# ---- fifo_wr_arb_ctrl_flat ----
### Cell sizes after repair, fifo_wr_arb_ctrl_flat

(10 px per micron)
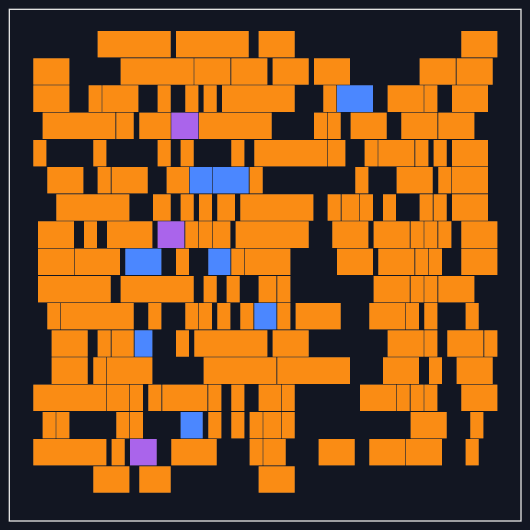

<file path="src/rtl/fifo_wr_arb_ctrl_if.sv">
// Handshake and status bundle between two producers, one consumer and the
// fifo_wr_arb_ctrl write-arbitrating FIFO controller.
interface fifo_wr_arb_ctrl_if #(
  parameter int unsigned DATA_WIDTH = 8,
  parameter int unsigned PTR_WIDTH  = 3
);
  logic                  req0_valid;
  logic [DATA_WIDTH-1:0] req0_data;
  logic                  req0_ready;
  logic                  req1_valid;
  logic [DATA_WIDTH-1:0] req1_data;
  logic                  req1_ready;
  logic                  pop;
  logic                  rd_valid;
  logic                  w_en;
  logic [DATA_WIDTH-1:0] data_in;
  logic [PTR_WIDTH:0]    bin_wptr;
  logic [PTR_WIDTH:0]    bin_rptr;
  logic                  full;
  logic                  empty;
  logic [PTR_WIDTH:0]    count;
  logic                  almost_full;
  logic                  last_grant;
  logic                  underflow_err;

  // Controller side
  modport slave (
    input  req0_valid, req0_data, req1_valid, req1_data, pop,
    output req0_ready, req1_ready, rd_valid, w_en, data_in, bin_wptr, bin_rptr,
           full, empty, count, almost_full, last_grant, underflow_err
  );

  // Producer/consumer side
  modport master (
    output req0_valid, req0_data, req1_valid, req1_data, pop,
    input  req0_ready, req1_ready, rd_valid, w_en, data_in, bin_wptr, bin_rptr,
           full, empty, count, almost_full, last_grant, underflow_err
  );
endinterface

</file>
<file path="src/rtl/fifo_wr_arb_ctrl.sv">
// FIFO pointer/flag controller whose single storage write port is shared by two
// requesters under round-robin arbitration; storage itself lives outside.
module fifo_wr_arb_ctrl #(
  parameter int unsigned DEPTH      = 8,
  parameter int unsigned DATA_WIDTH = 8,
  parameter int unsigned PTR_WIDTH  = 3,
  parameter int unsigned AF_LEVEL   = 6
) (
  input logic              clock,
  input logic              reset,
  fifo_wr_arb_ctrl_if.slave bus
);

  // A level above DEPTH could never be reached; clamp so the flag still means "full".
  localparam logic [PTR_WIDTH:0] AfLevel =
      (AF_LEVEL > DEPTH) ? DEPTH[PTR_WIDTH:0] : AF_LEVEL[PTR_WIDTH:0];

  logic [PTR_WIDTH:0] wptr_q, wptr_d;
  logic [PTR_WIDTH:0] rptr_q, rptr_d;
  logic [PTR_WIDTH:0] count_q, count_d;
  logic               full_q, full_d;
  logic               empty_q, empty_d;
  logic               af_q, af_d;
  logic               last_grant_q, last_grant_d;
  logic               underflow_q, underflow_d;

  logic grant0, grant1;
  logic push, do_pop;

  // Arbitration looks only at registered state, so ready never depends on pop.
  always_comb begin
    grant0 = 1'b0;
    grant1 = 1'b0;
    if (!full_q) begin
      unique case ({bus.req1_valid, bus.req0_valid})
        2'b01: grant0 = 1'b1;
        2'b10: grant1 = 1'b1;
        2'b11: begin
          if (last_grant_q) grant0 = 1'b1;
          else              grant1 = 1'b1;
        end
        default: ;
      endcase
    end
  end

  assign push   = (bus.req0_valid & grant0) | (bus.req1_valid & grant1);
  assign do_pop = bus.pop & ~empty_q;

  always_comb begin
    wptr_d       = wptr_q + (PTR_WIDTH + 1)'(push);
    rptr_d       = rptr_q + (PTR_WIDTH + 1)'(do_pop);
    count_d      = wptr_d - rptr_d;
    empty_d      = (wptr_d == rptr_d);
    full_d       = (wptr_d[PTR_WIDTH] != rptr_d[PTR_WIDTH]) &&
                   (wptr_d[PTR_WIDTH-1:0] == rptr_d[PTR_WIDTH-1:0]);
    af_d         = (count_d >= AfLevel);
    last_grant_d = push ? grant1 : last_grant_q;
    underflow_d  = underflow_q | (bus.pop & empty_q);
  end

  always_ff @(posedge clock) begin
    if (reset) begin
      wptr_q       <= '0;
      rptr_q       <= '0;
      count_q      <= '0;
      full_q       <= 1'b0;
      empty_q      <= 1'b1;
      af_q         <= 1'b0;
      last_grant_q <= 1'b1;
      underflow_q  <= 1'b0;
    end else begin
      wptr_q       <= wptr_d;
      rptr_q       <= rptr_d;
      count_q      <= count_d;
      full_q       <= full_d;
      empty_q      <= empty_d;
      af_q         <= af_d;
      last_grant_q <= last_grant_d;
      underflow_q  <= underflow_d;
    end
  end

  assign bus.req0_ready    = grant0;
  assign bus.req1_ready    = grant1;
  assign bus.w_en          = push;
  assign bus.data_in       = grant1 ? bus.req1_data : bus.req0_data;
  assign bus.rd_valid      = ~empty_q;
  assign bus.bin_wptr      = wptr_q;
  assign bus.bin_rptr      = rptr_q;
  assign bus.count         = count_q;
  assign bus.full          = full_q;
  assign bus.empty         = empty_q;
  assign bus.almost_full   = af_q;
  assign bus.last_grant    = last_grant_q;
  assign bus.underflow_err = underflow_q;

endmodule

</file>
<file path="src/flat_wrapper.sv">
// flat-port wrapper written by rule: the top's interface ports become plain ports
module fifo_wr_arb_ctrl_flat 
#(
  parameter int unsigned DEPTH      = 8,
  parameter int unsigned DATA_WIDTH = 8,
  parameter int unsigned PTR_WIDTH  = 3,
  parameter int unsigned AF_LEVEL   = 6
)
  (clock, reset, bus_req0_valid, bus_req0_data, bus_req1_valid, bus_req1_data, bus_pop, bus_req0_ready, bus_req1_ready, bus_rd_valid, bus_w_en, bus_data_in, bus_bin_wptr, bus_bin_rptr, bus_full, bus_empty, bus_count, bus_almost_full, bus_last_grant, bus_underflow_err);
  fifo_wr_arb_ctrl_if #(.DATA_WIDTH(DATA_WIDTH), .PTR_WIDTH(PTR_WIDTH)) bus_i ();
  input logic clock;
  input logic reset;
  input wire logic [$bits(bus_i.req0_valid)-1:0] bus_req0_valid;
  input wire logic [$bits(bus_i.req0_data)-1:0] bus_req0_data;
  input wire logic [$bits(bus_i.req1_valid)-1:0] bus_req1_valid;
  input wire logic [$bits(bus_i.req1_data)-1:0] bus_req1_data;
  input wire logic [$bits(bus_i.pop)-1:0] bus_pop;
  output wire logic [$bits(bus_i.req0_ready)-1:0] bus_req0_ready;
  output wire logic [$bits(bus_i.req1_ready)-1:0] bus_req1_ready;
  output wire logic [$bits(bus_i.rd_valid)-1:0] bus_rd_valid;
  output wire logic [$bits(bus_i.w_en)-1:0] bus_w_en;
  output wire logic [$bits(bus_i.data_in)-1:0] bus_data_in;
  output wire logic [$bits(bus_i.bin_wptr)-1:0] bus_bin_wptr;
  output wire logic [$bits(bus_i.bin_rptr)-1:0] bus_bin_rptr;
  output wire logic [$bits(bus_i.full)-1:0] bus_full;
  output wire logic [$bits(bus_i.empty)-1:0] bus_empty;
  output wire logic [$bits(bus_i.count)-1:0] bus_count;
  output wire logic [$bits(bus_i.almost_full)-1:0] bus_almost_full;
  output wire logic [$bits(bus_i.last_grant)-1:0] bus_last_grant;
  output wire logic [$bits(bus_i.underflow_err)-1:0] bus_underflow_err;
  assign bus_i.req0_valid = bus_req0_valid;
  assign bus_i.req0_data = bus_req0_data;
  assign bus_i.req1_valid = bus_req1_valid;
  assign bus_i.req1_data = bus_req1_data;
  assign bus_i.pop = bus_pop;
  assign bus_req0_ready = bus_i.req0_ready;
  assign bus_req1_ready = bus_i.req1_ready;
  assign bus_rd_valid = bus_i.rd_valid;
  assign bus_w_en = bus_i.w_en;
  assign bus_data_in = bus_i.data_in;
  assign bus_bin_wptr = bus_i.bin_wptr;
  assign bus_bin_rptr = bus_i.bin_rptr;
  assign bus_full = bus_i.full;
  assign bus_empty = bus_i.empty;
  assign bus_count = bus_i.count;
  assign bus_almost_full = bus_i.almost_full;
  assign bus_last_grant = bus_i.last_grant;
  assign bus_underflow_err = bus_i.underflow_err;
  fifo_wr_arb_ctrl #(.DEPTH(DEPTH), .DATA_WIDTH(DATA_WIDTH), .PTR_WIDTH(PTR_WIDTH), .AF_LEVEL(AF_LEVEL)) u_core (.clock(clock), .reset(reset), .bus(bus_i));
endmodule
</file>
<file path="config.mk">
export PLATFORM = sky130hd
export DESIGN_NAME = fifo_wr_arb_ctrl_flat
export DESIGN_NICKNAME = d
export VERILOG_FILES = /design/src/rtl/fifo_wr_arb_ctrl_if.sv /design/src/rtl/fifo_wr_arb_ctrl.sv /design/src/flat_wrapper.sv
export SDC_FILE = /design/constraint.sdc
export NUM_CORES = 1
export LEC_CHECK = 0
export ABC_AREA = 1
export CORE_MARGIN = 2
export CORE_UTILIZATION = 40
export DETAILED_ROUTE_END_ITERATION = 16
export GPL_TIMING_DRIVEN = 0
export PLACE_DENSITY = 0.82
export SLEW_MARGIN = 20
export SYNTH_ARGS = -nofsm -noshare
export SYNTH_HDL_FRONTEND = slang
export SYNTH_SLANG_ARGS = --single-unit
</file>
<file path="constraint.sdc">
create_clock -name clock -period 5.6 [get_ports clock]
set_clock_uncertainty 0.1 [all_clocks]
set_input_delay 1.12 -clock clock [delete_from_list [all_inputs] [get_ports clock]]
set_output_delay 1.12 -clock clock [all_outputs]
set_load 0.01 [all_outputs]
</file>
# ---- request_unit_p_flat ----
==> src/rtl/request_unit_p_pkg.sv <==
// Shared CPU types for the request unit.
// Contents:
//   state_t     - request FSM state (FETCH, DATA, HALTED)
//   DEF_TIMEOUT - default wait-cycle limit per memory request
//   DEF_CNT_W   - default width of the stall and wait counters
package cpu_types_pkg;

  typedef enum logic [1:0] {
    FETCH  = 2'd0,
    DATA   = 2'd1,
    HALTED = 2'd2
  } state_t;

  localparam int unsigned DEF_TIMEOUT = 64;
  localparam int unsigned DEF_CNT_W   = 16;

endpackage

==> src/rtl/request_unit_p_if.sv <==
// Bus between the request unit and the fetch/decode/memory side.
// Signals:
//   ihit, dhit        - instruction / data memory completion strobes
//   memread, memwrite - decoded load/store of the fetched instruction
//   halt              - decoded halt of the fetched instruction
//   iREN, dREN, dWEN  - memory read/write enables
//   pcenable          - single-cycle PC advance strobe
//   stall_cnt         - saturating count of stalled cycles
//   timeout           - sticky expired-request flag
// Modports: master drives the hit/decode inputs, slave is the request unit.
interface request_unit_p_if #(
  parameter int unsigned CNT_W = 16
);
  logic             ihit;
  logic             dhit;
  logic             memread;
  logic             memwrite;
  logic             halt;
  logic             iREN;
  logic             dREN;
  logic             dWEN;
  logic             pcenable;
  logic [CNT_W-1:0] stall_cnt;
  logic             timeout;

  modport master (
    output ihit, dhit, memread, memwrite, halt,
    input  iREN, dREN, dWEN, pcenable, stall_cnt, timeout
  );

  modport slave (
    input  ihit, dhit, memread, memwrite, halt,
    output iREN, dREN, dWEN, pcenable, stall_cnt, timeout
  );
endinterface

==> src/rtl/request_unit_p_sat_counter.sv <==
// Saturating up-counter: holds at all-ones instead of wrapping.
// Ports:
//   clk   - clock
//   clear - synchronous clear (highest priority)
//   inc   - increment enable
//   count - current count
module sat_counter #(
  parameter int unsigned W = 16
) (
  input  logic         clk,
  input  logic         clear,
  input  logic         inc,
  output logic [W-1:0] count
);

  logic [W-1:0] r_count;

  always_ff @(posedge clk) begin
    if (clear) begin
      r_count <= '0;
    end else if (inc && (r_count != '1)) begin
      r_count <= r_count + W'(1);
    end
  end

  assign count = r_count;

endmodule

==> src/rtl/request_unit_p.sv <==
// Request unit: sequences instruction fetch and the optional data access
// of each instruction, strobes pcenable once per retired instruction,
// counts stalled cycles and halts with a sticky timeout if memory does
// not answer within TIMEOUT cycles.
// Ports:
//   CLK - clock, rising edge
//   RST - synchronous active-high reset
//   bus - request_unit_p_if.slave (hit/decode inputs, enables, status)
module request_unit_p
  import cpu_types_pkg::*;
#(
  parameter int unsigned TIMEOUT = DEF_TIMEOUT,
  parameter int unsigned CNT_W   = DEF_CNT_W
) (
  input logic               CLK,
  input logic               RST,
  request_unit_p_if.slave   bus
);

  localparam logic [CNT_W-1:0] LP_WAIT_LAST = CNT_W'(TIMEOUT - 1);

  state_t           r_state;
  logic             r_rd;
  logic             r_wr;
  logic [CNT_W-1:0] r_wait;
  logic             r_timeout;

  logic             w_fetch;
  logic             w_data;
  logic             w_memop;
  logic             w_pcenable;
  logic             w_wait_last;
  logic             w_stall_inc;
  logic [CNT_W-1:0] w_stall_cnt;

  assign w_fetch     = (r_state == FETCH);
  assign w_data      = (r_state == DATA);
  assign w_memop     = bus.memread | bus.memwrite;
  assign w_wait_last = (r_wait == LP_WAIT_LAST);

  // Plain instructions retire on ihit; load/store retire on dhit.
  assign w_pcenable = (w_fetch && bus.ihit && !bus.halt && !w_memop) ||
                      (w_data && bus.dhit);

  always_ff @(posedge CLK) begin
    if (RST) begin
      r_state   <= FETCH;
      r_rd      <= 1'b0;
      r_wr      <= 1'b0;
      r_wait    <= '0;
      r_timeout <= 1'b0;
    end else begin
      case (r_state)
        FETCH: begin
          if (bus.ihit) begin
            r_wait <= '0;
            if (bus.halt) begin
              r_state <= HALTED;
            end else if (w_memop) begin
              r_state <= DATA;
              // A load wins over a store when both are decoded.
              r_rd    <= bus.memread;
              r_wr    <= bus.memwrite & ~bus.memread;
            end
          end else if (w_wait_last) begin
            r_timeout <= 1'b1;
            r_state   <= HALTED;
          end else begin
            r_wait <= r_wait + CNT_W'(1);
          end
        end
        DATA: begin
          if (bus.dhit) begin
            r_state <= FETCH;
            r_rd    <= 1'b0;
            r_wr    <= 1'b0;
            r_wait  <= '0;
          end else if (w_wait_last) begin
            r_timeout <= 1'b1;
            r_state   <= HALTED;
            r_rd      <= 1'b0;
            r_wr      <= 1'b0;
          end else begin
            r_wait <= r_wait + CNT_W'(1);
          end
        end
        HALTED: begin
          r_state <= HALTED;
        end
        default: begin
          r_state <= HALTED;
        end
      endcase
    end
  end

  assign w_stall_inc = (w_fetch || w_data) && !w_pcenable;

  sat_counter #(
    .W (CNT_W)
  ) u_stall_cnt (
    .clk   (CLK),
    .clear (RST),
    .inc   (w_stall_inc),
    .count (w_stall_cnt)
  );

  assign bus.iREN      = w_fetch;
  assign bus.dREN      = r_rd;
  assign bus.dWEN      = r_wr;
  assign bus.pcenable  = w_pcenable;
  assign bus.stall_cnt = w_stall_cnt;
  assign bus.timeout   = r_timeout;

endmodule

==> src/flat_wrapper.sv <==
// flat-port wrapper written by rule: the top's interface ports become plain ports
module request_unit_p_flat import cpu_types_pkg::*;
#(
  parameter int unsigned TIMEOUT = DEF_TIMEOUT,
  parameter int unsigned CNT_W   = DEF_CNT_W
)
  (CLK, RST, bus_ihit, bus_dhit, bus_memread, bus_memwrite, bus_halt, bus_iREN, bus_dREN, bus_dWEN, bus_pcenable, bus_stall_cnt, bus_timeout);
  request_unit_p_if #(.CNT_W(CNT_W)) bus_i ();
  input logic CLK;
  input logic RST;
  input wire logic [$bits(bus_i.ihit)-1:0] bus_ihit;
  input wire logic [$bits(bus_i.dhit)-1:0] bus_dhit;
  input wire logic [$bits(bus_i.memread)-1:0] bus_memread;
  input wire logic [$bits(bus_i.memwrite)-1:0] bus_memwrite;
  input wire logic [$bits(bus_i.halt)-1:0] bus_halt;
  output wire logic [$bits(bus_i.iREN)-1:0] bus_iREN;
  output wire logic [$bits(bus_i.dREN)-1:0] bus_dREN;
  output wire logic [$bits(bus_i.dWEN)-1:0] bus_dWEN;
  output wire logic [$bits(bus_i.pcenable)-1:0] bus_pcenable;
  output wire logic [$bits(bus_i.stall_cnt)-1:0] bus_stall_cnt;
  output wire logic [$bits(bus_i.timeout)-1:0] bus_timeout;
  assign bus_i.ihit = bus_ihit;
  assign bus_i.dhit = bus_dhit;
  assign bus_i.memread = bus_memread;
  assign bus_i.memwrite = bus_memwrite;
  assign bus_i.halt = bus_halt;
  assign bus_iREN = bus_i.iREN;
  assign bus_dREN = bus_i.dREN;
  assign bus_dWEN = bus_i.dWEN;
  assign bus_pcenable = bus_i.pcenable;
  assign bus_stall_cnt = bus_i.stall_cnt;
  assign bus_timeout = bus_i.timeout;
  request_unit_p #(.TIMEOUT(TIMEOUT), .CNT_W(CNT_W)) u_core (.CLK(CLK), .RST(RST), .bus(bus_i));
endmodule
==> config.mk <==
export PLATFORM = sky130hd
export DESIGN_NAME = request_unit_p_flat
export DESIGN_NICKNAME = d
export VERILOG_FILES = /design/src/rtl/request_unit_p_pkg.sv /design/src/rtl/request_unit_p_if.sv /design/src/rtl/request_unit_p_sat_counter.sv /design/src/rtl/request_unit_p.sv /design/src/flat_wrapper.sv
export SDC_FILE = /design/constraint.sdc
export NUM_CORES = 1
export LEC_CHECK = 0
export CAP_MARGIN = 10
export CORE_UTILIZATION = 48
export CTS_CLUSTER_DIAMETER = 100
export DETAILED_ROUTE_END_ITERATION = 10
export GPL_ROUTABILITY_DRIVEN = 0
export PLACE_DENSITY = 0.74
export REMOVE_ABC_BUFFERS = 1
export SYNTH_ARGS = -nofsm -noshare
export SYNTH_HDL_FRONTEND = slang
export SYNTH_SLANG_ARGS = --single-unit
==> constraint.sdc <==
create_clock -name CLK -period 1.8 [get_ports CLK]
set_clock_uncertainty 0.05 [all_clocks]
set_input_delay 0.36 -clock CLK [delete_from_list [all_inputs] [get_ports CLK]]
set_output_delay 0.36 -clock CLK [all_outputs]
set_load 0.02 [all_outputs]
# ---- seg7_pair_decoder ----
[config.mk]
export PLATFORM = sky130hd
export DESIGN_NAME = seg7_pair_decoder
export DESIGN_NICKNAME = d
export VERILOG_FILES = /design/src/rtl/seg7_pkg.sv /design/src/rtl/seg7_digit_decode.sv /design/src/rtl/seg7_pair_decoder.sv
export SDC_FILE = /design/constraint.sdc
export NUM_CORES = 1
export LEC_CHECK = 0
export CORE_MARGIN = 3
export CORE_UTILIZATION = 49
export CTS_CLUSTER_DIAMETER = 40
export DETAILED_ROUTE_END_ITERATION = 10
export PLACE_DENSITY = 0.7
export SYNTH_ARGS = -nofsm -noshare
export SYNTH_HDL_FRONTEND = slang
export SYNTH_SLANG_ARGS = --single-unit
[constraint.sdc]
create_clock -name clk -period 3.1 [get_ports clk]
set_input_delay 0.31 -clock clk [delete_from_list [all_inputs] [get_ports clk]]
set_output_delay 0.31 -clock clk [all_outputs]
set_load 0.05 [all_outputs]
[src/rtl/seg7_pkg.sv]
// Shared constants and types for the seven-segment pair decoder.
package seg7_pkg;

    // Active-high glyphs, bit order {g,f,e,d,c,b,a}
    localparam logic [6:0] SEG_0     = 7'h3F;
    localparam logic [6:0] SEG_1     = 7'h06;
    localparam logic [6:0] SEG_2     = 7'h5B;
    localparam logic [6:0] SEG_3     = 7'h4F;
    localparam logic [6:0] SEG_4     = 7'h66;
    localparam logic [6:0] SEG_5     = 7'h6D;
    localparam logic [6:0] SEG_6     = 7'h7D;
    localparam logic [6:0] SEG_7     = 7'h07;
    localparam logic [6:0] SEG_8     = 7'h7F;
    localparam logic [6:0] SEG_9     = 7'h6F;
    localparam logic [6:0] SEG_BLANK = 7'h00;

    typedef logic [3:0] digit_t;
    localparam digit_t DIGIT_ERR = 4'hF;

    typedef enum logic {WAIT, PRESENT} state_t;

endpackage

[src/rtl/seg7_digit_decode.sv]
// Combinational decode of one seven-segment glyph back to a BCD digit.
module seg7_digit_decode
    import seg7_pkg::*;
(
    input  logic [6:0] i_seg,
    output digit_t     o_digit,
    output logic       o_illegal
);

    // Only the canonical glyphs map to digits; blank and alternate forms are illegal
    always_comb begin
        o_digit   = DIGIT_ERR;
        o_illegal = 1'b0;
        case (i_seg)
            SEG_0:   o_digit = 4'd0;
            SEG_1:   o_digit = 4'd1;
            SEG_2:   o_digit = 4'd2;
            SEG_3:   o_digit = 4'd3;
            SEG_4:   o_digit = 4'd4;
            SEG_5:   o_digit = 4'd5;
            SEG_6:   o_digit = 4'd6;
            SEG_7:   o_digit = 4'd7;
            SEG_8:   o_digit = 4'd8;
            SEG_9:   o_digit = 4'd9;
            default: o_illegal = 1'b1;
        endcase
    end

endmodule

[src/rtl/seg7_pair_decoder.sv]
// Two-digit seven-segment reader: debounces {D1,D0}, decodes to BCD and
// binary, and hands each new stable reading out on a valid/ready handshake.
module seg7_pair_decoder
    import seg7_pkg::*;
#(
    parameter int STABLE_CYCLES = 4
) (
    input  logic       clk,
    input  logic       rst,
    input  logic [6:0] D1,
    input  logic [6:0] D0,
    output logic       out_valid,
    input  logic       out_ready,
    output logic [3:0] tens,
    output logic [3:0] units,
    output logic [6:0] value,
    output logic       err
);

    localparam logic [3:0] CNT_MAX = 4'(STABLE_CYCLES);

    logic [13:0] r_sample;
    logic [3:0]  r_cnt;
    logic [13:0] r_last;
    logic        r_none;
    logic [13:0] r_cap;
    state_t      r_state;

    logic        w_same;
    logic [3:0]  w_cnt_nxt;
    digit_t      w_tens;
    digit_t      w_units;
    logic        w_ill1;
    logic        w_ill0;
    logic        w_err;
    logic [6:0]  w_value;
    logic        w_eligible;

    // Decode the registered sample, not the raw pins, so capture matches what was debounced
    seg7_digit_decode u_dec_tens (
        .i_seg     (r_sample[13:7]),
        .o_digit   (w_tens),
        .o_illegal (w_ill1)
    );

    seg7_digit_decode u_dec_units (
        .i_seg     (r_sample[6:0]),
        .o_digit   (w_units),
        .o_illegal (w_ill0)
    );

    // Next count is used for the decision so a reading is accepted on the
    // same edge the counter reaches STABLE_CYCLES
    always_comb begin
        w_same     = ({D1, D0} == r_sample);
        w_cnt_nxt  = 4'd0;
        if (w_same)
            w_cnt_nxt = (r_cnt == CNT_MAX) ? r_cnt : r_cnt + 4'd1;
        w_err      = w_ill1 | w_ill0;
        w_value    = w_err ? 7'd0 : (7'(w_tens) * 7'd10 + 7'(w_units));
        w_eligible = (w_cnt_nxt == CNT_MAX) && (r_none || (r_sample != r_last));
    end

    // Input sampling and saturating stability counter
    always_ff @(posedge clk) begin
        if (rst) begin
            r_sample <= 14'd0;
            r_cnt    <= 4'd0;
        end else begin
            r_sample <= {D1, D0};
            r_cnt    <= w_cnt_nxt;
        end
    end

    // Handshake FSM with registered outputs; outputs freeze while PRESENT
    always_ff @(posedge clk) begin
        if (rst) begin
            r_state   <= WAIT;
            out_valid <= 1'b0;
            tens      <= 4'd0;
            units     <= 4'd0;
            value     <= 7'd0;
            err       <= 1'b0;
            r_cap     <= 14'd0;
            r_last    <= 14'd0;
            r_none    <= 1'b1;
        end else begin
            case (r_state)
                WAIT: begin
                    if (w_eligible) begin
                        r_state   <= PRESENT;
                        out_valid <= 1'b1;
                        tens      <= w_tens;
                        units     <= w_units;
                        value     <= w_value;
                        err       <= w_err;
                        r_cap     <= r_sample;
                    end
                end
                PRESENT: begin
                    if (out_ready) begin
                        r_state   <= WAIT;
                        out_valid <= 1'b0;
                        r_last    <= r_cap;
                        r_none    <= 1'b0;
                    end
                end
                default: r_state <= WAIT;
            endcase
        end
    end

endmodule

# ---- booth_seq_mult ----
<file path="src/rtl/booth_seq_mult.sv">
// Sequential Booth multiplier, signed or unsigned operands, one Booth step per clock.
// Define BOOTH_RADIX4_EN for radix-4 (modified Booth) stepping; the default build is radix-2.
module booth_seq_mult #(
    parameter int WIDTH = 8
) (
    input  logic                 clk,
    input  logic                 rst,
    input  logic                 start,
    input  logic                 is_signed,
    input  logic [WIDTH-1:0]     a,
    input  logic [WIDTH-1:0]     b,
    output logic                 busy,
    output logic                 done,
    output logic [2*WIDTH-1:0]   product
);

    localparam int EW = WIDTH + 2;   // extended operand width
    localparam int UW = EW + 1;      // upper half keeps headroom for +-2a
    localparam int AW = UW + EW;
`ifdef BOOTH_RADIX4_EN
    localparam int NSTEPS = (WIDTH + 2) / 2;
    localparam int PLSB   = 0;
`else
    localparam int NSTEPS = WIDTH + 1;
    localparam int PLSB   = 1;       // one unconsumed multiplier bit stays below the product
`endif
    localparam int CW = $clog2(NSTEPS + 1);

    typedef enum logic [1:0] {IDLE, RUN, DONE} state_t;

    state_t               state_q;
    logic [AW-1:0]        acc_q, acc_d;
    logic                 hist_q, hist_d;
    logic [UW-1:0]        mcand_q;
    logic [CW-1:0]        cnt_q;
    logic                 busy_q, done_q;
    logic [2*WIDTH-1:0]   prod_q;

    logic [UW-1:0]        upper, upper_sum;
    logic [AW:0]          full, shifted;
    logic                 a_fill, b_fill;

    assign a_fill = is_signed & a[WIDTH-1];
    assign b_fill = is_signed & b[WIDTH-1];

    always_comb begin
        upper     = acc_q[AW-1:EW];
        upper_sum = upper;
`ifdef BOOTH_RADIX4_EN
        case ({acc_q[1:0], hist_q})
            3'b001, 3'b010: upper_sum = upper + mcand_q;
            3'b011:         upper_sum = upper + (mcand_q << 1);
            3'b100:         upper_sum = upper - (mcand_q << 1);
            3'b101, 3'b110: upper_sum = upper - mcand_q;
            default:        upper_sum = upper;
        endcase
        full    = {upper_sum, acc_q[EW-1:0], hist_q};
        shifted = $signed(full) >>> 2;
`else
        case ({acc_q[0], hist_q})
            2'b01:   upper_sum = upper + mcand_q;
            2'b10:   upper_sum = upper - mcand_q;
            default: upper_sum = upper;
        endcase
        full    = {upper_sum, acc_q[EW-1:0], hist_q};
        shifted = $signed(full) >>> 1;
`endif
        acc_d  = shifted[AW:1];
        hist_d = shifted[0];
    end

    always_ff @(posedge clk) begin
        if (rst) begin
            state_q <= IDLE;
            acc_q   <= '0;
            hist_q  <= 1'b0;
            mcand_q <= '0;
            cnt_q   <= '0;
            busy_q  <= 1'b0;
            done_q  <= 1'b0;
            prod_q  <= '0;
        end else begin
            done_q <= 1'b0;
            case (state_q)
                RUN: begin
                    acc_q  <= acc_d;
                    hist_q <= hist_d;
                    cnt_q  <= cnt_q + 1'b1;
                    if (cnt_q == CW'(NSTEPS - 1)) begin
                        state_q <= DONE;
                        busy_q  <= 1'b0;
                        done_q  <= 1'b1;
                        prod_q  <= acc_d[PLSB +: 2*WIDTH];
                    end
                end
                default: begin
                    if (start) begin
                        state_q <= RUN;
                        busy_q  <= 1'b1;
                        acc_q   <= {{UW{1'b0}}, {(EW-WIDTH){b_fill}}, b};
                        hist_q  <= 1'b0;
                        mcand_q <= {{(UW-WIDTH){a_fill}}, a};
                        cnt_q   <= '0;
                    end else begin
                        state_q <= IDLE;
                    end
                end
            endcase
        end
    end

    assign busy    = busy_q;
    assign done    = done_q;
    assign product = prod_q;

endmodule

</file>
<file path="config.mk">
export PLATFORM = sky130hd
export DESIGN_NAME = booth_seq_mult
export DESIGN_NICKNAME = d
export VERILOG_FILES = /design/src/rtl/booth_seq_mult.sv
export SDC_FILE = /design/constraint.sdc
export NUM_CORES = 1
export LEC_CHECK = 0
export CAP_MARGIN = 5
export CORE_UTILIZATION = 57
export CTS_BUF_LIST = sky130_fd_sc_hd__clkbuf_16
export CTS_CLUSTER_DIAMETER = 80
export DETAILED_ROUTE_END_ITERATION = 16
export GPL_ROUTABILITY_DRIVEN = 0
export PLACE_DENSITY = 0.82
export SYNTH_ARGS = -nofsm -noshare
export SYNTH_HDL_FRONTEND = slang
export SYNTH_SLANG_ARGS = --single-unit
</file>
<file path="constraint.sdc">
create_clock -name clk -period 4.7 [get_ports clk]
set_clock_uncertainty 0.15 [all_clocks]
set_input_delay 1.41 -clock clk [delete_from_list [all_inputs] [get_ports clk]]
set_output_delay 1.41 -clock clk [all_outputs]
set_load 0.05 [all_outputs]
</file>

==> layout pictures side by side <==
Sequential cells colored by netlist name.
panel A
(6 px per micron) Other sequential cells in the stronger gray, the rest of the logic in the fainter gray.
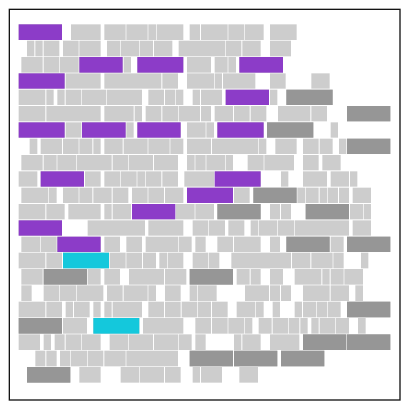
panel B
(4 px per micron) Other sequential cells in the stronger gray, the rest of the logic in the fainter gray.
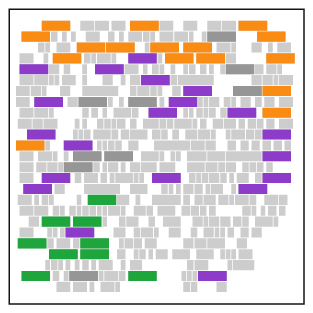
panel C
(4 px per micron) Other sequential cells in the stronger gray, the rest of the logic in the fainter gray.
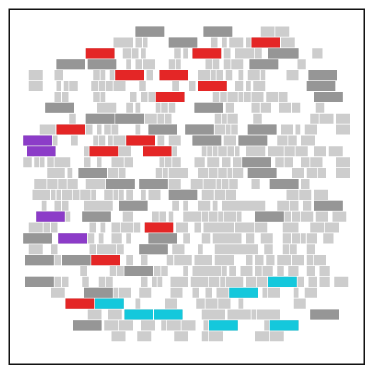
seg7_pair_decoder: panel C
booth_seq_mult: panel B
request_unit_p_flat: panel A
The one with the most sequential cells is panel C.

Key to panel B:
- `product`: orange (sequential cells 16)
- `acc_q`: purple (sequential cells 20)
- `mcand_q`: green (sequential cells 9; where lower left)
- not colored: 9

### Routing congestion map, booth_seq_mult

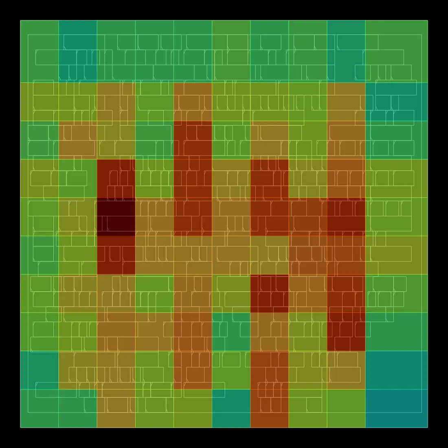
Layout Utilization: 71.5%
met1 layer usage reported by global route: 35.5%
GR peak layer: met2

==> run notes, booth_seq_mult <==
State of the implementation.

- The run finished with clean final reports.
- Detailed routing placed a total of 312 microns of wire on met3.
- The most common logic cell in the final layout is sky130_fd_sc_hd__dfxtp_1.
- VDD sags by at most 0.000203 V.
- In this run the critical path is formed by nor2_1 > nor4b_1 > a21oi_1 > xnor2_1 > ha_1 > and4_1 > or3_1 > o22ai_1 > or3_1 > a211oi_1 > mux2_2.
- The share of post-route cells with drive strength above 1 is 4.81%, for reference.
- The worst setup path is of the reg2reg kind.
- The internal power is 803 uW, for reference.
- The clock tree from TritonCTS is done, for reference.
- The clock network consumes a total of 359 uW.
- The number of standard cells reported by yosys is 367, for reference.
- The quantity of gates resized following cts is 0, for reference.
- The longest clock path from root to sink contains 2 buffers.
- The routed length on met2 is 3300 microns, for reference.
- After the last flow step, the layout net total stands at 430.
- Setup repair after global routing left no endpoint under its margin.
- The via count of the first global-routing pass is 2,409, for reference.
- The power spent charging and discharging nets is 352 uW, for reference.
- The post-route DRC violation count is 0, for reference.
-- booth_seq_mult: area by class of cell --
type | instances | area [sq um] | share of cell area (%)
Multi-Input combinational cell | 277 | 1680 | 48.8
Inverter | 14 | 52.6 | 1.53
Timing Repair Buffer | 42 | 403 | 11.7
Tap cell | 67 | 83.8 | 2.43
Clock buffer | 5 | 125 | 3.63
Sequential cell | 54 | 1080 | 31.4
Clock inverter | 3 | 17.5 | 0.509
-- booth_seq_mult: path summary, 6_finish.rpt --
kind / startpoint / to / slack, ns
worst min register to register: product[2]$_SDFFE_PP0P_ / product[2]$_SDFFE_PP0P_ / 0.31
worst min-delay path: product[2]$_SDFFE_PP0P_ / product[2]$_SDFFE_PP0P_ / 0.31
worst max register to register: mcand_q[2]$_SDFFE_PP0P_ / acc_q[19]$_SDFFE_PP0P_ / 1.17
worst max-delay path: mcand_q[2]$_SDFFE_PP0P_ / acc_q[19]$_SDFFE_PP0P_ / 1.17
-- booth_seq_mult: sequential cells by signal, summed over array words and instances, names as in the netlist --
| signal | cells |
|---|---|
| acc_q | 20 |
| busy | 1 |
| cnt_q | 4 |
| done | 1 |
| hist_q | 1 |
| mcand_q | 9 |
| product | 16 |
| state_q | 2 |
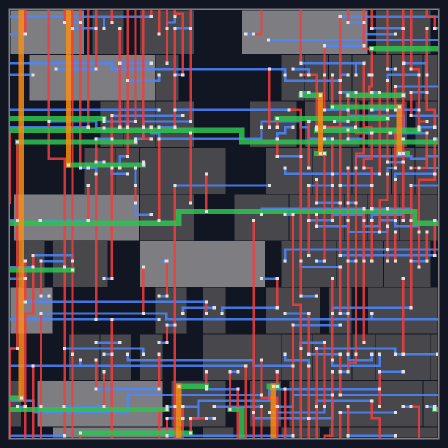
*Layout detail, seg7_pair_decoder*
Region (32, 32) to (57, 57) microns. Cells in gray, sequential cells in the stronger gray; small squares are vias.
- metal 2: red
- metal 4: orange
- metal 3: green
- metal 1: blue
- cells with their middle in the window: 56
- most frequent: nand2_1 (9), xor2_1 (7), dfxtp_1 (6)
- netlist names of flops here include: `r_cap` (3), `r_last` (2)
- sequential cells in the window: 6

==> run notes, seg7_pair_decoder <==
State of the implementation.

- The cell depth of the worst setup path is 12, for reference.
- The total power per unit cell area is 450 mW/mm^2, for reference.
- Per the power-grid run, VDD falls by no more than 0.000260 V.
- Setup repair after global routing left no endpoint under its margin.
- The switching component of the power was reported as 405 uW.
- The inverter count of the layout excluding clock inverters is 9, for reference.
- The number of hold-slack violations in the final timing report is 0, for reference.
- The clock-pin slew on the worst setup and hold paths is 0.07 ns, for reference.
- Yosys attributes the largest share of cell area to sky130_fd_sc_hd__dfxtp_1 39%, sky130_fd_sc_hd__xor2_1 8.2%, sky130_fd_sc_hd__a21oi_1 6.5%.
- In this run the biggest area consumer among cell types represents 39.1% of the synthesized area.
- After synthesis, the largest family of logic cells by area is simple AND/OR/NAND/NOR gates.
- The data arrival time reported for the critical path is 3.12 ns.
- The final worst slack is 0.187 ns, for reference.
- The routing usage on met1 is 31.3%, for reference.
- The hold path startpoint is rst, for reference.
- Before any placement, the netlist area is recorded as 0.00332 sq mm.
- The run finished with clean final reports.
- The first global-routing pass estimated 13,600 microns of wire.
- The layer carrying the most global-route usage is met2, for reference.
- The layout has 591 filler cells.
- The post-synthesis share of cell area spent on and, or, nand and nor gates is 23.1%, for reference.
- In this run, flip-flops and latches consume 48.6% of the power.
- The multi-input combinational cell count is 289, for reference.
- The number of antenna violations at the first check in global routing is 0, for reference.
- In this run the critical register-to-register path is launched from r_sample[9]$_SDFF_PP0_.
- The critical path start-end classification is reg2reg, for reference.
- The flop share of the area is 33.0%, for reference.
- The biggest slice of the area belongs to combinational gates.
- sky130_fd_sc_hd__dfxtp_1 takes more of the synthesized area than any other cell.
## seg7_pair_decoder: through the flow
| stage | hold slack, ns | instance area, sq um | cells | power, uW |
|---|---|---|---|---|
| 6_report | 0.390 | 3940 | 505 | 1770 |
| 2_1_floorplan | 0.423 | 3320 | 395 | 966 |
| 5_1_grt | 0.411 | 3940 | 505 | 1840 |
| 4_1_cts | 0.379 | 3940 | 505 | 1780 |
| 3_3_place_gp | 0.431 | 3730 | 489 | 1020 |
| 3_5_place_dp | 0.439 | 3730 | 489 | 1020 |
## seg7_pair_decoder: placed cells by master, fill, tap and decap left out, drive strengths merged, types with 17 or more instances in the layout
cell | synthesis | routed
a21oi | 43 | 43
buf | 4 | 17
clkdlybuf4s50 | 0 | 32
dfxtp | 65 | 65
nand2 | 47 | 47
nand3 | 26 | 26
nor2b | 17 | 17
o21ai | 25 | 25
xor2 | 31 | 31
## seg7_pair_decoder: power by group through the flow
stage / clock network, uW / logic (uW) / registers (uW)
4_1_cts: 775 / 145 / 861
6_report: 764 / 146 / 862
2_1_floorplan: 0 / 99.9 / 866
5_1_grt: 817 / 160 / 863
3_3_place_gp: 0 / 143 / 879
3_5_place_dp: 0 / 143 / 880
### M2 wires, request_unit_p_flat

(6 px per micron)
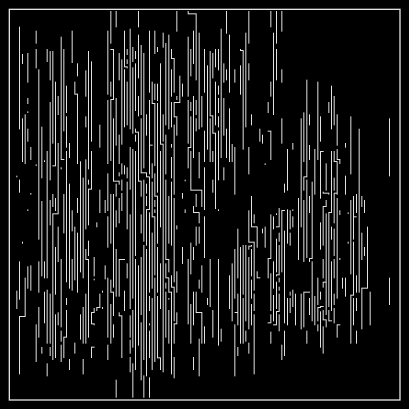
- share of all routed wire: 51%
- longest straight run: 37.9 microns
- nets with wire on the layer: 287
- main direction: vertical

==> run notes, request_unit_p_flat <==
State of the implementation.

- The internal power is 1330 uW, for reference.
- Setup slack on the worst reg-to-reg path comes out at -0.07 ns.
- In the final layout, non-clock buffers account for 24.8% of the cell area.
- The relative contribution of the clock network to total power is 32.9%, for reference.
- The flop share of the area is 25.4%, for reference.
- The final worst slack is -0.0674 ns, for reference.
- The power report attributes to the combinational group a share of 19.8%.
- The cell depth of the worst min-delay path is 3, for reference.
- Setup violations remaining at the end of the flow were counted as 11.
- After floorplanning, the core was sized to cover 0.00372 sq mm.
- The checks that failed: setup timing.
- The run finished, with violations left.
- According to the timing report, the arrival time at the worst endpoint equals 2.00 ns.
- The sequential power share is 47.3%, for reference.
- The overall die size recorded for this design is 0.00421 sq mm.
- After the flow finishes, the layout carries non-filler instances totaling 346.
- The number of routed nets with antenna violations is 0, for reference.
## request_unit_p_flat: critical path, cell delays in order, from the launching register on
cell and delay [ns]:
sky130_fd_sc_hd__dfxtp_2 0.37, sky130_fd_sc_hd__nand4_4 0.11, sky130_fd_sc_hd__or4_4 0.59, sky130_fd_sc_hd__buf_6 0.15
sky130_fd_sc_hd__o211ai_1 0.21, sky130_fd_sc_hd__xor2_1 0.20, sky130_fd_sc_hd__nor2_1 0.07
## request_unit_p_flat: logic make-up (layout without fill, tap and decap cells)
group | count (synthesis) | after routing | synth area share [%]
AOI/OAI and AO/OA | 38 | 38 | 14.6
xor gates and xnor gates | 23 | 23 | 10.6
adders and majority gates | 2 | 2 | 1.32
buffers and inverters | 11 | 92 | 2.44
DFF | 37 | 37 | 39.0
muxes | 4 | 4 | 2.37
and+or+nand+nor | 102 | 102 | 29.7
## request_unit_p_flat: layer usage
layer | up-vias | track usage (%) | wire, microns
met5 | - | 0 | 0
met4 | 0 | 13.1 | 172
met3 | 19 | 7.39 | 317
met2 | 82 | 46.6 | 2900
met1 | 972 | 30.6 | 2300
li1 | 943 | - | -
### Routing congestion map, fifo_wr_arb_ctrl_flat

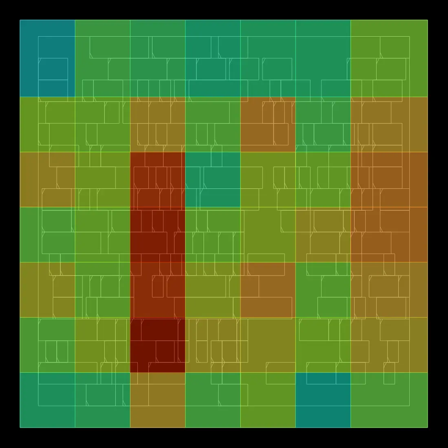
GR peak layer: met2
global routing usage on met2: 42.9%
met1 layer usage reported by global route: 18.2%

About 'Cell sizes after repair' of fifo_wr_arb_ctrl_flat:
- _2 cells: blue (cells 8)
- _0 and _1 cells: orange (cells 167)
- _3 and _4 cells: purple (cells 3)
layout-stage area growth over the synthesis result: 62.5%
Final WS setup: 1.59 ns

==> run notes, fifo_wr_arb_ctrl_flat <==
State of the implementation.

- The run finished with clean final reports.
- The buffer type at the clock tree root is sky130_fd_sc_hd__clkbuf_4, for reference.
- The clock network consumes a total of 66.3 uW.
- The startpoint of the worst setup timing path is bus_req0_valid, for reference.
- The worst setup path is captured at a primary output.
- Of the total synthesized cell area, the portion taken by AND, OR, NAND and NOR gates is 38.0%.
- After technology mapping, the gate count stands at 125.
- The cell depth of the worst min-delay path is 2, for reference.
- Per the post-synthesis stats, the area per cell is 7.08 sq um.
- The share of post-route cells with drive strength above 1 is 6.18%, for reference.
- The critical path start-end classification is in2out, for reference.
- The length in cells of the worst reg-to-reg path is 15, for reference.
- The number of buffers and inverters on the critical path is 3, for reference.
- Routability-driven placement finished with a final weighted congestion of 0.848.
- The number of antenna violations at the first check in global routing is 0, for reference.
- The most common cell in the netlist is sky130_fd_sc_hd__nand2_1, for reference.
- After Yosys synthesis, full adders, half adders and majority gates account for 12.2% of the synthesized area.
- The chip occupies 0.00260 sq mm.
- For the pin with the worst max-slew slack, the measured transition is 0.444 ns.
[fifo_wr_arb_ctrl_flat: stage by stage]
step / std cells / power, uW / hold slack [ns]
after floorplan: 125 / 228 / 0.402
after global placement: 202 / 306 / 0.359
after detailed placement: 202 / 313 / 0.365
after CTS: 206 / 379 / 0.386
after global routing: 206 / 400 / 0.434
final: 206 / 376 / 0.389
[fifo_wr_arb_ctrl_flat: registers in the layout, summed over array words and instances, names as in the netlist]
| register | cells |
|---|---|
| u_core.bus.almost_full | 1 |
| u_core.bus.last_grant | 1 |
| u_core.bus.count | 4 |
| u_core.bus.empty | 1 |
| u_core.bus.bin_rptr | 4 |
| u_core.bus.underflow_err | 1 |
| u_core.bus.bin_wptr | 4 |
| u_core.bus.full | 1 |
[fifo_wr_arb_ctrl_flat: logic make-up (layout without fill, tap and decap cells)]
family	count (synthesis)	after routing
simple gates	77	77
buf+inv	18	71
flops	17	17
fa+ha+maj	8	8
compound gates	3	3
xor+xnor	2	2

# ---- display_refresh_controller ----
### Sequential cells colored by netlist name, display_refresh_controller

(3 px per micron) Other sequential cells in the stronger gray, the rest of the logic in the fainter gray.
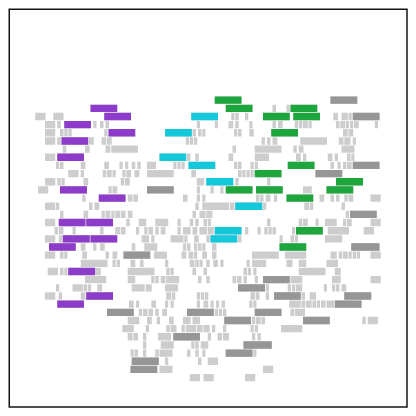

`config.mk`:
```
export PLATFORM = sky130hd
export DESIGN_NAME = display_refresh_controller
export DESIGN_NICKNAME = d
export VERILOG_FILES = /design/src/rtl/display_refresh_pkg.sv /design/src/rtl/serial_frame_tx.sv /design/src/rtl/display_refresh_controller.sv
export SDC_FILE = /design/constraint.sdc
export NUM_CORES = 1
export LEC_CHECK = 0
export ABC_AREA = 1
export CAP_MARGIN = 10
export CORE_MARGIN = 8
export CORE_UTILIZATION = 25
export DETAILED_ROUTE_END_ITERATION = 7
export PLACE_DENSITY = 0.43
export SKIP_CTS_REPAIR_TIMING = 1
export SLEW_MARGIN = 20
export SYNTH_ARGS = -nofsm -noshare
export SYNTH_HDL_FRONTEND = slang
export SYNTH_SLANG_ARGS = --single-unit
export TNS_END_PERCENT = 10
```
`constraint.sdc`:
```
create_clock -name i_clk -period 2.1 [get_ports i_clk]
set_input_delay 0.42 -clock i_clk [delete_from_list [all_inputs] [get_ports i_clk]]
set_output_delay 0.42 -clock i_clk [all_outputs]
set_load 0.01 [all_outputs]
```
`src/rtl/display_refresh_pkg.sv`:
```
// Purpose: shared register map, FSM state type and frame-word helper for the display refresh path.
// Latency: n/a (declarations only).
// Backpressure: n/a.
package display_refresh_pkg;

  // Driver-chip register addresses (upper nibble of the 16-bit frame is always zero)
  localparam logic [3:0] ADDR_DIGIT0     = 4'h1;
  localparam logic [3:0] ADDR_DIGIT1     = 4'h2;
  localparam logic [3:0] ADDR_DIGIT2     = 4'h3;
  localparam logic [3:0] ADDR_DIGIT3     = 4'h4;
  localparam logic [3:0] ADDR_DIGIT4     = 4'h5;
  localparam logic [3:0] ADDR_DIGIT5     = 4'h6;
  localparam logic [3:0] ADDR_DIGIT6     = 4'h7;
  localparam logic [3:0] ADDR_DIGIT7     = 4'h8;
  localparam logic [3:0] ADDR_DECODE     = 4'h9;
  localparam logic [3:0] ADDR_INTENSITY  = 4'hA;
  localparam logic [3:0] ADDR_SCAN_LIMIT = 4'hB;
  localparam logic [3:0] ADDR_SHUTDOWN   = 4'hC;
  localparam logic [3:0] ADDR_TEST       = 4'hF;

  // Index of the last frame in the power-up init sequence (five frames, 0..4)
  localparam logic [2:0] INIT_LAST = 3'd4;
  // Init frame that carries the intensity value
  localparam logic [2:0] INIT_INTENS_IDX = 3'd3;

  typedef enum logic [1:0] {
    ST_INIT,
    ST_DIGITS,
    ST_IDLE,
    ST_INTENS
  } state_t;

  // Build one 16-bit register frame: {don't-care nibble, address, data}
  function automatic logic [15:0] frame_word(input logic [3:0] addr, input logic [7:0] data);
    return {4'h0, addr, data};
  endfunction

endpackage

```
`src/rtl/serial_frame_tx.sv`:
```
// Purpose: shifts one 16-bit frame MSB-first onto dout/sclk with load framing.
// Latency: outputs start the cycle after i_start; frame lasts 33*CLK_DIV cycles, o_done on the last one.
// Backpressure: i_start is accepted only while idle or on the o_done cycle; otherwise ignored.
module serial_frame_tx #(
  parameter int CLK_DIV = 2
) (
  input  logic        i_clk,
  input  logic        i_reset,
  input  logic        i_start,
  input  logic [15:0] i_word,
  output logic        o_done,
  output logic        o_dout,
  output logic        o_load,
  output logic        o_sclk
);

  localparam int DIV_W = (CLK_DIV > 1) ? $clog2(CLK_DIV) : 1;
  localparam logic [DIV_W-1:0] DIV_LAST = DIV_W'(CLK_DIV - 1);

  logic             active;
  logic             tail;     // trailing half-bit with load high, clk low
  logic             half;     // 0 = clk-low half of the bit, 1 = clk-high half
  logic [DIV_W-1:0] div_cnt;
  logic [3:0]       bit_idx;
  logic [15:0]      shreg;    // remaining bits, next one to send at [15]
  logic             phase_end;
  logic             accept;

  assign phase_end = (div_cnt == DIV_LAST);
  assign o_done    = active && tail && phase_end;
  assign accept    = i_start && (!active || o_done);

  // Frame sequencer: divider, bit counter and registered pin levels
  always_ff @(posedge i_clk or posedge i_reset) begin
    if (i_reset) begin
      active  <= 1'b0;
      tail    <= 1'b0;
      half    <= 1'b0;
      div_cnt <= '0;
      bit_idx <= 4'd0;
      shreg   <= 16'h0000;
      o_dout  <= 1'b0;
      o_load  <= 1'b1;
      o_sclk  <= 1'b0;
    end else if (accept) begin
      active  <= 1'b1;
      tail    <= 1'b0;
      half    <= 1'b0;
      div_cnt <= '0;
      bit_idx <= 4'd15;
      shreg   <= {i_word[14:0], 1'b0};
      o_dout  <= i_word[15];
      o_load  <= 1'b0;
      o_sclk  <= 1'b0;
    end else if (active) begin
      if (!phase_end) begin
        div_cnt <= div_cnt + DIV_W'(1);
      end else begin
        div_cnt <= '0;
        if (tail) begin
          active <= 1'b0;
          tail   <= 1'b0;
        end else if (!half) begin
          half   <= 1'b1;
          o_sclk <= 1'b1;
        end else begin
          // Falling clk edge: the only place data is allowed to move
          half   <= 1'b0;
          o_sclk <= 1'b0;
          if (bit_idx == 4'd0) begin
            tail   <= 1'b1;
            o_load <= 1'b1;
            o_dout <= 1'b0;
          end else begin
            bit_idx <= bit_idx - 4'd1;
            o_dout  <= shreg[15];
            shreg   <= {shreg[14:0], 1'b0};
          end
        end
      end
    end
  end

endmodule

```
`src/rtl/display_refresh_controller.sv`:
```
// Purpose: sequences init, digit refresh and intensity frames to a MAX7219-style driver.
// Latency: a refresh request in IDLE starts its first frame 2 cycles later; o_busy follows 1 cycle after a request.
// Backpressure: i_en low holds at the next frame boundary; requests arriving while busy coalesce into one refresh.
module display_refresh_controller
  import display_refresh_pkg::*;
#(
  parameter int NUM_DIGITS = 4,
  parameter int CLK_DIV    = 2
) (
  input  logic                    i_clk,
  input  logic                    i_reset,
  input  logic                    i_en,
  input  logic [4*NUM_DIGITS-1:0] i_bcd,
  input  logic                    i_update,
  input  logic [3:0]              i_intensity,
  output logic                    o_busy,
  output logic                    o_serial_dout,
  output logic                    o_serial_load,
  output logic                    o_serial_clk
);

  localparam logic [7:0] DECODE_MASK = 8'((1 << NUM_DIGITS) - 1);
  localparam logic [7:0] SCAN_DATA   = 8'(NUM_DIGITS - 1);
  localparam logic [2:0] LAST_DIGIT  = 3'(NUM_DIGITS - 1);

  state_t      state;
  logic [2:0]  idx;            // position within INIT or DIGITS sequence
  logic        pending;        // refresh requested while not able to serve it
  logic [3:0]  last_intensity; // value most recently sent to the chip
  logic [31:0] bcd_snap;       // digits frozen at DIGITS entry, padded to 8 digits
  logic        in_flight;
  logic        tx_start;
  logic [15:0] tx_word;
  logic        tx_done;

  logic [15:0] init_word;
  logic [15:0] digit_word;
  logic        idle_now;

  // Word for the current init step
  always_comb begin
    init_word = frame_word(ADDR_SHUTDOWN, 8'h01);
    case (idx)
      3'd0:    init_word = frame_word(ADDR_TEST, 8'h00);
      3'd1:    init_word = frame_word(ADDR_DECODE, DECODE_MASK);
      3'd2:    init_word = frame_word(ADDR_SCAN_LIMIT, SCAN_DATA);
      3'd3:    init_word = frame_word(ADDR_INTENSITY, {4'h0, i_intensity});
      default: init_word = frame_word(ADDR_SHUTDOWN, 8'h01);
    endcase
  end

  // Word for the current digit, taken from the snapshot
  always_comb begin
    digit_word = frame_word(ADDR_DIGIT0 + {1'b0, idx}, {4'h0, bcd_snap[{idx, 2'b00} +: 4]});
  end

  // Nothing to do and nothing about to be requested
  always_comb begin
    idle_now = (state == ST_IDLE) && !in_flight && !pending && !i_update &&
               (i_intensity == last_intensity);
  end

  // Sequencing FSM: issues one frame at a time and advances on frame completion
  always_ff @(posedge i_clk or posedge i_reset) begin
    if (i_reset) begin
      state          <= ST_INIT;
      idx            <= 3'd0;
      pending        <= 1'b0;
      last_intensity <= 4'h0;
      bcd_snap       <= 32'h0;
      in_flight      <= 1'b0;
      tx_start       <= 1'b0;
      tx_word        <= 16'h0000;
      o_busy         <= 1'b1;
    end else begin
      tx_start <= 1'b0;
      o_busy   <= !idle_now;
      if (i_update) begin
        pending <= 1'b1;
      end

      if (tx_done) begin
        in_flight <= 1'b0;
        case (state)
          ST_INIT: begin
            if (idx == INIT_LAST) begin
              state    <= ST_DIGITS;
              idx      <= 3'd0;
              bcd_snap <= 32'(i_bcd);
            end else begin
              idx <= idx + 3'd1;
            end
          end
          ST_DIGITS: begin
            if (idx == LAST_DIGIT) begin
              state <= ST_IDLE;
              idx   <= 3'd0;
            end else begin
              idx <= idx + 3'd1;
            end
          end
          ST_INTENS: state <= ST_IDLE;
          default:   state <= ST_IDLE;
        endcase
      end else if (!in_flight && i_en) begin
        case (state)
          ST_INIT: begin
            tx_start  <= 1'b1;
            tx_word   <= init_word;
            in_flight <= 1'b1;
            if (idx == INIT_INTENS_IDX) begin
              last_intensity <= i_intensity;
            end
          end
          ST_DIGITS: begin
            tx_start  <= 1'b1;
            tx_word   <= digit_word;
            in_flight <= 1'b1;
          end
          ST_IDLE: begin
            if (pending || i_update) begin
              state    <= ST_DIGITS;
              idx      <= 3'd0;
              bcd_snap <= 32'(i_bcd);
              pending  <= 1'b0;
            end else if (i_intensity != last_intensity) begin
              state <= ST_INTENS;
            end
          end
          ST_INTENS: begin
            tx_start       <= 1'b1;
            tx_word        <= frame_word(ADDR_INTENSITY, {4'h0, i_intensity});
            last_intensity <= i_intensity;
            in_flight      <= 1'b1;
          end
          default: state <= ST_IDLE;
        endcase
      end
    end
  end

  serial_frame_tx #(
    .CLK_DIV (CLK_DIV)
  ) u_tx (
    .i_clk   (i_clk),
    .i_reset (i_reset),
    .i_start (tx_start),
    .i_word  (tx_word),
    .o_done  (tx_done),
    .o_dout  (o_serial_dout),
    .o_load  (o_serial_load),
    .o_sclk  (o_serial_clk)
  );

endmodule

```
# ---- bubble_sort_ctrl ----
<file path="src/rtl/bubble_sort_ctrl.sv">
// Serial bubble-sort controller: load DEPTH words, sort in place with one shared compare-and-swap per clock, stream out ascending.
// Optional macro EARLY_EXIT_EN: finish sorting after the first pass that performs no swap.
module bubble_sort_ctrl #(
  parameter int N     = 7,
  parameter int DEPTH = 4
) (
  input  logic         clk,
  input  logic         rst,
  input  logic         in_valid,
  output logic         in_ready,
  input  logic [N-1:0] in_data,
  output logic         out_valid,
  input  logic         out_ready,
  output logic [N-1:0] out_data,
  output logic         out_last,
  output logic         busy,
  output logic         done,
  output logic [1:0]   state_dbg
);

  localparam int IW = (DEPTH > 2) ? $clog2(DEPTH) : 1;
  localparam logic [IW-1:0] LAST_IDX  = IW'(DEPTH - 1);
  localparam logic [IW-1:0] LAST_PASS = IW'(DEPTH - 2);

  typedef enum logic [1:0] {
    S_LOAD  = 2'd0,
    S_SORT  = 2'd1,
    S_DRAIN = 2'd2
  } state_t;

  state_t        state, state_nxt;
  logic [N-1:0]  mem [DEPTH];
  logic [IW-1:0] wr_idx, rd_idx, j, p;
  logic [IW-1:0] j_next, j_last;
  logic          in_fire, out_fire, pass_end, do_swap, sort_exit, done_r;

  // Handshakes: a word moves only in a cycle where valid and ready are both high.
  assign in_fire  = in_valid && in_ready;
  assign out_fire = out_valid && out_ready;
  assign j_next   = j + 1'b1;
  assign j_last   = LAST_PASS - p;
  assign pass_end = (j == j_last);
  assign do_swap  = (state == S_SORT) && (mem[j] > mem[j_next]);

`ifdef EARLY_EXIT_EN
  logic swapped;
  // A pass with no swap (including this compare) proves the buffer is sorted.
  assign sort_exit = pass_end && ((p == LAST_PASS) || !(swapped || do_swap));
`else
  assign sort_exit = pass_end && (p == LAST_PASS);
`endif

  always_ff @(posedge clk or posedge rst) begin
    if (rst) state <= S_LOAD;
    else     state <= state_nxt;
  end

  always_comb begin
    state_nxt = state;
    case (state)
      S_LOAD:  if (in_fire && (wr_idx == LAST_IDX)) state_nxt = S_SORT;
      S_SORT:  if (sort_exit) state_nxt = S_DRAIN;
      S_DRAIN: if (out_fire && (rd_idx == LAST_IDX)) state_nxt = S_LOAD;
      default: state_nxt = S_LOAD;
    endcase
  end

  always_comb begin
    in_ready  = (state == S_LOAD);
    out_valid = (state == S_DRAIN);
    out_data  = out_valid ? mem[rd_idx] : '0;
    out_last  = out_valid && (rd_idx == LAST_IDX);
    busy      = (state == S_SORT) || (state == S_DRAIN);
    done      = done_r;
    state_dbg = state;
  end

  always_ff @(posedge clk or posedge rst) begin
    if (rst) begin
      for (int i = 0; i < DEPTH; i++) mem[i] <= '0;
      wr_idx <= '0;
      rd_idx <= '0;
      j      <= '0;
      p      <= '0;
      done_r <= 1'b0;
    end else begin
      done_r <= out_fire && out_last;
      case (state)
        S_LOAD: begin
          if (in_fire) begin
            mem[wr_idx] <= in_data;
            wr_idx      <= (wr_idx == LAST_IDX) ? '0 : wr_idx + 1'b1;
          end
        end
        S_SORT: begin
          if (do_swap) begin
            mem[j]      <= mem[j_next];
            mem[j_next] <= mem[j];
          end
          if (pass_end) begin
            j <= '0;
            p <= sort_exit ? '0 : p + 1'b1;
          end else begin
            j <= j_next;
          end
        end
        S_DRAIN: begin
          if (out_fire) rd_idx <= (rd_idx == LAST_IDX) ? '0 : rd_idx + 1'b1;
        end
        default: ;
      endcase
    end
  end

`ifdef EARLY_EXIT_EN
  always_ff @(posedge clk or posedge rst) begin
    if (rst)                          swapped <= 1'b0;
    else if (state != S_SORT)         swapped <= 1'b0;
    else if (pass_end)                swapped <= 1'b0;
    else if (do_swap)                 swapped <= 1'b1;
  end
`endif

endmodule

</file>
<file path="config.mk">
export PLATFORM = sky130hd
export DESIGN_NAME = bubble_sort_ctrl
export DESIGN_NICKNAME = d
export VERILOG_FILES = /design/src/rtl/bubble_sort_ctrl.sv
export SDC_FILE = /design/constraint.sdc
export NUM_CORES = 1
export LEC_CHECK = 0
export ABC_AREA = 1
export CAP_MARGIN = 25
export CORE_MARGIN = 4
export CORE_UTILIZATION = 35
export DETAILED_ROUTE_END_ITERATION = 10
export HOLD_SLACK_MARGIN = 0.06
export PLACE_DENSITY = 0.54
export SETUP_SLACK_MARGIN = 0.02
export SYNTH_ARGS = -nofsm -noshare
export SYNTH_HDL_FRONTEND = slang
export SYNTH_SLANG_ARGS = --single-unit
</file>
<file path="constraint.sdc">
create_clock -name clk -period 2.41 [get_ports clk]
set_input_delay 0.482 -clock clk [delete_from_list [all_inputs] [get_ports clk]]
set_output_delay 0.482 -clock clk [all_outputs]
set_load 0.01 [all_outputs]
</file>
# ---- bcd_countdown ----
--- src/rtl/bcd_countdown_pkg.sv ---
// Shared types and constants for the two-digit BCD countdown timer.
// Segment patterns are active-low, bit order gfedcba.
package countdown_pkg;

  typedef enum logic [1:0] {
    IDLE  = 2'd0,
    RUN   = 2'd1,
    PAUSE = 2'd2,
    DONE  = 2'd3
  } state_t;

  localparam logic [6:0] SEG_BLANK = 7'h7F;
  localparam logic [6:0] SEG_0 = 7'h40;
  localparam logic [6:0] SEG_1 = 7'h79;
  localparam logic [6:0] SEG_2 = 7'h24;
  localparam logic [6:0] SEG_3 = 7'h30;
  localparam logic [6:0] SEG_4 = 7'h19;
  localparam logic [6:0] SEG_5 = 7'h12;
  localparam logic [6:0] SEG_6 = 7'h02;
  localparam logic [6:0] SEG_7 = 7'h78;
  localparam logic [6:0] SEG_8 = 7'h00;
  localparam logic [6:0] SEG_9 = 7'h10;

  function automatic logic [3:0] bcd_clamp(input logic [3:0] d);
    return (d > 4'd9) ? 4'd9 : d;
  endfunction

endpackage

--- src/rtl/bcd_to_7seg.sv ---
// One BCD digit to active-low seven-segment pattern (gfedcba).
// Non-decimal codes show blank.
module bcd_to_7seg
  import countdown_pkg::*;
(
  input  logic [3:0] digit,
  output logic [6:0] seg
);

  always_comb begin
    seg = SEG_BLANK;
    case (digit)
      4'd0:    seg = SEG_0;
      4'd1:    seg = SEG_1;
      4'd2:    seg = SEG_2;
      4'd3:    seg = SEG_3;
      4'd4:    seg = SEG_4;
      4'd5:    seg = SEG_5;
      4'd6:    seg = SEG_6;
      4'd7:    seg = SEG_7;
      4'd8:    seg = SEG_8;
      4'd9:    seg = SEG_9;
      default: seg = SEG_BLANK;
    endcase
  end

endmodule

--- src/rtl/bcd_countdown.sv ---
// Two-digit BCD countdown timer driving HEX1:HEX0 (active-low).
// Optional macro COUNTDOWN_BLINK_EN blanks the display on alternate ticks while DONE.
//
// Handshake: tick, load and start are single-cycle strobes with no back-pressure;
// each is sampled on the rising clock edge and acts at most once.
module bcd_countdown
  import countdown_pkg::*;
#(
  parameter logic [3:0] DEFAULT_TENS  = 4'd3,
  parameter logic [3:0] DEFAULT_UNITS = 4'd0
) (
  input  logic       clk,
  input  logic       reset,
  input  logic       tick,
  input  logic       load,
  input  logic       start,
  input  logic [3:0] preset_tens,
  input  logic [3:0] preset_units,
  output logic [3:0] tens,
  output logic [3:0] units,
  output logic       running,
  output logic       expired,
  output logic       done_pulse,
  output logic [6:0] hex1,
  output logic [6:0] hex0,
  output logic [1:0] state_dbg
);

  state_t     state, state_nxt;
  logic [3:0] tens_nxt, units_nxt;
  logic       done_nxt;
  logic [6:0] seg1, seg0;

  // State and count register
  always_ff @(posedge clk or posedge reset) begin
    if (reset) begin
      state      <= IDLE;
      tens       <= DEFAULT_TENS;
      units      <= DEFAULT_UNITS;
      done_pulse <= 1'b0;
    end else begin
      state      <= state_nxt;
      tens       <= tens_nxt;
      units      <= units_nxt;
      done_pulse <= done_nxt;
    end
  end

  // Next state and count; load beats start, start beats tick
  always_comb begin
    state_nxt = state;
    tens_nxt  = tens;
    units_nxt = units;
    if (load) begin
      state_nxt = IDLE;
      tens_nxt  = bcd_clamp(preset_tens);
      units_nxt = bcd_clamp(preset_units);
    end else begin
      case (state)
        IDLE: begin
          if (start)
            state_nxt = (tens == 4'd0 && units == 4'd0) ? DONE : RUN;
        end
        RUN: begin
          if (start) begin
            state_nxt = PAUSE;
          end else if (tick && !(tens == 4'd0 && units == 4'd0)) begin
            if (units != 4'd0) begin
              units_nxt = units - 4'd1;
            end else begin
              units_nxt = 4'd9;
              tens_nxt  = tens - 4'd1;
            end
            if (tens == 4'd0 && units == 4'd1)
              state_nxt = DONE;
          end
        end
        PAUSE: begin
          if (start)
            state_nxt = RUN;
        end
        default: state_nxt = state;
      endcase
    end
    done_nxt = (state_nxt == DONE) && (state != DONE);
  end

  bcd_to_7seg u_seg_tens  (.digit(tens),  .seg(seg1));
  bcd_to_7seg u_seg_units (.digit(units), .seg(seg0));

`ifdef COUNTDOWN_BLINK_EN
  logic blink, blink_nxt;

  always_ff @(posedge clk or posedge reset) begin
    if (reset) blink <= 1'b0;
    else       blink <= blink_nxt;
  end

  // Phase only runs while DONE; any other state (and DONE entry) forces visible
  always_comb begin
    blink_nxt = 1'b0;
    if (!load && state == DONE && state_nxt == DONE)
      blink_nxt = tick ? ~blink : blink;
  end
`else
  logic blink;
  assign blink = 1'b0;
`endif

  // Outputs
  always_comb begin
    running   = (state == RUN);
    expired   = (state == DONE);
    state_dbg = state;
    hex1      = blink ? SEG_BLANK : seg1;
    hex0      = blink ? SEG_BLANK : seg0;
  end

endmodule

--- config.mk ---
export PLATFORM = sky130hd
export DESIGN_NAME = bcd_countdown
export DESIGN_NICKNAME = d
export VERILOG_FILES = /design/src/rtl/bcd_countdown_pkg.sv /design/src/rtl/bcd_to_7seg.sv /design/src/rtl/bcd_countdown.sv
export SDC_FILE = /design/constraint.sdc
export NUM_CORES = 1
export LEC_CHECK = 0
export CORE_MARGIN = 2
export CORE_UTILIZATION = 40
export DETAILED_ROUTE_END_ITERATION = 16
export MAX_ROUTING_LAYER = met4
export PLACE_DENSITY = 0.7
export SETUP_SLACK_MARGIN = 0.02
export SKIP_CTS_REPAIR_TIMING = 1
export SYNTH_ARGS = -nofsm -noshare
export SYNTH_HDL_FRONTEND = slang
export SYNTH_SLANG_ARGS = --single-unit
--- constraint.sdc ---
create_clock -name clk -period 5.6 [get_ports clk]
set_input_delay 0.84 -clock clk [delete_from_list [all_inputs] [get_ports clk]]
set_output_delay 0.84 -clock clk [all_outputs]
set_load 0.02 [all_outputs]

==> gallery <==
Layout detail.
shot_01.png
Region (15, 15) to (40, 40) microns. Cells in gray, sequential cells in the stronger gray; small squares are vias.
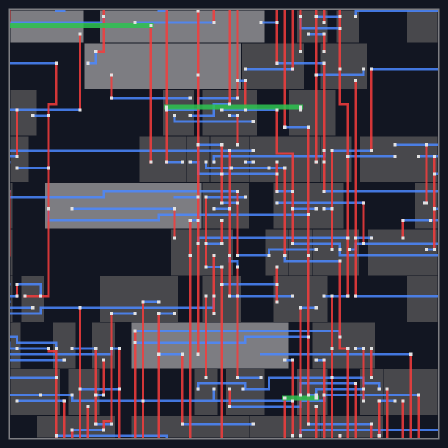
shot_02.png
Region (42, 42) to (67, 67) microns. Cells in gray, sequential cells in the stronger gray; small squares are vias.
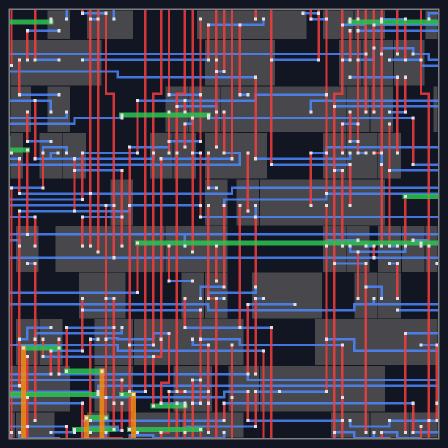
shot_03.png
Region (54, 54) to (79, 79) microns. Cells in gray, sequential cells in the stronger gray; small squares are vias.
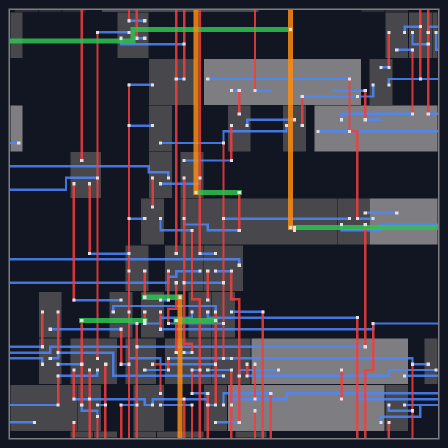
- shot_02.png = bubble_sort_ctrl
- shot_01.png = bcd_countdown
- shot_03.png = display_refresh_controller

Key to shot_02.png:
- metal 1: blue
- metal 4: orange
- metal 3: green
- metal 2: red
- sequential cells in the window: 0
- most frequent: nand2_1 (28), nand3_1 (7), nand4_1 (7)
- cells with their middle in the window: 58

### Cell sizes after repair, display_refresh_controller

(4 px per micron)
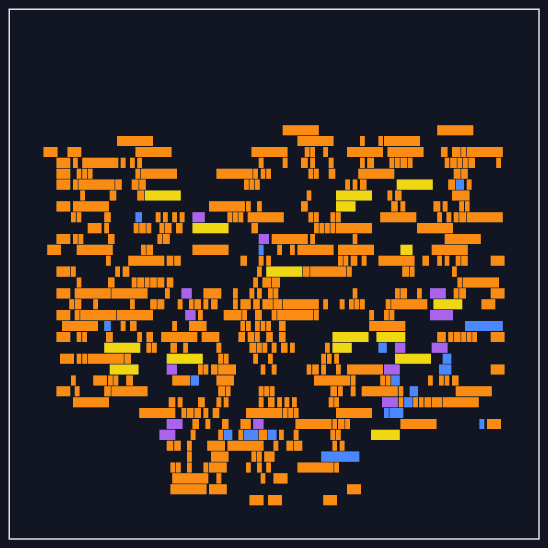
- _2 cells: blue (cells 19)
- _6 and larger: yellow (cells 16)
- _0 and _1 cells: orange (cells 427)
- _3 and _4 cells: purple (cells 14)

## Picture notes: 'Sequential cells colored by netlist name' of display_refresh_controller
- `tx_word`: cyan (sequential cells 8; where center)
- `u_tx.shreg`: green (sequential cells 15)
- `bcd_snap`: purple (sequential cells 16; where middle left)
- not colored: 23
register cell area after layout: 0.00155 sq mm
share of the final layout cell area in sequential cells: 37.4%
Layout Utilization: 31.5%

==> run notes, display_refresh_controller <==
State of the implementation.

- The area overhead of the layout relative to synthesis is 23.4%, for reference.
- Clock tree synthesis selected as its root buffer the cell sky130_fd_sc_hd__clkbuf_16.
- Yosys printed 0 warnings.
- The diode insertion count for antenna repair is 0, for reference.
- The last timing report of the flow puts the setup violation total at 0.
- The most used flip-flop cell is sky130_fd_sc_hd__dfrtp_1, for reference.
- After layout, the setup clock skew is reported as 0.00761 ns.
- The critical path endpoint category is a primary output, for reference.
- The number of antenna violations at the first check in global routing is 0, for reference.
- The run finished with clean final reports.
- The number of routed nets with antenna violations is 0, for reference.
- After the last flow step, the layout net total stands at 507.
- The I/O pin total is 28, for reference.
- In this run the critical path is formed by clkdlybuf4s50_1.
- The most common logic cells in the final layout are 162 x sky130_fd_sc_hd__nand2_1, 60 x sky130_fd_sc_hd__dfrtp_1, 45 x sky130_fd_sc_hd__inv_1, 36 x sky130_fd_sc_hd__o21ai_0, 33 x sky130_fd_sc_hd__nand3_1.
- The clock tree buffer depth is 2, for reference.
- The critical path endpoint has a required time of 1.68 ns.
- Per the gpl log, the routability congestion estimate is 0.796.
- The highest metal layer used by the detailed router is met4, for reference.
- The maximum clock frequency is 557 MHz, for reference.
- The cell type that accounts for the most area after synthesis is sky130_fd_sc_hd__dfrtp_1.
- The chip width is 132 microns, for reference.
==> display_refresh_controller: state kept, by name, indices dropped and copies added (netlist names) <==
name / cells
u_tx.shreg: 15
tx_word: 8
u_tx.active: 1
u_tx.bit_idx: 4
u_tx.o_load: 1
u_tx.tail: 1
bcd_snap: 16
idx: 3
o_busy: 1
tx_start: 1
u_tx.div_cnt: 1
state: 2
u_tx.o_dout: 1
pending: 1
in_flight: 1
last_intensity: 4
u_tx.o_sclk: 1
==> display_refresh_controller: stage by stage <==
stage | hold slack, ns | instances
after floorplan | 0.442 | 436
after global placement | 0.450 | 636
after detailed placement | 0.451 | 636
after CTS | 0.454 | 652
after global routing | 0.473 | 652
final | 0.439 | 652
### M2 wires, bubble_sort_ctrl

(3 px per micron)
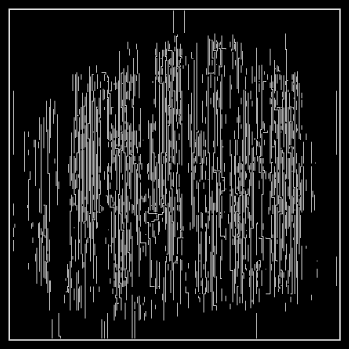
- wire length on this layer: 6,750 microns
- share of all routed wire: 49%
- main direction: vertical
Routed Wire Length: 13,900 microns
DR vias: 4,288
global routing usage on met2: 40.0%

### Routing congestion map, bubble_sort_ctrl

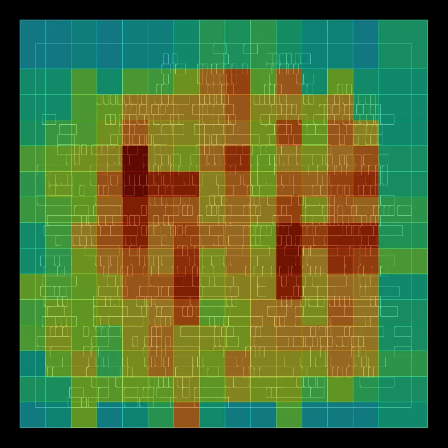
GR peak layer: met2
Layout Utilization: 50.2%
met1 layer usage reported by global route: 31.3%
Global Route Usage Sum: 23.6%
met3 usage in global routing: 2.94%

==> run notes, bubble_sort_ctrl <==
State of the implementation.

- The number of maximum-capacitance constraint violations is 0, for reference.
- The checks that failed: setup timing.
- The via count of the first global-routing pass is 4,007, for reference.
- The number of antenna violations at the first check in global routing is 0, for reference.
- The cell with the biggest individual delay on the critical path is sky130_fd_sc_hd__dfrtp_1, for reference.
- In this run, the synthesized area fraction spent on adder and majority cells is recorded as 7.25%.
- The cell type group with the largest total delay on the critical path is simple AND/OR/NAND/NOR gates, for reference.
- The cell area after technology mapping is 0.00362 sq mm, for reference.
- Compared with the post-synthesis result, the final layout area differs by 37.3%.
- At the worst endpoint, the arrival time is 2.62 ns.
- The run finished, with violations left.
- On the worst path, the slowest cell contributes a delay of 0.41 ns.
- STA classifies the critical path startpoint as a flop.
- Across all setup checks in the final design, the least slack found is -0.0242 ns.
- The hold buffer count at cts is 0, for reference.
- The OpenROAD report gives the critical path a required time of 2.59 ns.
- Once detailed placement completed, the half-perimeter wirelength came to 10,300 microns.
- Looking at the reg2reg group, the worst path ends at mem[0]$_DFFE_PP0P_.
- After synthesis, the cell types taking the most area are sky130_fd_sc_hd__dfrtp_1 27%, sky130_fd_sc_hd__nand2_1 27%, sky130_fd_sc_hd__nand3_1 11%.
- The clock arrives with 0.00992 ns of skew.
- The final timing report counts setup violations totalling 15.
- For this run, the script counts the antenna cells in the layout as 0.
- Among the non-sequential cells, simple AND/OR/NAND/NOR gates take the most area.
-- bubble_sort_ctrl: worst min-delay path, cell delays in order (launching register included) --
cell and delay [ns]:
sky130_fd_sc_hd__dfrtp_1 0.42, sky130_fd_sc_hd__nand2_2 0.05, sky130_fd_sc_hd__nand2_1 0.05
-- bubble_sort_ctrl: cell type report --
| type | count | area [sq um] |
|---|---|---|
| clock inverter | 1 | 5.00 |
| timing repair buffer | 92 | 930 |
| tap | 133 | 166 |
| clock buffer | 7 | 76.3 |
| inverter | 32 | 141 |
| multi-input combinational | 492 | 2680 |
| sequential | 39 | 977 |
| fill | 1032 | 4930 |
-- bubble_sort_ctrl: metal layers --
metal | share of wire (%) | routed length [microns] | vias up
met2 | 49 | 6750 | 164
li1 | - | - | 2076
met5 | 0 | 0 | -
met4 | 3.4 | 469 | 0
met3 | 5.1 | 716 | 34
met1 | 43 | 5970 | 2014
-- bubble_sort_ctrl: flip-flops by register name (all words and copies together), names as in the netlist --
register,count
mem,28
j,2
p,2
rd_idx,2
state_dbg,2
wr_idx,2
done,1
### Sequential cells colored by netlist name, bcd_countdown

(6 px per micron) Other sequential cells in the stronger gray, the rest of the logic in the fainter gray.
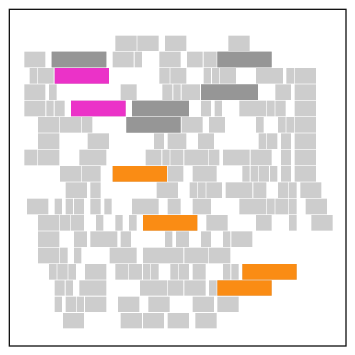
- `units`: orange (sequential cells 4)
- `state_dbg`: magenta (sequential cells 2)
- not colored: 5
Layout Utilization: 58.8%
register cell area after layout: 278 sq um

==> run notes, bcd_countdown <==
State of the implementation.

- The flow ran to the end, and the final reports show no timing, DRC or antenna violations.
- According to the cell report, flip-flops and latches in the layout number 11.
- The delay contributed by the slowest stage of the critical path is 0.61 ns, for reference.
- The well tap count is 30, for reference.
- Per the synth stats, the flop cell with the highest instance count is sky130_fd_sc_hd__dfrtp_1.
- The parity-gate share of the synthesized area counting xor and xnor cells is 1.63%, for reference.
- Per Yosys stat, the portion of area used by sequential elements is 25.8%.
- In the finished design, the share of the clock period the worst path needs comes to 54.4%.
- The final worst slack is 2.56 ns, for reference.
- The post-synthesis share of cell area spent on and, or, nand and nor gates is 29.2%, for reference.
- The portion of synthesized area spent on multiplexers is 6.63%.
- During placement, the flow inserted port buffers numbering 39.
- The vertical die dimension reported for this design is 55.9 microns.
- Endpoints failing hold in the final report were tallied at 0.
- In this run the critical register-to-register path is launched from units[1]$_DFFE_PP0P_.
- The area growth from synthesis to layout is 37.8%.
- The worst slew slack as a fraction of its limit is 51.6%, for reference.
- The global-route wire length before repair is 4260 microns, for reference.
## bcd_countdown: worst max path at each step
stage                        startpoint  cells after the start  slack, ns       to
finish              tens[0]$_DFFE_PP1P_                      6       2.56  hex1[0]
global route        tens[0]$_DFFE_PP1P_                      6       2.42  hex1[0]
CTS                 tens[0]$_DFFE_PP1P_                      6       2.54  hex1[0]
detailed placement  tens[0]$_DFFE_PP1P_                      6       2.84  hex1[0]
global placement    tens[0]$_DFFE_PP1P_                      6       2.88  hex1[0]
floorplan           tens[0]$_DFFE_PP1P_                      4       3.27  hex1[4]
## bcd_countdown: layer usage
metal / routed length (microns) / track usage [%] / vias up / part of all wire (%)
met1: 1270 / 22.6 / 526 / 48
met3: 92 / 3.49 / 0 / 3.5
met4: 0 / 4.76 / 0 / 0
met2: 1290 / 27.7 / 29 / 49
li1: - / - / 541 / -
met5: 0 / - / - / 0

# ---- pi_buf_tx ----
### Cell sizes after repair, pi_buf_tx

(6 px per micron)
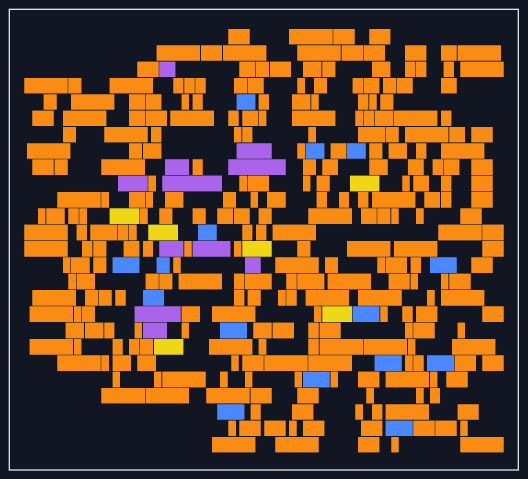

## config.mk

```make
export PLATFORM = sky130hd
export DESIGN_NAME = pi_buf_tx
export DESIGN_NICKNAME = d
export VERILOG_FILES = /design/src/rtl/oscope_pkg.sv /design/src/rtl/sync_edge.sv /design/src/rtl/pi_buf_tx.sv
export SDC_FILE = /design/constraint.sdc
export NUM_CORES = 1
export LEC_CHECK = 0
export CAP_MARGIN = 5
export CORE_ASPECT_RATIO = 0.9
export CORE_MARGIN = 2
export CORE_UTILIZATION = 46
export CTS_CLUSTER_DIAMETER = 100
export DETAILED_ROUTE_END_ITERATION = 10
export HOLD_SLACK_MARGIN = 0.06
export PLACE_DENSITY_LB_ADDON = 0.1
export SLEW_MARGIN = 5
export SYNTH_ARGS = -nofsm -noshare
export SYNTH_HDL_FRONTEND = slang
export SYNTH_SLANG_ARGS = --single-unit
```

## constraint.sdc

```tcl
create_clock -name osc_clk -period 3.15 [get_ports osc_clk]
set_clock_uncertainty 0.1 [all_clocks]
set_input_delay 0.63 -clock osc_clk [delete_from_list [all_inputs] [get_ports osc_clk]]
set_output_delay 0.63 -clock osc_clk [all_outputs]
set_load 0.02 [all_outputs]
```

## src/rtl/oscope_pkg.sv

```systemverilog
// ============================================================================
// Package  : oscope_pkg
// Brief    : Shared widths, transmitter state encoding and the sync byte
//            used by the capture-buffer readout path.
// Revision : 1.0 - initial release
// ============================================================================
`default_nettype none

package oscope_pkg;

    // Default buffer address and sample widths
    localparam int c_ADDR_W = 10;
    localparam int c_DATA_W = 8;

    // Constant byte sent ahead of the payload when the header is enabled
    localparam logic [7:0] c_SYNC_BYTE = 8'hA5;

    // Transmitter state encoding
    typedef logic [2:0] tx_state_t;
    localparam tx_state_t c_IDLE  = 3'd0;
    localparam tx_state_t c_FETCH = 3'd1;
    localparam tx_state_t c_LOAD  = 3'd2;
    localparam tx_state_t c_SHIFT = 3'd3;
    localparam tx_state_t c_DONE  = 3'd4;

endpackage

`default_nettype wire

```

## src/rtl/sync_edge.sv

```systemverilog
// ============================================================================
// Module   : sync_edge
// Brief    : Multi-flop synchroniser for an asynchronous level, with
//            one-cycle rise/fall pulses from the last two synchronised samples.
// Revision : 1.0 - initial release
// ============================================================================
`default_nettype none

module sync_edge #(
    parameter int SYNC_STAGES = 2
) (
    input  logic clk,
    input  logic rst,
    input  logic i_async,
    output logic o_level,
    output logic o_rise,
    output logic o_fall
);

    logic [SYNC_STAGES-1:0] r_sync;
    logic                   r_prev;

    // Shift the async input through the chain and keep the previous sample
    always_ff @(posedge clk) begin
        if (rst) begin
            r_sync <= '0;
            r_prev <= 1'b0;
        end else begin
            r_sync <= {r_sync[SYNC_STAGES-2:0], i_async};
            r_prev <= r_sync[SYNC_STAGES-1];
        end
    end

    assign o_level = r_sync[SYNC_STAGES-1];
    assign o_rise  =  o_level & ~r_prev;
    assign o_fall  = ~o_level &  r_prev;

endmodule

`default_nettype wire

```

## src/rtl/pi_buf_tx.sv

```systemverilog
// ============================================================================
// Module   : pi_buf_tx
// Brief    : Reads a full capture buffer from RAM and serialises it MSB-first
//            to the Pi, stepping one bit per synchronised pi_clk fall. Hands
//            the buffer back via capture_restart on completion or pi_done.
// Options  : PI_TX_HEADER_EN - send sync byte 8'hA5 before the payload
// Revision : 1.0 - initial release
// ============================================================================
`default_nettype none

module pi_buf_tx
    import oscope_pkg::*;
#(
    parameter int DEPTH       = 1024,
    parameter int ADDR_W      = c_ADDR_W,
    parameter int DATA_W      = c_DATA_W,
    parameter int SYNC_STAGES = 2
) (
    input  logic              osc_clk,
    input  logic              reset,
    input  logic              buf_full,
    output logic              rd_en,
    output logic [ADDR_W-1:0] rd_adr,
    input  logic [DATA_W-1:0] rd_data,
    input  logic              pi_clk,
    input  logic              pi_done,
    output logic              pi_signal_flag,
    output logic              pi_data,
    output logic              capture_restart
);

    localparam int c_BIT_W = (DATA_W > 1) ? $clog2(DATA_W) : 1;
    localparam int c_CNT_W = ADDR_W + 1;
    localparam logic [c_BIT_W-1:0] c_BIT_LAST = c_BIT_W'(DATA_W - 1);
    localparam logic [ADDR_W-1:0]  c_ADR_LAST = ADDR_W'(DEPTH - 1);
`ifdef PI_TX_HEADER_EN
    // One extra byte on the wire: the sync byte precedes address 0
    localparam logic [c_CNT_W-1:0] c_BYTE_LAST  = c_CNT_W'(DEPTH);
    localparam logic [DATA_W-1:0]  c_FIRST_BYTE = DATA_W'(c_SYNC_BYTE);
`else
    localparam logic [c_CNT_W-1:0] c_BYTE_LAST  = c_CNT_W'(DEPTH - 1);
`endif

    tx_state_t          r_state;
    logic [DATA_W-1:0]  r_shift;
    logic [DATA_W-1:0]  r_pf;
    logic               r_rd_en_d;
    logic [c_BIT_W-1:0] r_bit_cnt;
    logic [c_CNT_W-1:0] r_byte_cnt;
    logic               r_armed;

    logic w_pi_level;
    logic w_pi_rise;
    logic w_pi_fall;
    logic w_done;
    logic w_done_rise;
    logic w_done_fall;
    logic w_unused;

    sync_edge #(.SYNC_STAGES(SYNC_STAGES)) u_sync_pi_clk (
        .clk     (osc_clk),
        .rst     (reset),
        .i_async (pi_clk),
        .o_level (w_pi_level),
        .o_rise  (w_pi_rise),
        .o_fall  (w_pi_fall)
    );

    sync_edge #(.SYNC_STAGES(SYNC_STAGES)) u_sync_pi_done (
        .clk     (osc_clk),
        .rst     (reset),
        .i_async (pi_done),
        .o_level (w_done),
        .o_rise  (w_done_rise),
        .o_fall  (w_done_fall)
    );

    // Only the pi_clk fall and the pi_done level drive the transmitter
    assign w_unused = &{1'b0, w_pi_level, w_pi_rise, w_done_rise, w_done_fall};

    // The serial line is always the MSB of the shift register; clearing the
    // register in reset/DONE therefore also parks pi_data low
    assign pi_data = r_shift[DATA_W-1];

    // Capture read data one cycle after every read strobe
    always_ff @(posedge osc_clk) begin
        if (reset) begin
            r_rd_en_d <= 1'b0;
            r_pf      <= '0;
        end else begin
            r_rd_en_d <= rd_en;
            if (r_rd_en_d) begin
                r_pf <= rd_data;
            end
        end
    end

    // Transfer sequencer: fetch, load, shift per pi_clk fall, hand back
    always_ff @(posedge osc_clk) begin
        if (reset) begin
            r_state         <= c_IDLE;
            r_shift         <= '0;
            r_bit_cnt       <= '0;
            r_byte_cnt      <= '0;
            r_armed         <= 1'b1;
            rd_en           <= 1'b0;
            rd_adr          <= '0;
            pi_signal_flag  <= 1'b0;
            capture_restart <= 1'b0;
        end else begin
            rd_en           <= 1'b0;
            capture_restart <= 1'b0;
            if (!buf_full) begin
                r_armed <= 1'b1;
            end

            case (r_state)
                c_IDLE: begin
                    if (buf_full && r_armed) begin
                        rd_en   <= 1'b1;
                        rd_adr  <= '0;
                        r_state <= c_FETCH;
                    end
                end

                c_FETCH: begin
                    r_state <= w_done ? c_DONE : c_LOAD;
                end

                c_LOAD: begin
                    if (w_done) begin
                        r_state <= c_DONE;
                    end else begin
`ifdef PI_TX_HEADER_EN
                        // Address-0 data lands in the prefetch register this
                        // cycle; the next prefetch waits for the first boundary
                        r_shift <= c_FIRST_BYTE;
`else
                        r_shift <= rd_data;
                        if (rd_adr != c_ADR_LAST) begin
                            rd_en  <= 1'b1;
                            rd_adr <= rd_adr + 1'b1;
                        end
`endif
                        pi_signal_flag <= 1'b1;
                        r_bit_cnt      <= '0;
                        r_state        <= c_SHIFT;
                    end
                end

                c_SHIFT: begin
                    if (w_done) begin
                        r_state <= c_DONE;
                    end else if (w_pi_fall) begin
                        if (r_bit_cnt != c_BIT_LAST) begin
                            r_shift   <= {r_shift[DATA_W-2:0], 1'b0};
                            r_bit_cnt <= r_bit_cnt + 1'b1;
                        end else if (r_byte_cnt < c_BYTE_LAST) begin
                            r_byte_cnt <= r_byte_cnt + 1'b1;
                            r_shift    <= r_pf;
                            r_bit_cnt  <= '0;
                            if (rd_adr != c_ADR_LAST) begin
                                rd_en  <= 1'b1;
                                rd_adr <= rd_adr + 1'b1;
                            end
                        end else begin
                            r_state <= c_DONE;
                        end
                    end
                end

                c_DONE: begin
                    pi_signal_flag  <= 1'b0;
                    capture_restart <= 1'b1;
                    r_shift         <= '0;
                    r_bit_cnt       <= '0;
                    r_byte_cnt      <= '0;
                    rd_adr          <= '0;
                    // A buf_full still high from this buffer must drop first
                    r_armed         <= 1'b0;
                    r_state         <= c_IDLE;
                end

                default: begin
                    r_state <= c_IDLE;
                end
            endcase
        end
    end

endmodule

`default_nettype wire

```

# ---- tdm_demux_1x4 ----
`src/rtl/tdm_pkg.sv`:
```
// Shared definitions for the TDM 4:1 link: slot indices and lock FSM encoding.
package tdm_pkg;
  localparam logic [1:0] SLOT_A = 2'd0;
  localparam logic [1:0] SLOT_B = 2'd1;
  localparam logic [1:0] SLOT_C = 2'd2;
  localparam logic [1:0] SLOT_D = 2'd3;

  typedef enum logic {HUNT = 1'b0, RUN = 1'b1} state_t;
endpackage

```
`src/rtl/tdm_slot_dec.sv`:
```
// Slot decoder: turns a slot index plus write enable into a one-hot lane enable.
module tdm_slot_dec (
  input  logic [1:0] sel,
  input  logic       wr_en,
  output logic [3:0] slot_en
);
  always_comb begin
    slot_en = '0;
    if (wr_en) slot_en[sel] = 1'b1;
  end
endmodule

```
`src/rtl/tdm_demux_1x4.sv`:
```
// 1:4 TDM demultiplexer: locks onto frame_sync, de-interleaves slots into shadow
// registers and publishes all four lanes together once a frame is complete.
module tdm_demux_1x4
  import tdm_pkg::*;
#(
  parameter int WIDTH = 1,
  parameter int CNT_W = 8
) (
  input  logic             clk,
  input  logic             rst_n,
  input  logic [WIDTH-1:0] din,
  input  logic             din_valid,
  input  logic             frame_sync,
  output logic [WIDTH-1:0] a,
  output logic [WIDTH-1:0] b,
  output logic [WIDTH-1:0] c,
  output logic [WIDTH-1:0] d,
  output logic [1:0]       sel,
  output logic             frame_valid,
  output logic             sync_err,
  output logic             locked,
  output logic [CNT_W-1:0] frame_cnt
);
  state_t                 state_q, state_d;
  logic [1:0]             sel_q, sel_d, wr_sel;
  logic                   wr_en, err;
  logic [3:0]             slot_en;
  logic [2:0][WIDTH-1:0]  shadow_q;
  logic [3:0][WIDTH-1:0]  lane_q;
  logic                   fv_q, err_q;
  logic [CNT_W-1:0]       cnt_q;

  always_comb begin
    state_d = state_q;
    sel_d   = sel_q;
    wr_sel  = sel_q;
    wr_en   = 1'b0;
    err     = 1'b0;
    if (din_valid) begin
      unique case (state_q)
        HUNT: if (frame_sync) begin
          wr_en   = 1'b1;
          wr_sel  = SLOT_A;
          sel_d   = SLOT_B;
          state_d = RUN;
        end
        RUN: begin
          if (frame_sync) begin
            // a sync mid-frame restarts the frame at slot 0
            err    = (sel_q != SLOT_A);
            wr_en  = 1'b1;
            wr_sel = SLOT_A;
            sel_d  = SLOT_B;
          end else if (sel_q == SLOT_A) begin
            err     = 1'b1;
            state_d = HUNT;
            sel_d   = SLOT_A;
          end else begin
            wr_en = 1'b1;
            sel_d = (sel_q == SLOT_D) ? SLOT_A : sel_q + 2'd1;
          end
        end
        default: state_d = HUNT;
      endcase
    end
  end

  tdm_slot_dec u_dec (.sel(wr_sel), .wr_en(wr_en), .slot_en(slot_en));

  // slot-3 enable doubles as the publish strobe; d comes straight from din
  always_ff @(posedge clk or negedge rst_n) begin
    if (!rst_n) begin
      state_q  <= HUNT;
      sel_q    <= SLOT_A;
      shadow_q <= '0;
      lane_q   <= '0;
      fv_q     <= 1'b0;
      err_q    <= 1'b0;
      cnt_q    <= '0;
    end else begin
      state_q <= state_d;
      sel_q   <= sel_d;
      fv_q    <= slot_en[3];
      err_q   <= err;
      for (int i = 0; i < 3; i++)
        if (slot_en[i]) shadow_q[i] <= din;
      if (slot_en[3]) begin
        lane_q <= {din, shadow_q[2], shadow_q[1], shadow_q[0]};
        cnt_q  <= cnt_q + CNT_W'(1);
      end
    end
  end

  assign a           = lane_q[0];
  assign b           = lane_q[1];
  assign c           = lane_q[2];
  assign d           = lane_q[3];
  assign sel         = sel_q;
  assign frame_valid = fv_q;
  assign sync_err    = err_q;
  assign locked      = (state_q == RUN);
  assign frame_cnt   = cnt_q;
endmodule

```
`config.mk`:
```
export PLATFORM = sky130hd
export DESIGN_NAME = tdm_demux_1x4
export DESIGN_NICKNAME = d
export VERILOG_FILES = /design/src/rtl/tdm_pkg.sv /design/src/rtl/tdm_slot_dec.sv /design/src/rtl/tdm_demux_1x4.sv
export SDC_FILE = /design/constraint.sdc
export NUM_CORES = 1
export LEC_CHECK = 0
export ABC_AREA = 1
export CAP_MARGIN = 20
export CORE_MARGIN = 1
export CORE_UTILIZATION = 43
export CTS_BUF_LIST = sky130_fd_sc_hd__clkbuf_4 sky130_fd_sc_hd__clkbuf_8 sky130_fd_sc_hd__clkbuf_16
export CTS_CLUSTER_DIAMETER = 200
export DETAILED_ROUTE_END_ITERATION = 16
export GPL_ROUTABILITY_DRIVEN = 0
export PLACE_DENSITY_LB_ADDON = 0.15
export SYNTH_ARGS = -nofsm -noshare
export SYNTH_HDL_FRONTEND = slang
export SYNTH_SLANG_ARGS = --single-unit
```
`constraint.sdc`:
```
create_clock -name clk -period 2.4 [get_ports clk]
set_input_delay 0.24 -clock clk [delete_from_list [all_inputs] [get_ports clk]]
set_output_delay 0.24 -clock clk [all_outputs]
set_load 0.02 [all_outputs]
```
### Sequential cells colored by netlist name, pi_buf_tx

(4 px per micron) Other sequential cells in the stronger gray, the rest of the logic in the fainter gray.
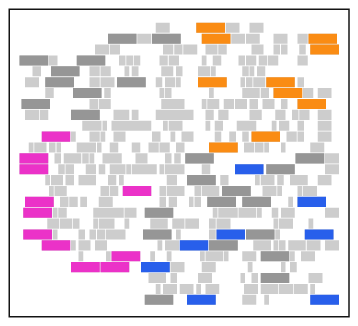
- `r_pf`: blue (sequential cells 8)
- `rd_adr`: orange (sequential cells 10; where upper right)
- `r_byte_cnt`: magenta (sequential cells 11)
power consumed by sequential cells: 728 uW
register cell area after layout: 0.00106 sq mm
Layout Utilization: 53.6%
share of the final layout cell area in sequential cells: 35.0%

About 'Cell sizes after repair' of pi_buf_tx:
- _2 cells: blue (cells 15)
- _0 and _1 cells: orange (cells 278)
- _6 and larger: yellow (cells 6)
- _3 and _4 cells: purple (cells 11)

==> run notes, pi_buf_tx <==
State of the implementation.

- The flow ran to the end, and the final reports show no timing, DRC or antenna violations.
- Per the post-synthesis report, the nets total 308.
- After legalization and detailed placement, the total HPWL measured 3700 microns.
- The placement-stage cell area is 0.00295 sq mm, for reference.
- The worst endpoint required time is 3.27 ns, for reference.
- The delay contributed by the slowest stage of the critical path is 0.66 ns, for reference.
- The clock network burns 29.1% of the power.
- The post-route DRC violation count is 0, for reference.
- The I/O pin total is 27, for reference.
- The area of the placeable core is 0.00566 sq mm, for reference.
- Summed over all layers, the global routing overflow is 0.
- Of the cells placed in the final design, the portion with a size suffix greater than 1 is 10.3%.
- The total power per unit cell area is 433 mW/mm^2, for reference.
- The total chip power is 1310 uW, for reference.
- The distinct cell type count of the synthesized netlist is 57, for reference.
- Nets still carrying antenna violations after routing amount to 0.
- The die covers 0.00647 sq mm.
- The max-slew violation count is 0, for reference.
- The time the worst path needs with I/O delays and setup is 2.43 ns, for reference.
- The number of buffers and inverters on the critical path is 0, for reference.
- The final layout net count is 327, for reference.
- Per Yosys stat, the portion of area used by sequential elements is 39.5%.
- The inverter count of the layout excluding clock inverters is 3, for reference.
- The clock tree buffer depth is 2, for reference.
- The via count of the first global-routing pass is 1,977.
- The internal power of the cells totals 963 uW.
- The largest register by flop count is r_byte_cnt.
- The number of detailed-routing iterations run before antenna repair is 4, for reference.
- The final total negative setup slack is 0 ns, for reference.
- The non-clock buffering overhead in the final layout is 9.07%, for reference.
- The net switching power in the latest report is 351 uW.
- According to the CTS report, the clock sink count is 53.
- As logged by OpenROAD, the buffers inserted on ports number 26.
- Hold is met by 0.339 ns.
-- pi_buf_tx: Yosys cell counts (4+ instances only) --
library cell / n
sky130_fd_sc_hd__mux2i_1: 16
sky130_fd_sc_hd__clkbuf_1: 4
sky130_fd_sc_hd__nand3_1: 14
sky130_fd_sc_hd__a21oi_1: 21
sky130_fd_sc_hd__a211oi_2: 8
sky130_fd_sc_hd__nand2b_1: 8
sky130_fd_sc_hd__nor3_1: 5
sky130_fd_sc_hd__dfxtp_1: 53
sky130_fd_sc_hd__ha_1: 4
sky130_fd_sc_hd__or4_1: 6
sky130_fd_sc_hd__nand4_1: 6
sky130_fd_sc_hd__buf_2: 4
sky130_fd_sc_hd__and2_1: 4
sky130_fd_sc_hd__nor2_1: 44
sky130_fd_sc_hd__a21o_1: 5
sky130_fd_sc_hd__nor2b_1: 6
sky130_fd_sc_hd__o21ai_0: 6
sky130_fd_sc_hd__nand2_1: 11
sky130_fd_sc_hd__xor2_1: 6
-- pi_buf_tx: layer usage --
metal	wire, microns	part of all wire, %	global-route usage, %	vias up
li1	-	-	-	1094
met5	0	0	0	-
met1	2750	52	24.2	985
met4	51	0.96	4.29	0
met3	151	2.8	3.58	5
met2	2380	45	26.9	27
### Sequential cells colored by netlist name, tdm_demux_1x4

(8 px per micron) Other sequential cells in the stronger gray, the rest of the logic in the fainter gray.
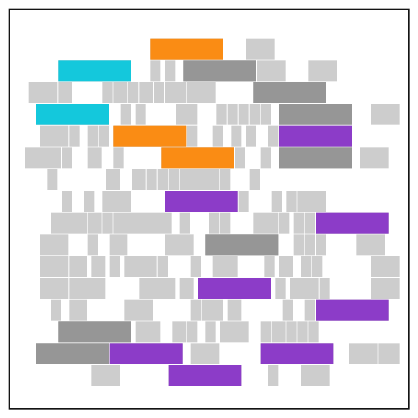
- `frame_cnt`: purple (sequential cells 8)
- `sel`: cyan (sequential cells 2)
- `shadow_q`: orange (sequential cells 3)
- not colored: 7
power consumed by sequential cells: 520 uW
share of the final layout cell area in sequential cells: 39.9%
Layout Utilization: 60.8%

### M2 wires, tdm_demux_1x4

(8 px per micron)
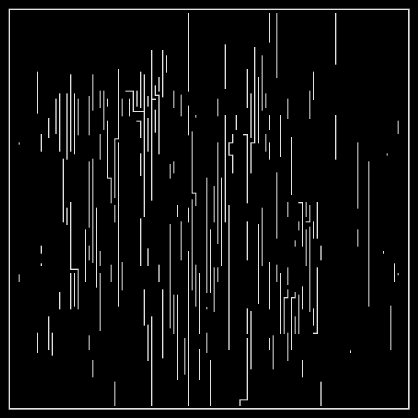
- main direction: vertical
- longest straight run: 20.4 microns
- wire length on this layer: 868 microns
- nets with wire on the layer: 116

==> run notes, tdm_demux_1x4 <==
State of the implementation.

- The TritonCTS buffer count is 3, for reference.
- The sequential power share is 44.5%, for reference.
- The measured slew at the worst slew-check pin is 0.251 ns, for reference.
- The post-detailed-route wirelength per cell is 10.4 microns, for reference.
- The placement-stage cell area is 0.00122 sq mm, for reference.
- For reference, the top cells by count after synthesis are 50 x sky130_fd_sc_hd__nand2_1, 20 x sky130_fd_sc_hd__dfrtp_1, 10 x sky130_fd_sc_hd__inv_1, 7 x sky130_fd_sc_hd__nand3_1, 5 x sky130_fd_sc_hd__nor2_1.
- The via count of the first global-routing pass is 733, for reference.
- The placement row count is 16, for reference.
- The mux share of post-synthesis cell area is 0%, for reference.
- The leakage component of the power was reported as 0.000618 uW.
- The flow reports that the clock network draws 16.8% of the design power.
- The worst setup path is captured at a flop.
- The clock sink count is 20, for reference.
- The cell area after technology mapping is 981 sq um, for reference.
- On the critical path the data arrives at 1.93 ns.
- The delay contributed by the slowest stage of the critical path is 0.45 ns, for reference.
- The routed design has 1730 microns of wire.
- The critical path start-end classification is reg2reg, for reference.
- For this run, the final setup violation count is recorded as 0.
- In the post-route analysis, the smallest setup slack over all paths is 0.666 ns.
- Setup repair after global routing left no endpoint under its margin.
- The fraction of synthesis flops using an asynchronous set or reset pin is 100%, for reference.
- The cell sequence reported for the critical path is inv_1 > ha_1 > ha_1 > nand2_1 > nand2_4 > nor2_8 > inv_1 > nand2_1 > nand2_1.
- The startpoint of the worst-slack reg-to-reg timing path is sel[0]$_DFFE_PN0P_, for reference.
- The flow ran to the end, and the final reports show no timing, DRC or antenna violations.
tdm_demux_1x4: layout make-up:
type | instances | area [sq um] | share of cell area (%)
multi-input cells | 83 | 428 | 34.1
clock buffers | 4 | 36.3 | 2.89
repair buffers | 22 | 218 | 17.4
inverters | 10 | 37.5 | 2.99
well taps | 27 | 33.8 | 2.69
flip-flops and latches | 20 | 500 | 39.9
tdm_demux_1x4: power by group through the flow:
stage	Sequential [uW]	Clock [uW]	Combinational [uW]
detailed placement	526	0	457
finish	520	197	453
global placement	523	0	447
CTS	519	200	459
global route	536	218	498
floorplan	602	0	173
tdm_demux_1x4: routing by layer:
metal | global-route usage [%] | vias up | share of wire, %
li1 | - | 409 | -
met1 | 19.7 | 359 | 45
met2 | 28.4 | 18 | 50
met3 | 3.70 | 2 | 3.5
met4 | 5.71 | 0 | 1.3
met5 | 0 | - | 0
tdm_demux_1x4: registers in the layout (all words and copies together) (netlist names):
name and flops:
b 1, shadow_q 3, frame_cnt 8, d 1
frame_valid 1, a 1, locked 1, sync_err 1
sel 2, c 1

==> gallery <==
Layout detail.
picture 1
Region (12, 12) to (37, 37) microns. Cells in gray, sequential cells in the stronger gray; small squares are vias.
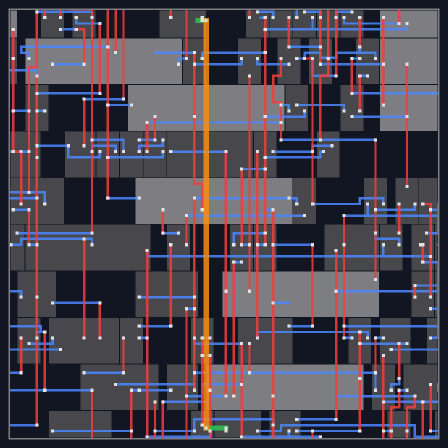
picture 2
Region (30, 26) to (55, 51) microns. Cells in gray, sequential cells in the stronger gray; small squares are vias.
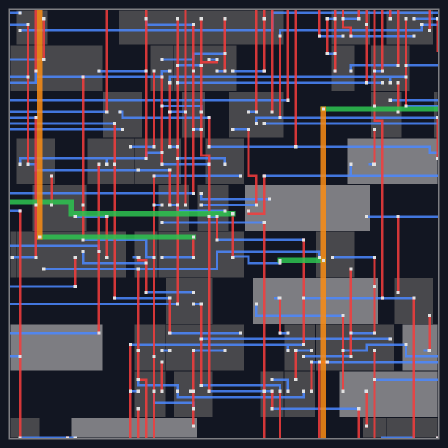
| from | picture |
|---|---|
| pi_buf_tx | picture 2 |
| tdm_demux_1x4 | picture 1 |

Key to picture 1:
- metal 2: red
- metal 3: green
- metal 4: orange
- metal 1: blue
- cells with their middle in the window: 60
- netlist names of flops here include: `frame_cnt` (2), `shadow_q` (2)
- sequential cells in the window: 5
- most frequent: nand2_1 (32), dfrtp_1 (5)


# ---- memory_array_flat ----
### Routing congestion map, memory_array_flat

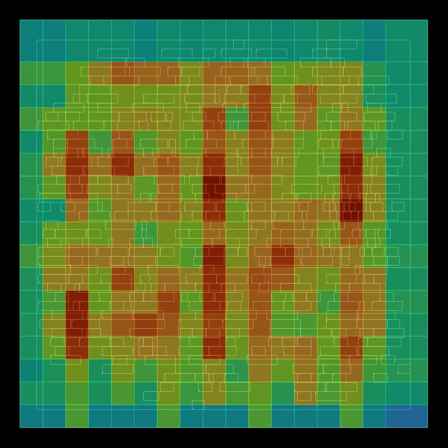

`src/rtl/memory_array_pkg.sv`:
```
// Shared constants for memory_array.
//   MEM_TYPE_REG  : register array, combinational read, array cleared by reset
//   MEM_TYPE_SYNC : synchronous-read array, only the output register is reset
//   mem_depth()   : number of words addressed by an address of the given width
package memory_array_pkg;

   localparam string MEM_TYPE_REG  = "REG";
   localparam string MEM_TYPE_SYNC = "SYNC";

   function automatic int unsigned mem_depth(input int unsigned addr_width);
      return 32'd1 << addr_width;
   endfunction

endpackage

```
`src/rtl/memory_array_if.sv`:
```
// Access bus for memory_array.
//   we   : write enable, sampled on rising clk
//   addr : shared read/write word address
//   din  : write data
//   dout : read data
// master = the block issuing accesses, slave = the memory.
interface memory_array_if #(
   parameter int DATA_WIDTH = 8,
   parameter int ADDR_WIDTH = 4
);

   logic                  we;
   logic [ADDR_WIDTH-1:0] addr;
   logic [DATA_WIDTH-1:0] din;
   logic [DATA_WIDTH-1:0] dout;

   modport master (
      output we,
      output addr,
      output din,
      input  dout
   );

   modport slave (
      input  we,
      input  addr,
      input  din,
      output dout
   );

endinterface

```
`src/rtl/memory_array.sv`:
```
// Single-port word memory with selectable storage style.
//   MEM_TYPE "REG"  : dout = mem[addr] combinationally; reset clears every word.
//   MEM_TYPE "SYNC" : dout registered from mem[addr] each edge (read-first);
//                     reset clears only the dout register.
// Ports:
//   clk   : single clock, rising edge
//   rst_n : asynchronous active-low reset
//   bus   : memory_array_if slave (we, addr, din -> dout)
module memory_array
   import memory_array_pkg::*;
#(
   parameter string MEM_TYPE   = MEM_TYPE_REG,
   parameter int    DATA_WIDTH = 8,
   parameter int    ADDR_WIDTH = 4
) (
   input logic           clk,
   input logic           rst_n,
   memory_array_if.slave bus
);

   localparam int DEPTH = int'(mem_depth(ADDR_WIDTH));

   typedef logic [DATA_WIDTH-1:0] word_t;

   word_t mem_q [DEPTH];
   word_t mem_d [DEPTH];

   // Gating with rst_n discards a write that lands on an edge while reset is
   // held; the SYNC array has no reset of its own to do this.
   always_comb begin
      mem_d = mem_q;
      if (bus.we && rst_n) begin
         mem_d[bus.addr] = bus.din;
      end
   end

   if (DATA_WIDTH < 1) begin : g_bad_width
      $fatal(1, "memory_array: DATA_WIDTH must be at least 1");
   end

   if (MEM_TYPE == MEM_TYPE_REG) begin : g_reg

      always_ff @(posedge clk or negedge rst_n) begin
         if (!rst_n) begin
            for (int i = 0; i < DEPTH; i++) begin
               mem_q[i] <= '0;
            end
         end else begin
            mem_q <= mem_d;
         end
      end

      assign bus.dout = mem_q[bus.addr];

   end else if (MEM_TYPE == MEM_TYPE_SYNC) begin : g_sync

      word_t dout_q;
      word_t dout_d;

      // Array contents survive reset.
      always_ff @(posedge clk) begin
         mem_q <= mem_d;
      end

      // Reads the pre-write contents, so a same-address write is read-first.
      always_comb begin
         dout_d = mem_q[bus.addr];
      end

      always_ff @(posedge clk or negedge rst_n) begin
         if (!rst_n) begin
            dout_q <= '0;
         end else begin
            dout_q <= dout_d;
         end
      end

      assign bus.dout = dout_q;

   end else begin : g_bad_type
      $fatal(1, "memory_array: MEM_TYPE must be REG or SYNC");
   end

endmodule

```
`src/flat_wrapper.sv`:
```
// flat-port wrapper written by rule: the top's interface ports become plain ports
module memory_array_flat import memory_array_pkg::*;
#(
   parameter string MEM_TYPE   = MEM_TYPE_REG,
   parameter int    DATA_WIDTH = 8,
   parameter int    ADDR_WIDTH = 4
)
  (clk, rst_n, bus_we, bus_addr, bus_din, bus_dout);
  memory_array_if #(.DATA_WIDTH(DATA_WIDTH), .ADDR_WIDTH(ADDR_WIDTH)) bus_i ();
  input logic clk;
  input logic rst_n;
  input wire logic [$bits(bus_i.we)-1:0] bus_we;
  input wire logic [$bits(bus_i.addr)-1:0] bus_addr;
  input wire logic [$bits(bus_i.din)-1:0] bus_din;
  output wire logic [$bits(bus_i.dout)-1:0] bus_dout;
  assign bus_i.we = bus_we;
  assign bus_i.addr = bus_addr;
  assign bus_i.din = bus_din;
  assign bus_dout = bus_i.dout;
  memory_array #(.MEM_TYPE(MEM_TYPE), .DATA_WIDTH(DATA_WIDTH), .ADDR_WIDTH(ADDR_WIDTH)) u_core (.clk(clk), .rst_n(rst_n), .bus(bus_i));
endmodule
```
`config.mk`:
```
export PLATFORM = sky130hd
export DESIGN_NAME = memory_array_flat
export DESIGN_NICKNAME = d
export VERILOG_FILES = /design/src/rtl/memory_array_pkg.sv /design/src/rtl/memory_array_if.sv /design/src/rtl/memory_array.sv /design/src/flat_wrapper.sv
export SDC_FILE = /design/constraint.sdc
export NUM_CORES = 1
export LEC_CHECK = 0
export CAP_MARGIN = 20
export CORE_MARGIN = 5
export CORE_UTILIZATION = 46
export DETAILED_ROUTE_END_ITERATION = 6
export GPL_TIMING_DRIVEN = 0
export PLACE_DENSITY = 0.62
export SYNTH_ARGS = -nofsm -noshare
export SYNTH_HDL_FRONTEND = slang
export SYNTH_SLANG_ARGS = --single-unit
```
`constraint.sdc`:
```
create_clock -name clk -period 3.26 [get_ports clk]
set_clock_uncertainty 0.05 [all_clocks]
set_input_delay 0.326 -clock clk [delete_from_list [all_inputs] [get_ports clk]]
set_output_delay 0.326 -clock clk [all_outputs]
set_load 0.03 [all_outputs]
```
# ---- tristate_bus_reader ----
File: config.mk
export PLATFORM = sky130hd
export DESIGN_NAME = tristate_bus_reader
export DESIGN_NICKNAME = d
export VERILOG_FILES = /design/src/rtl/tristate_bus_reader_pkg.sv /design/src/rtl/tristate_bus_reader_rr_arbiter.sv /design/src/rtl/tristate_bus_reader.sv
export SDC_FILE = /design/constraint.sdc
export NUM_CORES = 1
export LEC_CHECK = 0
export CORE_ASPECT_RATIO = 0.9
export CORE_MARGIN = 2
export CORE_UTILIZATION = 52
export CTS_CLUSTER_SIZE = 8
export DETAILED_ROUTE_END_ITERATION = 7
export GPL_TIMING_DRIVEN = 0
export PLACE_DENSITY = 0.78
export SKIP_CTS_REPAIR_TIMING = 1
export SYNTH_ARGS = -nofsm -noshare
export SYNTH_HDL_FRONTEND = slang
export SYNTH_SLANG_ARGS = --single-unit
File: constraint.sdc
create_clock -name clk -period 2.9 [get_ports clk]
set_input_delay 0.58 -clock clk [delete_from_list [all_inputs] [get_ports clk]]
set_output_delay 0.58 -clock clk [all_outputs]
set_load 0.02 [all_outputs]
File: src/rtl/tristate_bus_reader_pkg.sv
// Shared definitions for the tri-state bus reader: FSM encoding, default sizes
// and a modular index helper used by the arbiter pointer and FIFO pointers.
package tristate_bus_reader_pkg;

    localparam int DEFAULT_N_SRC = 4;
    localparam int DEFAULT_DW    = 8;

    typedef enum logic [1:0] {
        IDLE  = 2'd0,
        DRIVE = 2'd1,
        TURN  = 2'd2
    } bus_state_t;

    // Increment with wrap-around, valid for any modulus (not only powers of two).
    function automatic int next_index(input int idx, input int modulus);
        return (idx + 1 >= modulus) ? 0 : idx + 1;
    endfunction

endpackage

File: src/rtl/tristate_bus_reader_rr_arbiter.sv
// Combinational round-robin arbiter: searches req upward from ptr, wrapping,
// and returns the first set bit as both a one-hot vector and an index.
module rr_arbiter #(
    parameter  int N_SRC = 4,
    localparam int SW    = $clog2(N_SRC)
) (
    input  logic [N_SRC-1:0] req,
    input  logic [SW-1:0]    ptr,
    output logic [N_SRC-1:0] winner_onehot,
    output logic [SW-1:0]    winner_idx,
    output logic             winner_valid
);

    always_comb begin
        int            cand;
        logic [SW-1:0] cand_idx;
        // NOTE: every output gets a default before the loop; otherwise the
        // paths where no bit wins would infer latches.
        winner_onehot = '0;
        winner_idx    = '0;
        winner_valid  = 1'b0;
        cand          = 0;
        cand_idx      = '0;
        for (int i = 0; i < N_SRC; i++) begin
            cand     = (int'(ptr) + i) % N_SRC;
            cand_idx = SW'(cand);
            if (!winner_valid && req[cand_idx]) begin
                winner_valid            = 1'b1;
                winner_idx              = cand_idx;
                winner_onehot[cand_idx] = 1'b1;
            end
        end
    end

endmodule

File: src/rtl/tristate_bus_reader.sv
// Receiving end of the shared tri-state bus: round-robin grants with a
// mandatory turnaround cycle, bus capture, and a small tagged output FIFO.
module tristate_bus_reader
    import tristate_bus_reader_pkg::*;
#(
    parameter  int N_SRC = DEFAULT_N_SRC,
    parameter  int DW    = DEFAULT_DW,
    parameter  int DEPTH = 2,
    localparam int SW    = $clog2(N_SRC)
) (
    input  logic             clk,
    input  logic             rst_n,
    input  logic [N_SRC-1:0] req,
    output logic [N_SRC-1:0] gnt,
    input  logic [DW-1:0]    bus_in,
    output logic [DW-1:0]    out_data,
    output logic [SW-1:0]    out_src,
    output logic             out_valid,
    input  logic             out_ready
);

    localparam int PW = (DEPTH > 1) ? $clog2(DEPTH) : 1;
    localparam int CW = $clog2(DEPTH + 1);

    bus_state_t       state_q, state_d;
    logic [SW-1:0]    winner_q, winner_d;
    logic [N_SRC-1:0] winner_oh_q, winner_oh_d;
    logic [SW-1:0]    ptr_q;

    logic [N_SRC-1:0] arb_onehot;
    logic [SW-1:0]    arb_idx;
    logic             arb_valid;

    logic [DW-1:0]    mem_data [DEPTH];
    logic [SW-1:0]    mem_src  [DEPTH];
    logic [PW-1:0]    wr_ptr, rd_ptr;
    logic [CW-1:0]    count;

    logic push, pop, has_room, eligible;

    rr_arbiter #(
        .N_SRC(N_SRC)
    ) u_arbiter (
        .req          (req),
        .ptr          (ptr_q),
        .winner_onehot(arb_onehot),
        .winner_idx   (arb_idx),
        .winner_valid (arb_valid)
    );

    // A grant reserves a FIFO slot: there must be room now, or a pop this cycle.
    assign pop      = out_valid & out_ready;
    assign push     = (state_q == DRIVE);
    assign has_room = (count < CW'(DEPTH));
    assign eligible = (state_q != DRIVE) && arb_valid && (has_room || pop);

    always_comb begin
        state_d     = state_q;
        winner_d    = winner_q;
        winner_oh_d = winner_oh_q;
        unique case (state_q)
            IDLE, TURN: begin
                if (eligible) begin
                    state_d     = DRIVE;
                    winner_d    = arb_idx;
                    winner_oh_d = arb_onehot;
                end else begin
                    state_d = IDLE;
                end
            end
            DRIVE:   state_d = TURN;
            default: state_d = IDLE;
        endcase
    end

    // NOTE: registered state uses non-blocking assignments so every flop
    // samples pre-edge values regardless of statement order.
    always_ff @(posedge clk or negedge rst_n) begin
        if (!rst_n) begin
            state_q     <= IDLE;
            winner_q    <= '0;
            winner_oh_q <= '0;
            ptr_q       <= '0;
        end else begin
            state_q     <= state_d;
            winner_q    <= winner_d;
            winner_oh_q <= winner_oh_d;
            if (push) begin
                ptr_q <= SW'(next_index(int'(winner_q), N_SRC));
            end
        end
    end

    // Pure decode of registers, so reset clears it asynchronously and req never glitches it.
    assign gnt = (state_q == DRIVE) ? winner_oh_q : '0;

    // NOTE: FIFO storage is deliberately not reset; the head outputs are
    // forced to zero while empty, so stale contents are never visible.
    always_ff @(posedge clk) begin
        if (push) begin
            mem_data[wr_ptr] <= bus_in;
            mem_src[wr_ptr]  <= winner_q;
        end
    end

    always_ff @(posedge clk or negedge rst_n) begin
        if (!rst_n) begin
            wr_ptr <= '0;
            rd_ptr <= '0;
            count  <= '0;
        end else begin
            if (push) begin
                wr_ptr <= PW'(next_index(int'(wr_ptr), DEPTH));
            end
            if (pop) begin
                rd_ptr <= PW'(next_index(int'(rd_ptr), DEPTH));
            end
            unique case ({push, pop})
                2'b10:   count <= count + CW'(1);
                2'b01:   count <= count - CW'(1);
                default: count <= count;
            endcase
        end
    end

    assign out_valid = (count != '0);
    assign out_data  = out_valid ? mem_data[rd_ptr] : '0;
    assign out_src   = out_valid ? mem_src[rd_ptr]  : '0;

endmodule

### Sequential cells colored by netlist name, tristate_bus_reader

(6 px per micron) Other sequential cells in the stronger gray, the rest of the logic in the fainter gray.
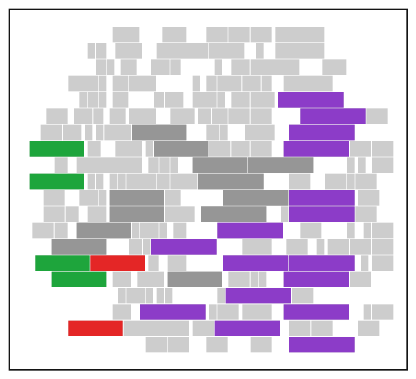
- `count`: red (sequential cells 2)
- `mem_data`: purple (sequential cells 16)
- `winner_oh_q`: green (sequential cells 4)
- not colored: 12
Layout Utilization: 68.3%
share of the final layout cell area in sequential cells: 41.5%

==> run notes, tristate_bus_reader <==
State of the implementation.

- The flow ran to the end, and the final reports show no timing, DRC or antenna violations.
- The worst hold margin is 0.493 ns, for reference.
- The number of warnings in the stage logs is 31, for reference.
- The synth_stat.txt file lists the number of cells as 146.
- Looking at the hold checks, the worst path lands on wr_ptr$_DFFE_PN0N_.
- The diode insertion count for antenna repair is 0, for reference.
- The startpoint of the worst-slack reg-to-reg timing path is ptr_q[1]$_DFFE_PN0N_, for reference.
- The placement stage leaves a total instance area of 0.00215 sq mm.
- The non-filler instance count after layout is 227, for reference.
- Looking at the cell usage after synthesis, the top flip-flop cell is sky130_fd_sc_hd__edfxtp_1.
- The most critical min-delay path falls under reg2reg.
- Counting distinct cell types in the post-synthesis netlist gives 34.
- Before any placement, the netlist area is recorded as 0.00180 sq mm.
- The total number of yosys warnings is 0, for reference.
- Per the OpenROAD power report, leakage power amounts to 0.000914 uW.
- The post-detailed-placement half-perimeter wirelength is 2330 microns, for reference.
- The dominant cell type by area after synthesis is sky130_fd_sc_hd__edfxtp_1, for reference.
- Looking at the max-slew report, the worst-margin pin has a slew of 0.881 ns.
- For this run, the register share of the synthesized area comes to 52.7%.
- In this build the clock could be raised as far as 365 MHz.
- At floorplan, the net count of the design was reported as 169.
- The clock-pin slew on the worst setup and hold paths is 0.07 ns, for reference.
- The final power report lists total power as 2870 uW.
tristate_bus_reader: routing by layer:
metal	vias to the layer above	GRT usage (%)
met5	-	0
met4	0	7.29
met3	12	5.46
met2	37	30.4
met1	582	25.3
li1	599	-
tristate_bus_reader: power breakdown:
group / total [uW] / internal, uW / leakage [uW] / switching, uW
clock: 533 / 366 / 0.0000714 / 166
combinational: 1500 / 702 / 0.000490 / 797
sequential: 839 / 725 / 0.000352 / 114
tristate_bus_reader: cells by family (layout without fill, tap and decap cells):
logic type,after synthesis,in the layout,share of synthesized area (%)
AOI/OAI and AO/OA,28,28,11.5
and+or+nand+nor,40,40,11.7
buffers and inverters,15,52,4.44
muxes,16,16,11.7
adders and majority gates,8,8,5.55
DFF,34,34,52.7
xor gates and xnor gates,5,5,2.43
tristate_bus_reader: cell type report:
cell class | instances | area share [%]
Clock inverter | 2 | 2.62
Tap cell | 44 | 2.40
Multi-Input combinational cell | 97 | 33.7
Sequential cell | 34 | 41.5
Buffer | 7 | 2.18
Clock buffer | 6 | 3.60
Inverter | 8 | 1.31
Timing Repair Buffer | 29 | 12.7
### Cell area per tile, memory_array_flat

(3 px per micron) 12 x 12 tiles, from black (low) to pale yellow (high), 0 to 100% covered.
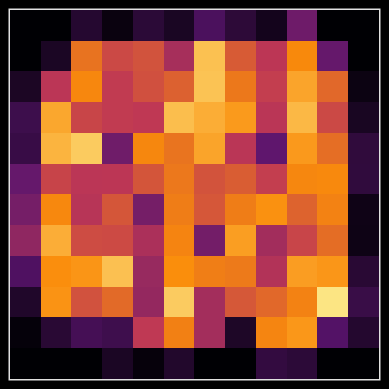
- nearly empty tiles: 10%
- tiles over 75% full: 17%
- fullest tile: 94%
Layout Utilization: 55.7%
floorplan utilization: 46.7%
Core Footprint: 0.0126 sq mm

Notes on 'Routing congestion map' of memory_array_flat above:
GR peak layer: met2
per-cell routed wire length: 22.9 microns
met1 layer usage reported by global route: 26.2%
Global Route Usage Sum: 20.0%

==> run notes, memory_array_flat <==
State of the implementation.

- The chip width is 123 microns, for reference.
- The first global-routing pass estimated 21,500 microns of wire.
- The number of instances in the synthesized netlist is 364, for reference.
- The clock sink count is 128, for reference.
- The total power per unit cell area is 688 mW/mm^2, for reference.
- The flow ran to the end, and the final reports show no timing, DRC or antenna violations.
- The peak ir drop on the vdd network is 0.000466 V, for reference.
- At the worst endpoint, the required time is 2.88 ns.
- The register with the most flip-flops is u_core.mem_q, for reference.
- The clock-pin slew on the worst setup and hold paths is 0.05 ns, for reference.
- The TritonCTS buffer count is 17, for reference.
- In this run the power spent charging and discharging nets is 1120 uW.
- Setup repair after global routing left no endpoint under its margin.
- Buffers added to address setup during post-CTS repair amount to 0.
- The cell area after technology mapping is 0.00587 sq mm, for reference.
- The total combinational power is 760 uW, for reference.
- The startpoint of the worst setup timing path is bus_addr[0], for reference.
- The number of hold buffers added after CTS was 1.
- The most used cell along the critical path is sky130_fd_sc_hd__clkdlybuf4s50_1, for reference.
- 23 I/O pins were placed.
- Summing the areas of all fa, ha and maj instances in the mapped netlist gives 0% of the synthesized area.
- Subtracting the final worst setup slack from the clock period gives 3.19 ns.
-- memory_array_flat: layer usage --
layer / wire [microns] / part of all wire [%] / track usage (%)
met1: 6030 / 44 / 26.2
met2: 6650 / 49 / 31.9
met3: 645 / 4.7 / 6.22
met4: 257 / 1.9 / 7.13
met5: 0 / 0 / 0
-- memory_array_flat: synth_stat cells, drive strengths merged --
cell,instances
mux4,32
nand4b,2
nor2b,1
dfrtp,128
and2b,2
nor2,11
nand4,1
and2,1
nand2,10
mux2,128
or3,2
a22oi,16
and4bb,1
clkbuf,11
buf,13
nand2b,4
nor3,1
-- memory_array_flat: final cells by class --
| class | count | area [sq um] | area share (%) |
|---|---|---|---|
| plain buffers | 24 | 130 | 1.86 |
| clock buffers | 19 | 433 | 6.19 |
| clock inverters | 13 | 193 | 2.75 |
| multi-input cells | 212 | 2560 | 36.6 |
| flip-flops and latches | 128 | 3200 | 45.8 |
| well taps | 172 | 215 | 3.08 |
| repair buffers | 24 | 263 | 3.75 |

==> screenshots <==
Cell sizes after repair.
(a)
(4 px per micron)
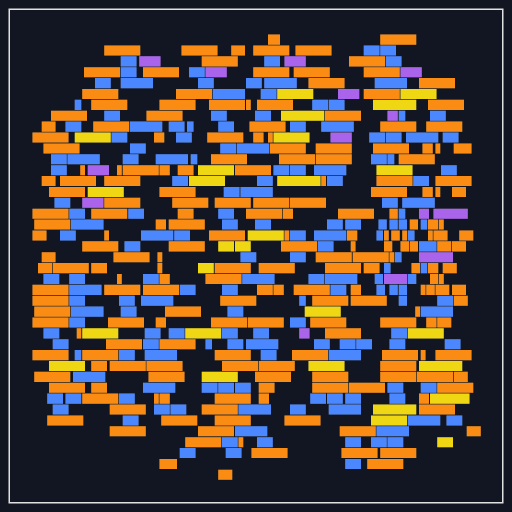
(b)
(8 px per micron)
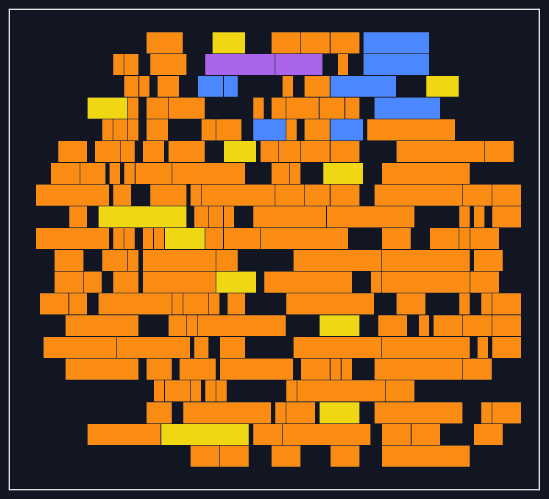
Of these, largest die: (a)
| from | picture |
|---|---|
| tristate_bus_reader | (b) |
| memory_array_flat | (a) |

Key to (b):
- _3 and _4 cells: purple (cells 2)
- _0 and _1 cells: orange (cells 162)
- _2 cells: blue (cells 8)
- _6 and larger: yellow (cells 11)



==> notes/layouts.md <==
Pictures saved along the way, in no particular order.

Routing congestion map.
image #1
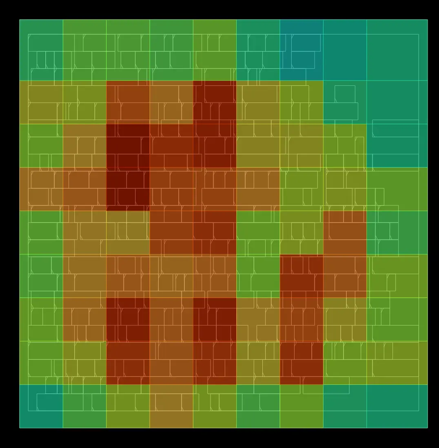
image #2
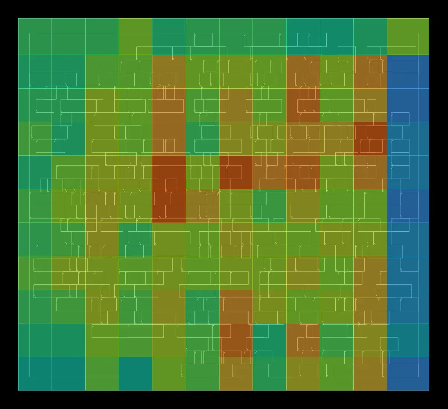
image #3
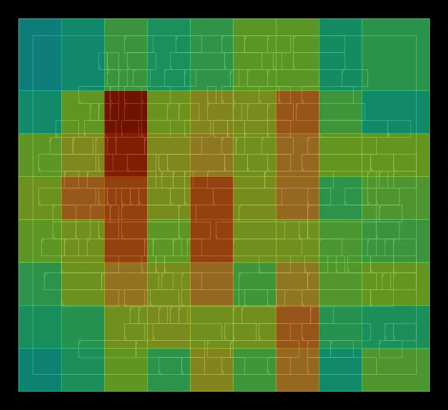
image #4
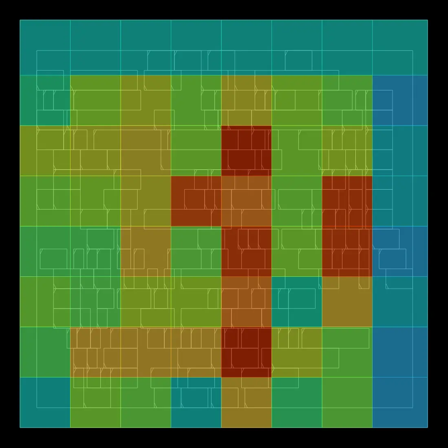
image #5
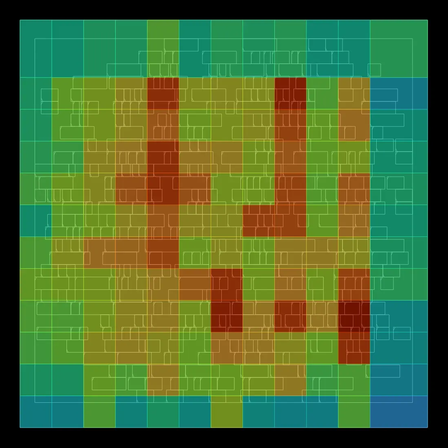
image #6
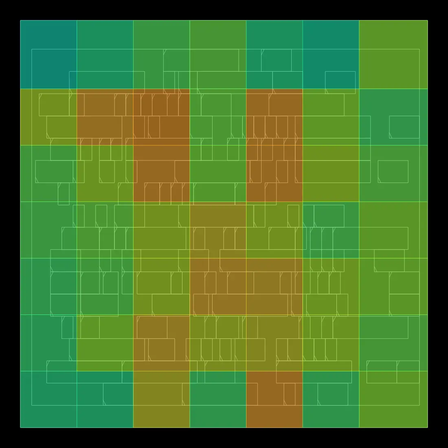
| from | picture |
|---|---|
| tristate_bus_reader | image #3 |
| pi_buf_tx | image #2 |
| seg7_pair_decoder | image #5 |
| bcd_countdown | image #4 |
| request_unit_p_flat | image #1 |
| tdm_demux_1x4 | image #6 |
The one with the highest track usage is image #1.


==> layout pictures side by side <==
Cell sizes after repair.
Plate I
(8 px per micron)
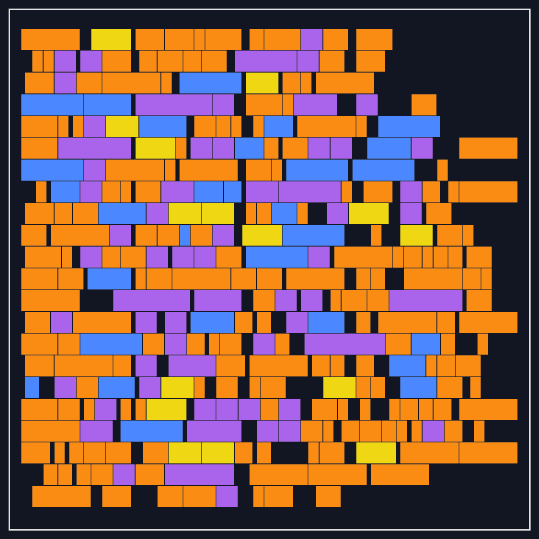
Plate II
(6 px per micron)
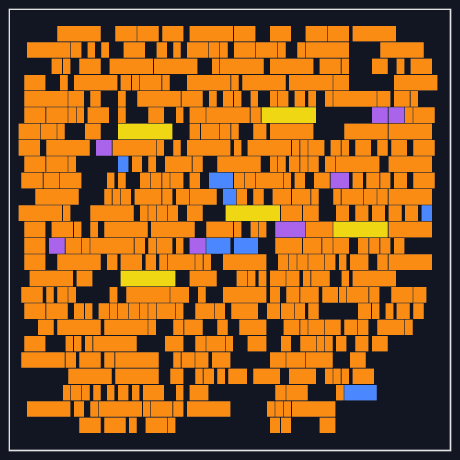
Plate III
(4 px per micron)
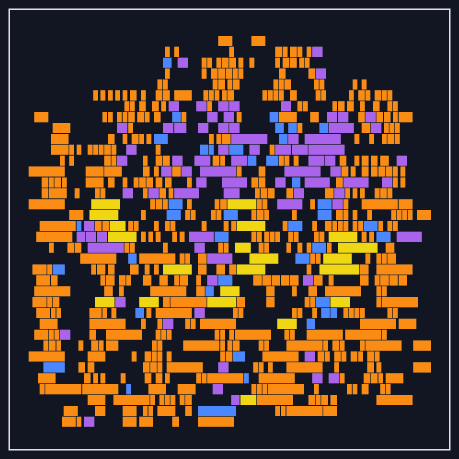
Plate IV
(8 px per micron)
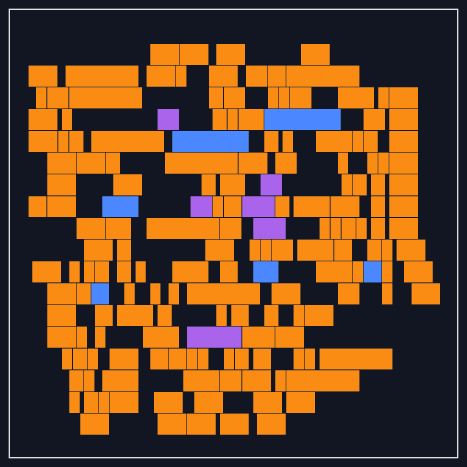
Plate V
(6 px per micron)
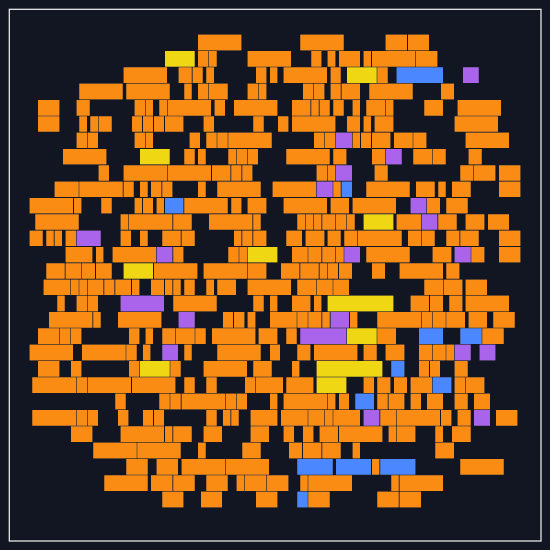
Plate VI
(10 px per micron)
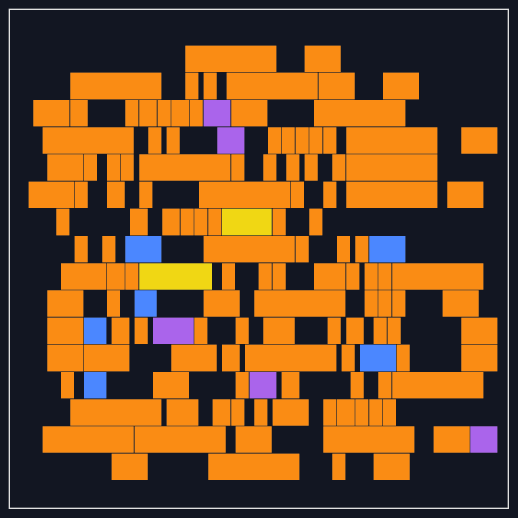
Plate V -> seg7_pair_decoder
Plate II -> booth_seq_mult
Plate IV -> bcd_countdown
Plate I -> request_unit_p_flat
Plate VI -> tdm_demux_1x4
Plate III -> bubble_sort_ctrl

Key to Plate IV:
- _3 and _4 cells: purple (cells 6)
- _0 and _1 cells: orange (cells 160)
- _2 cells: blue (cells 6)

Power figures rest on the tool's default switching activity, not on a simulated workload.
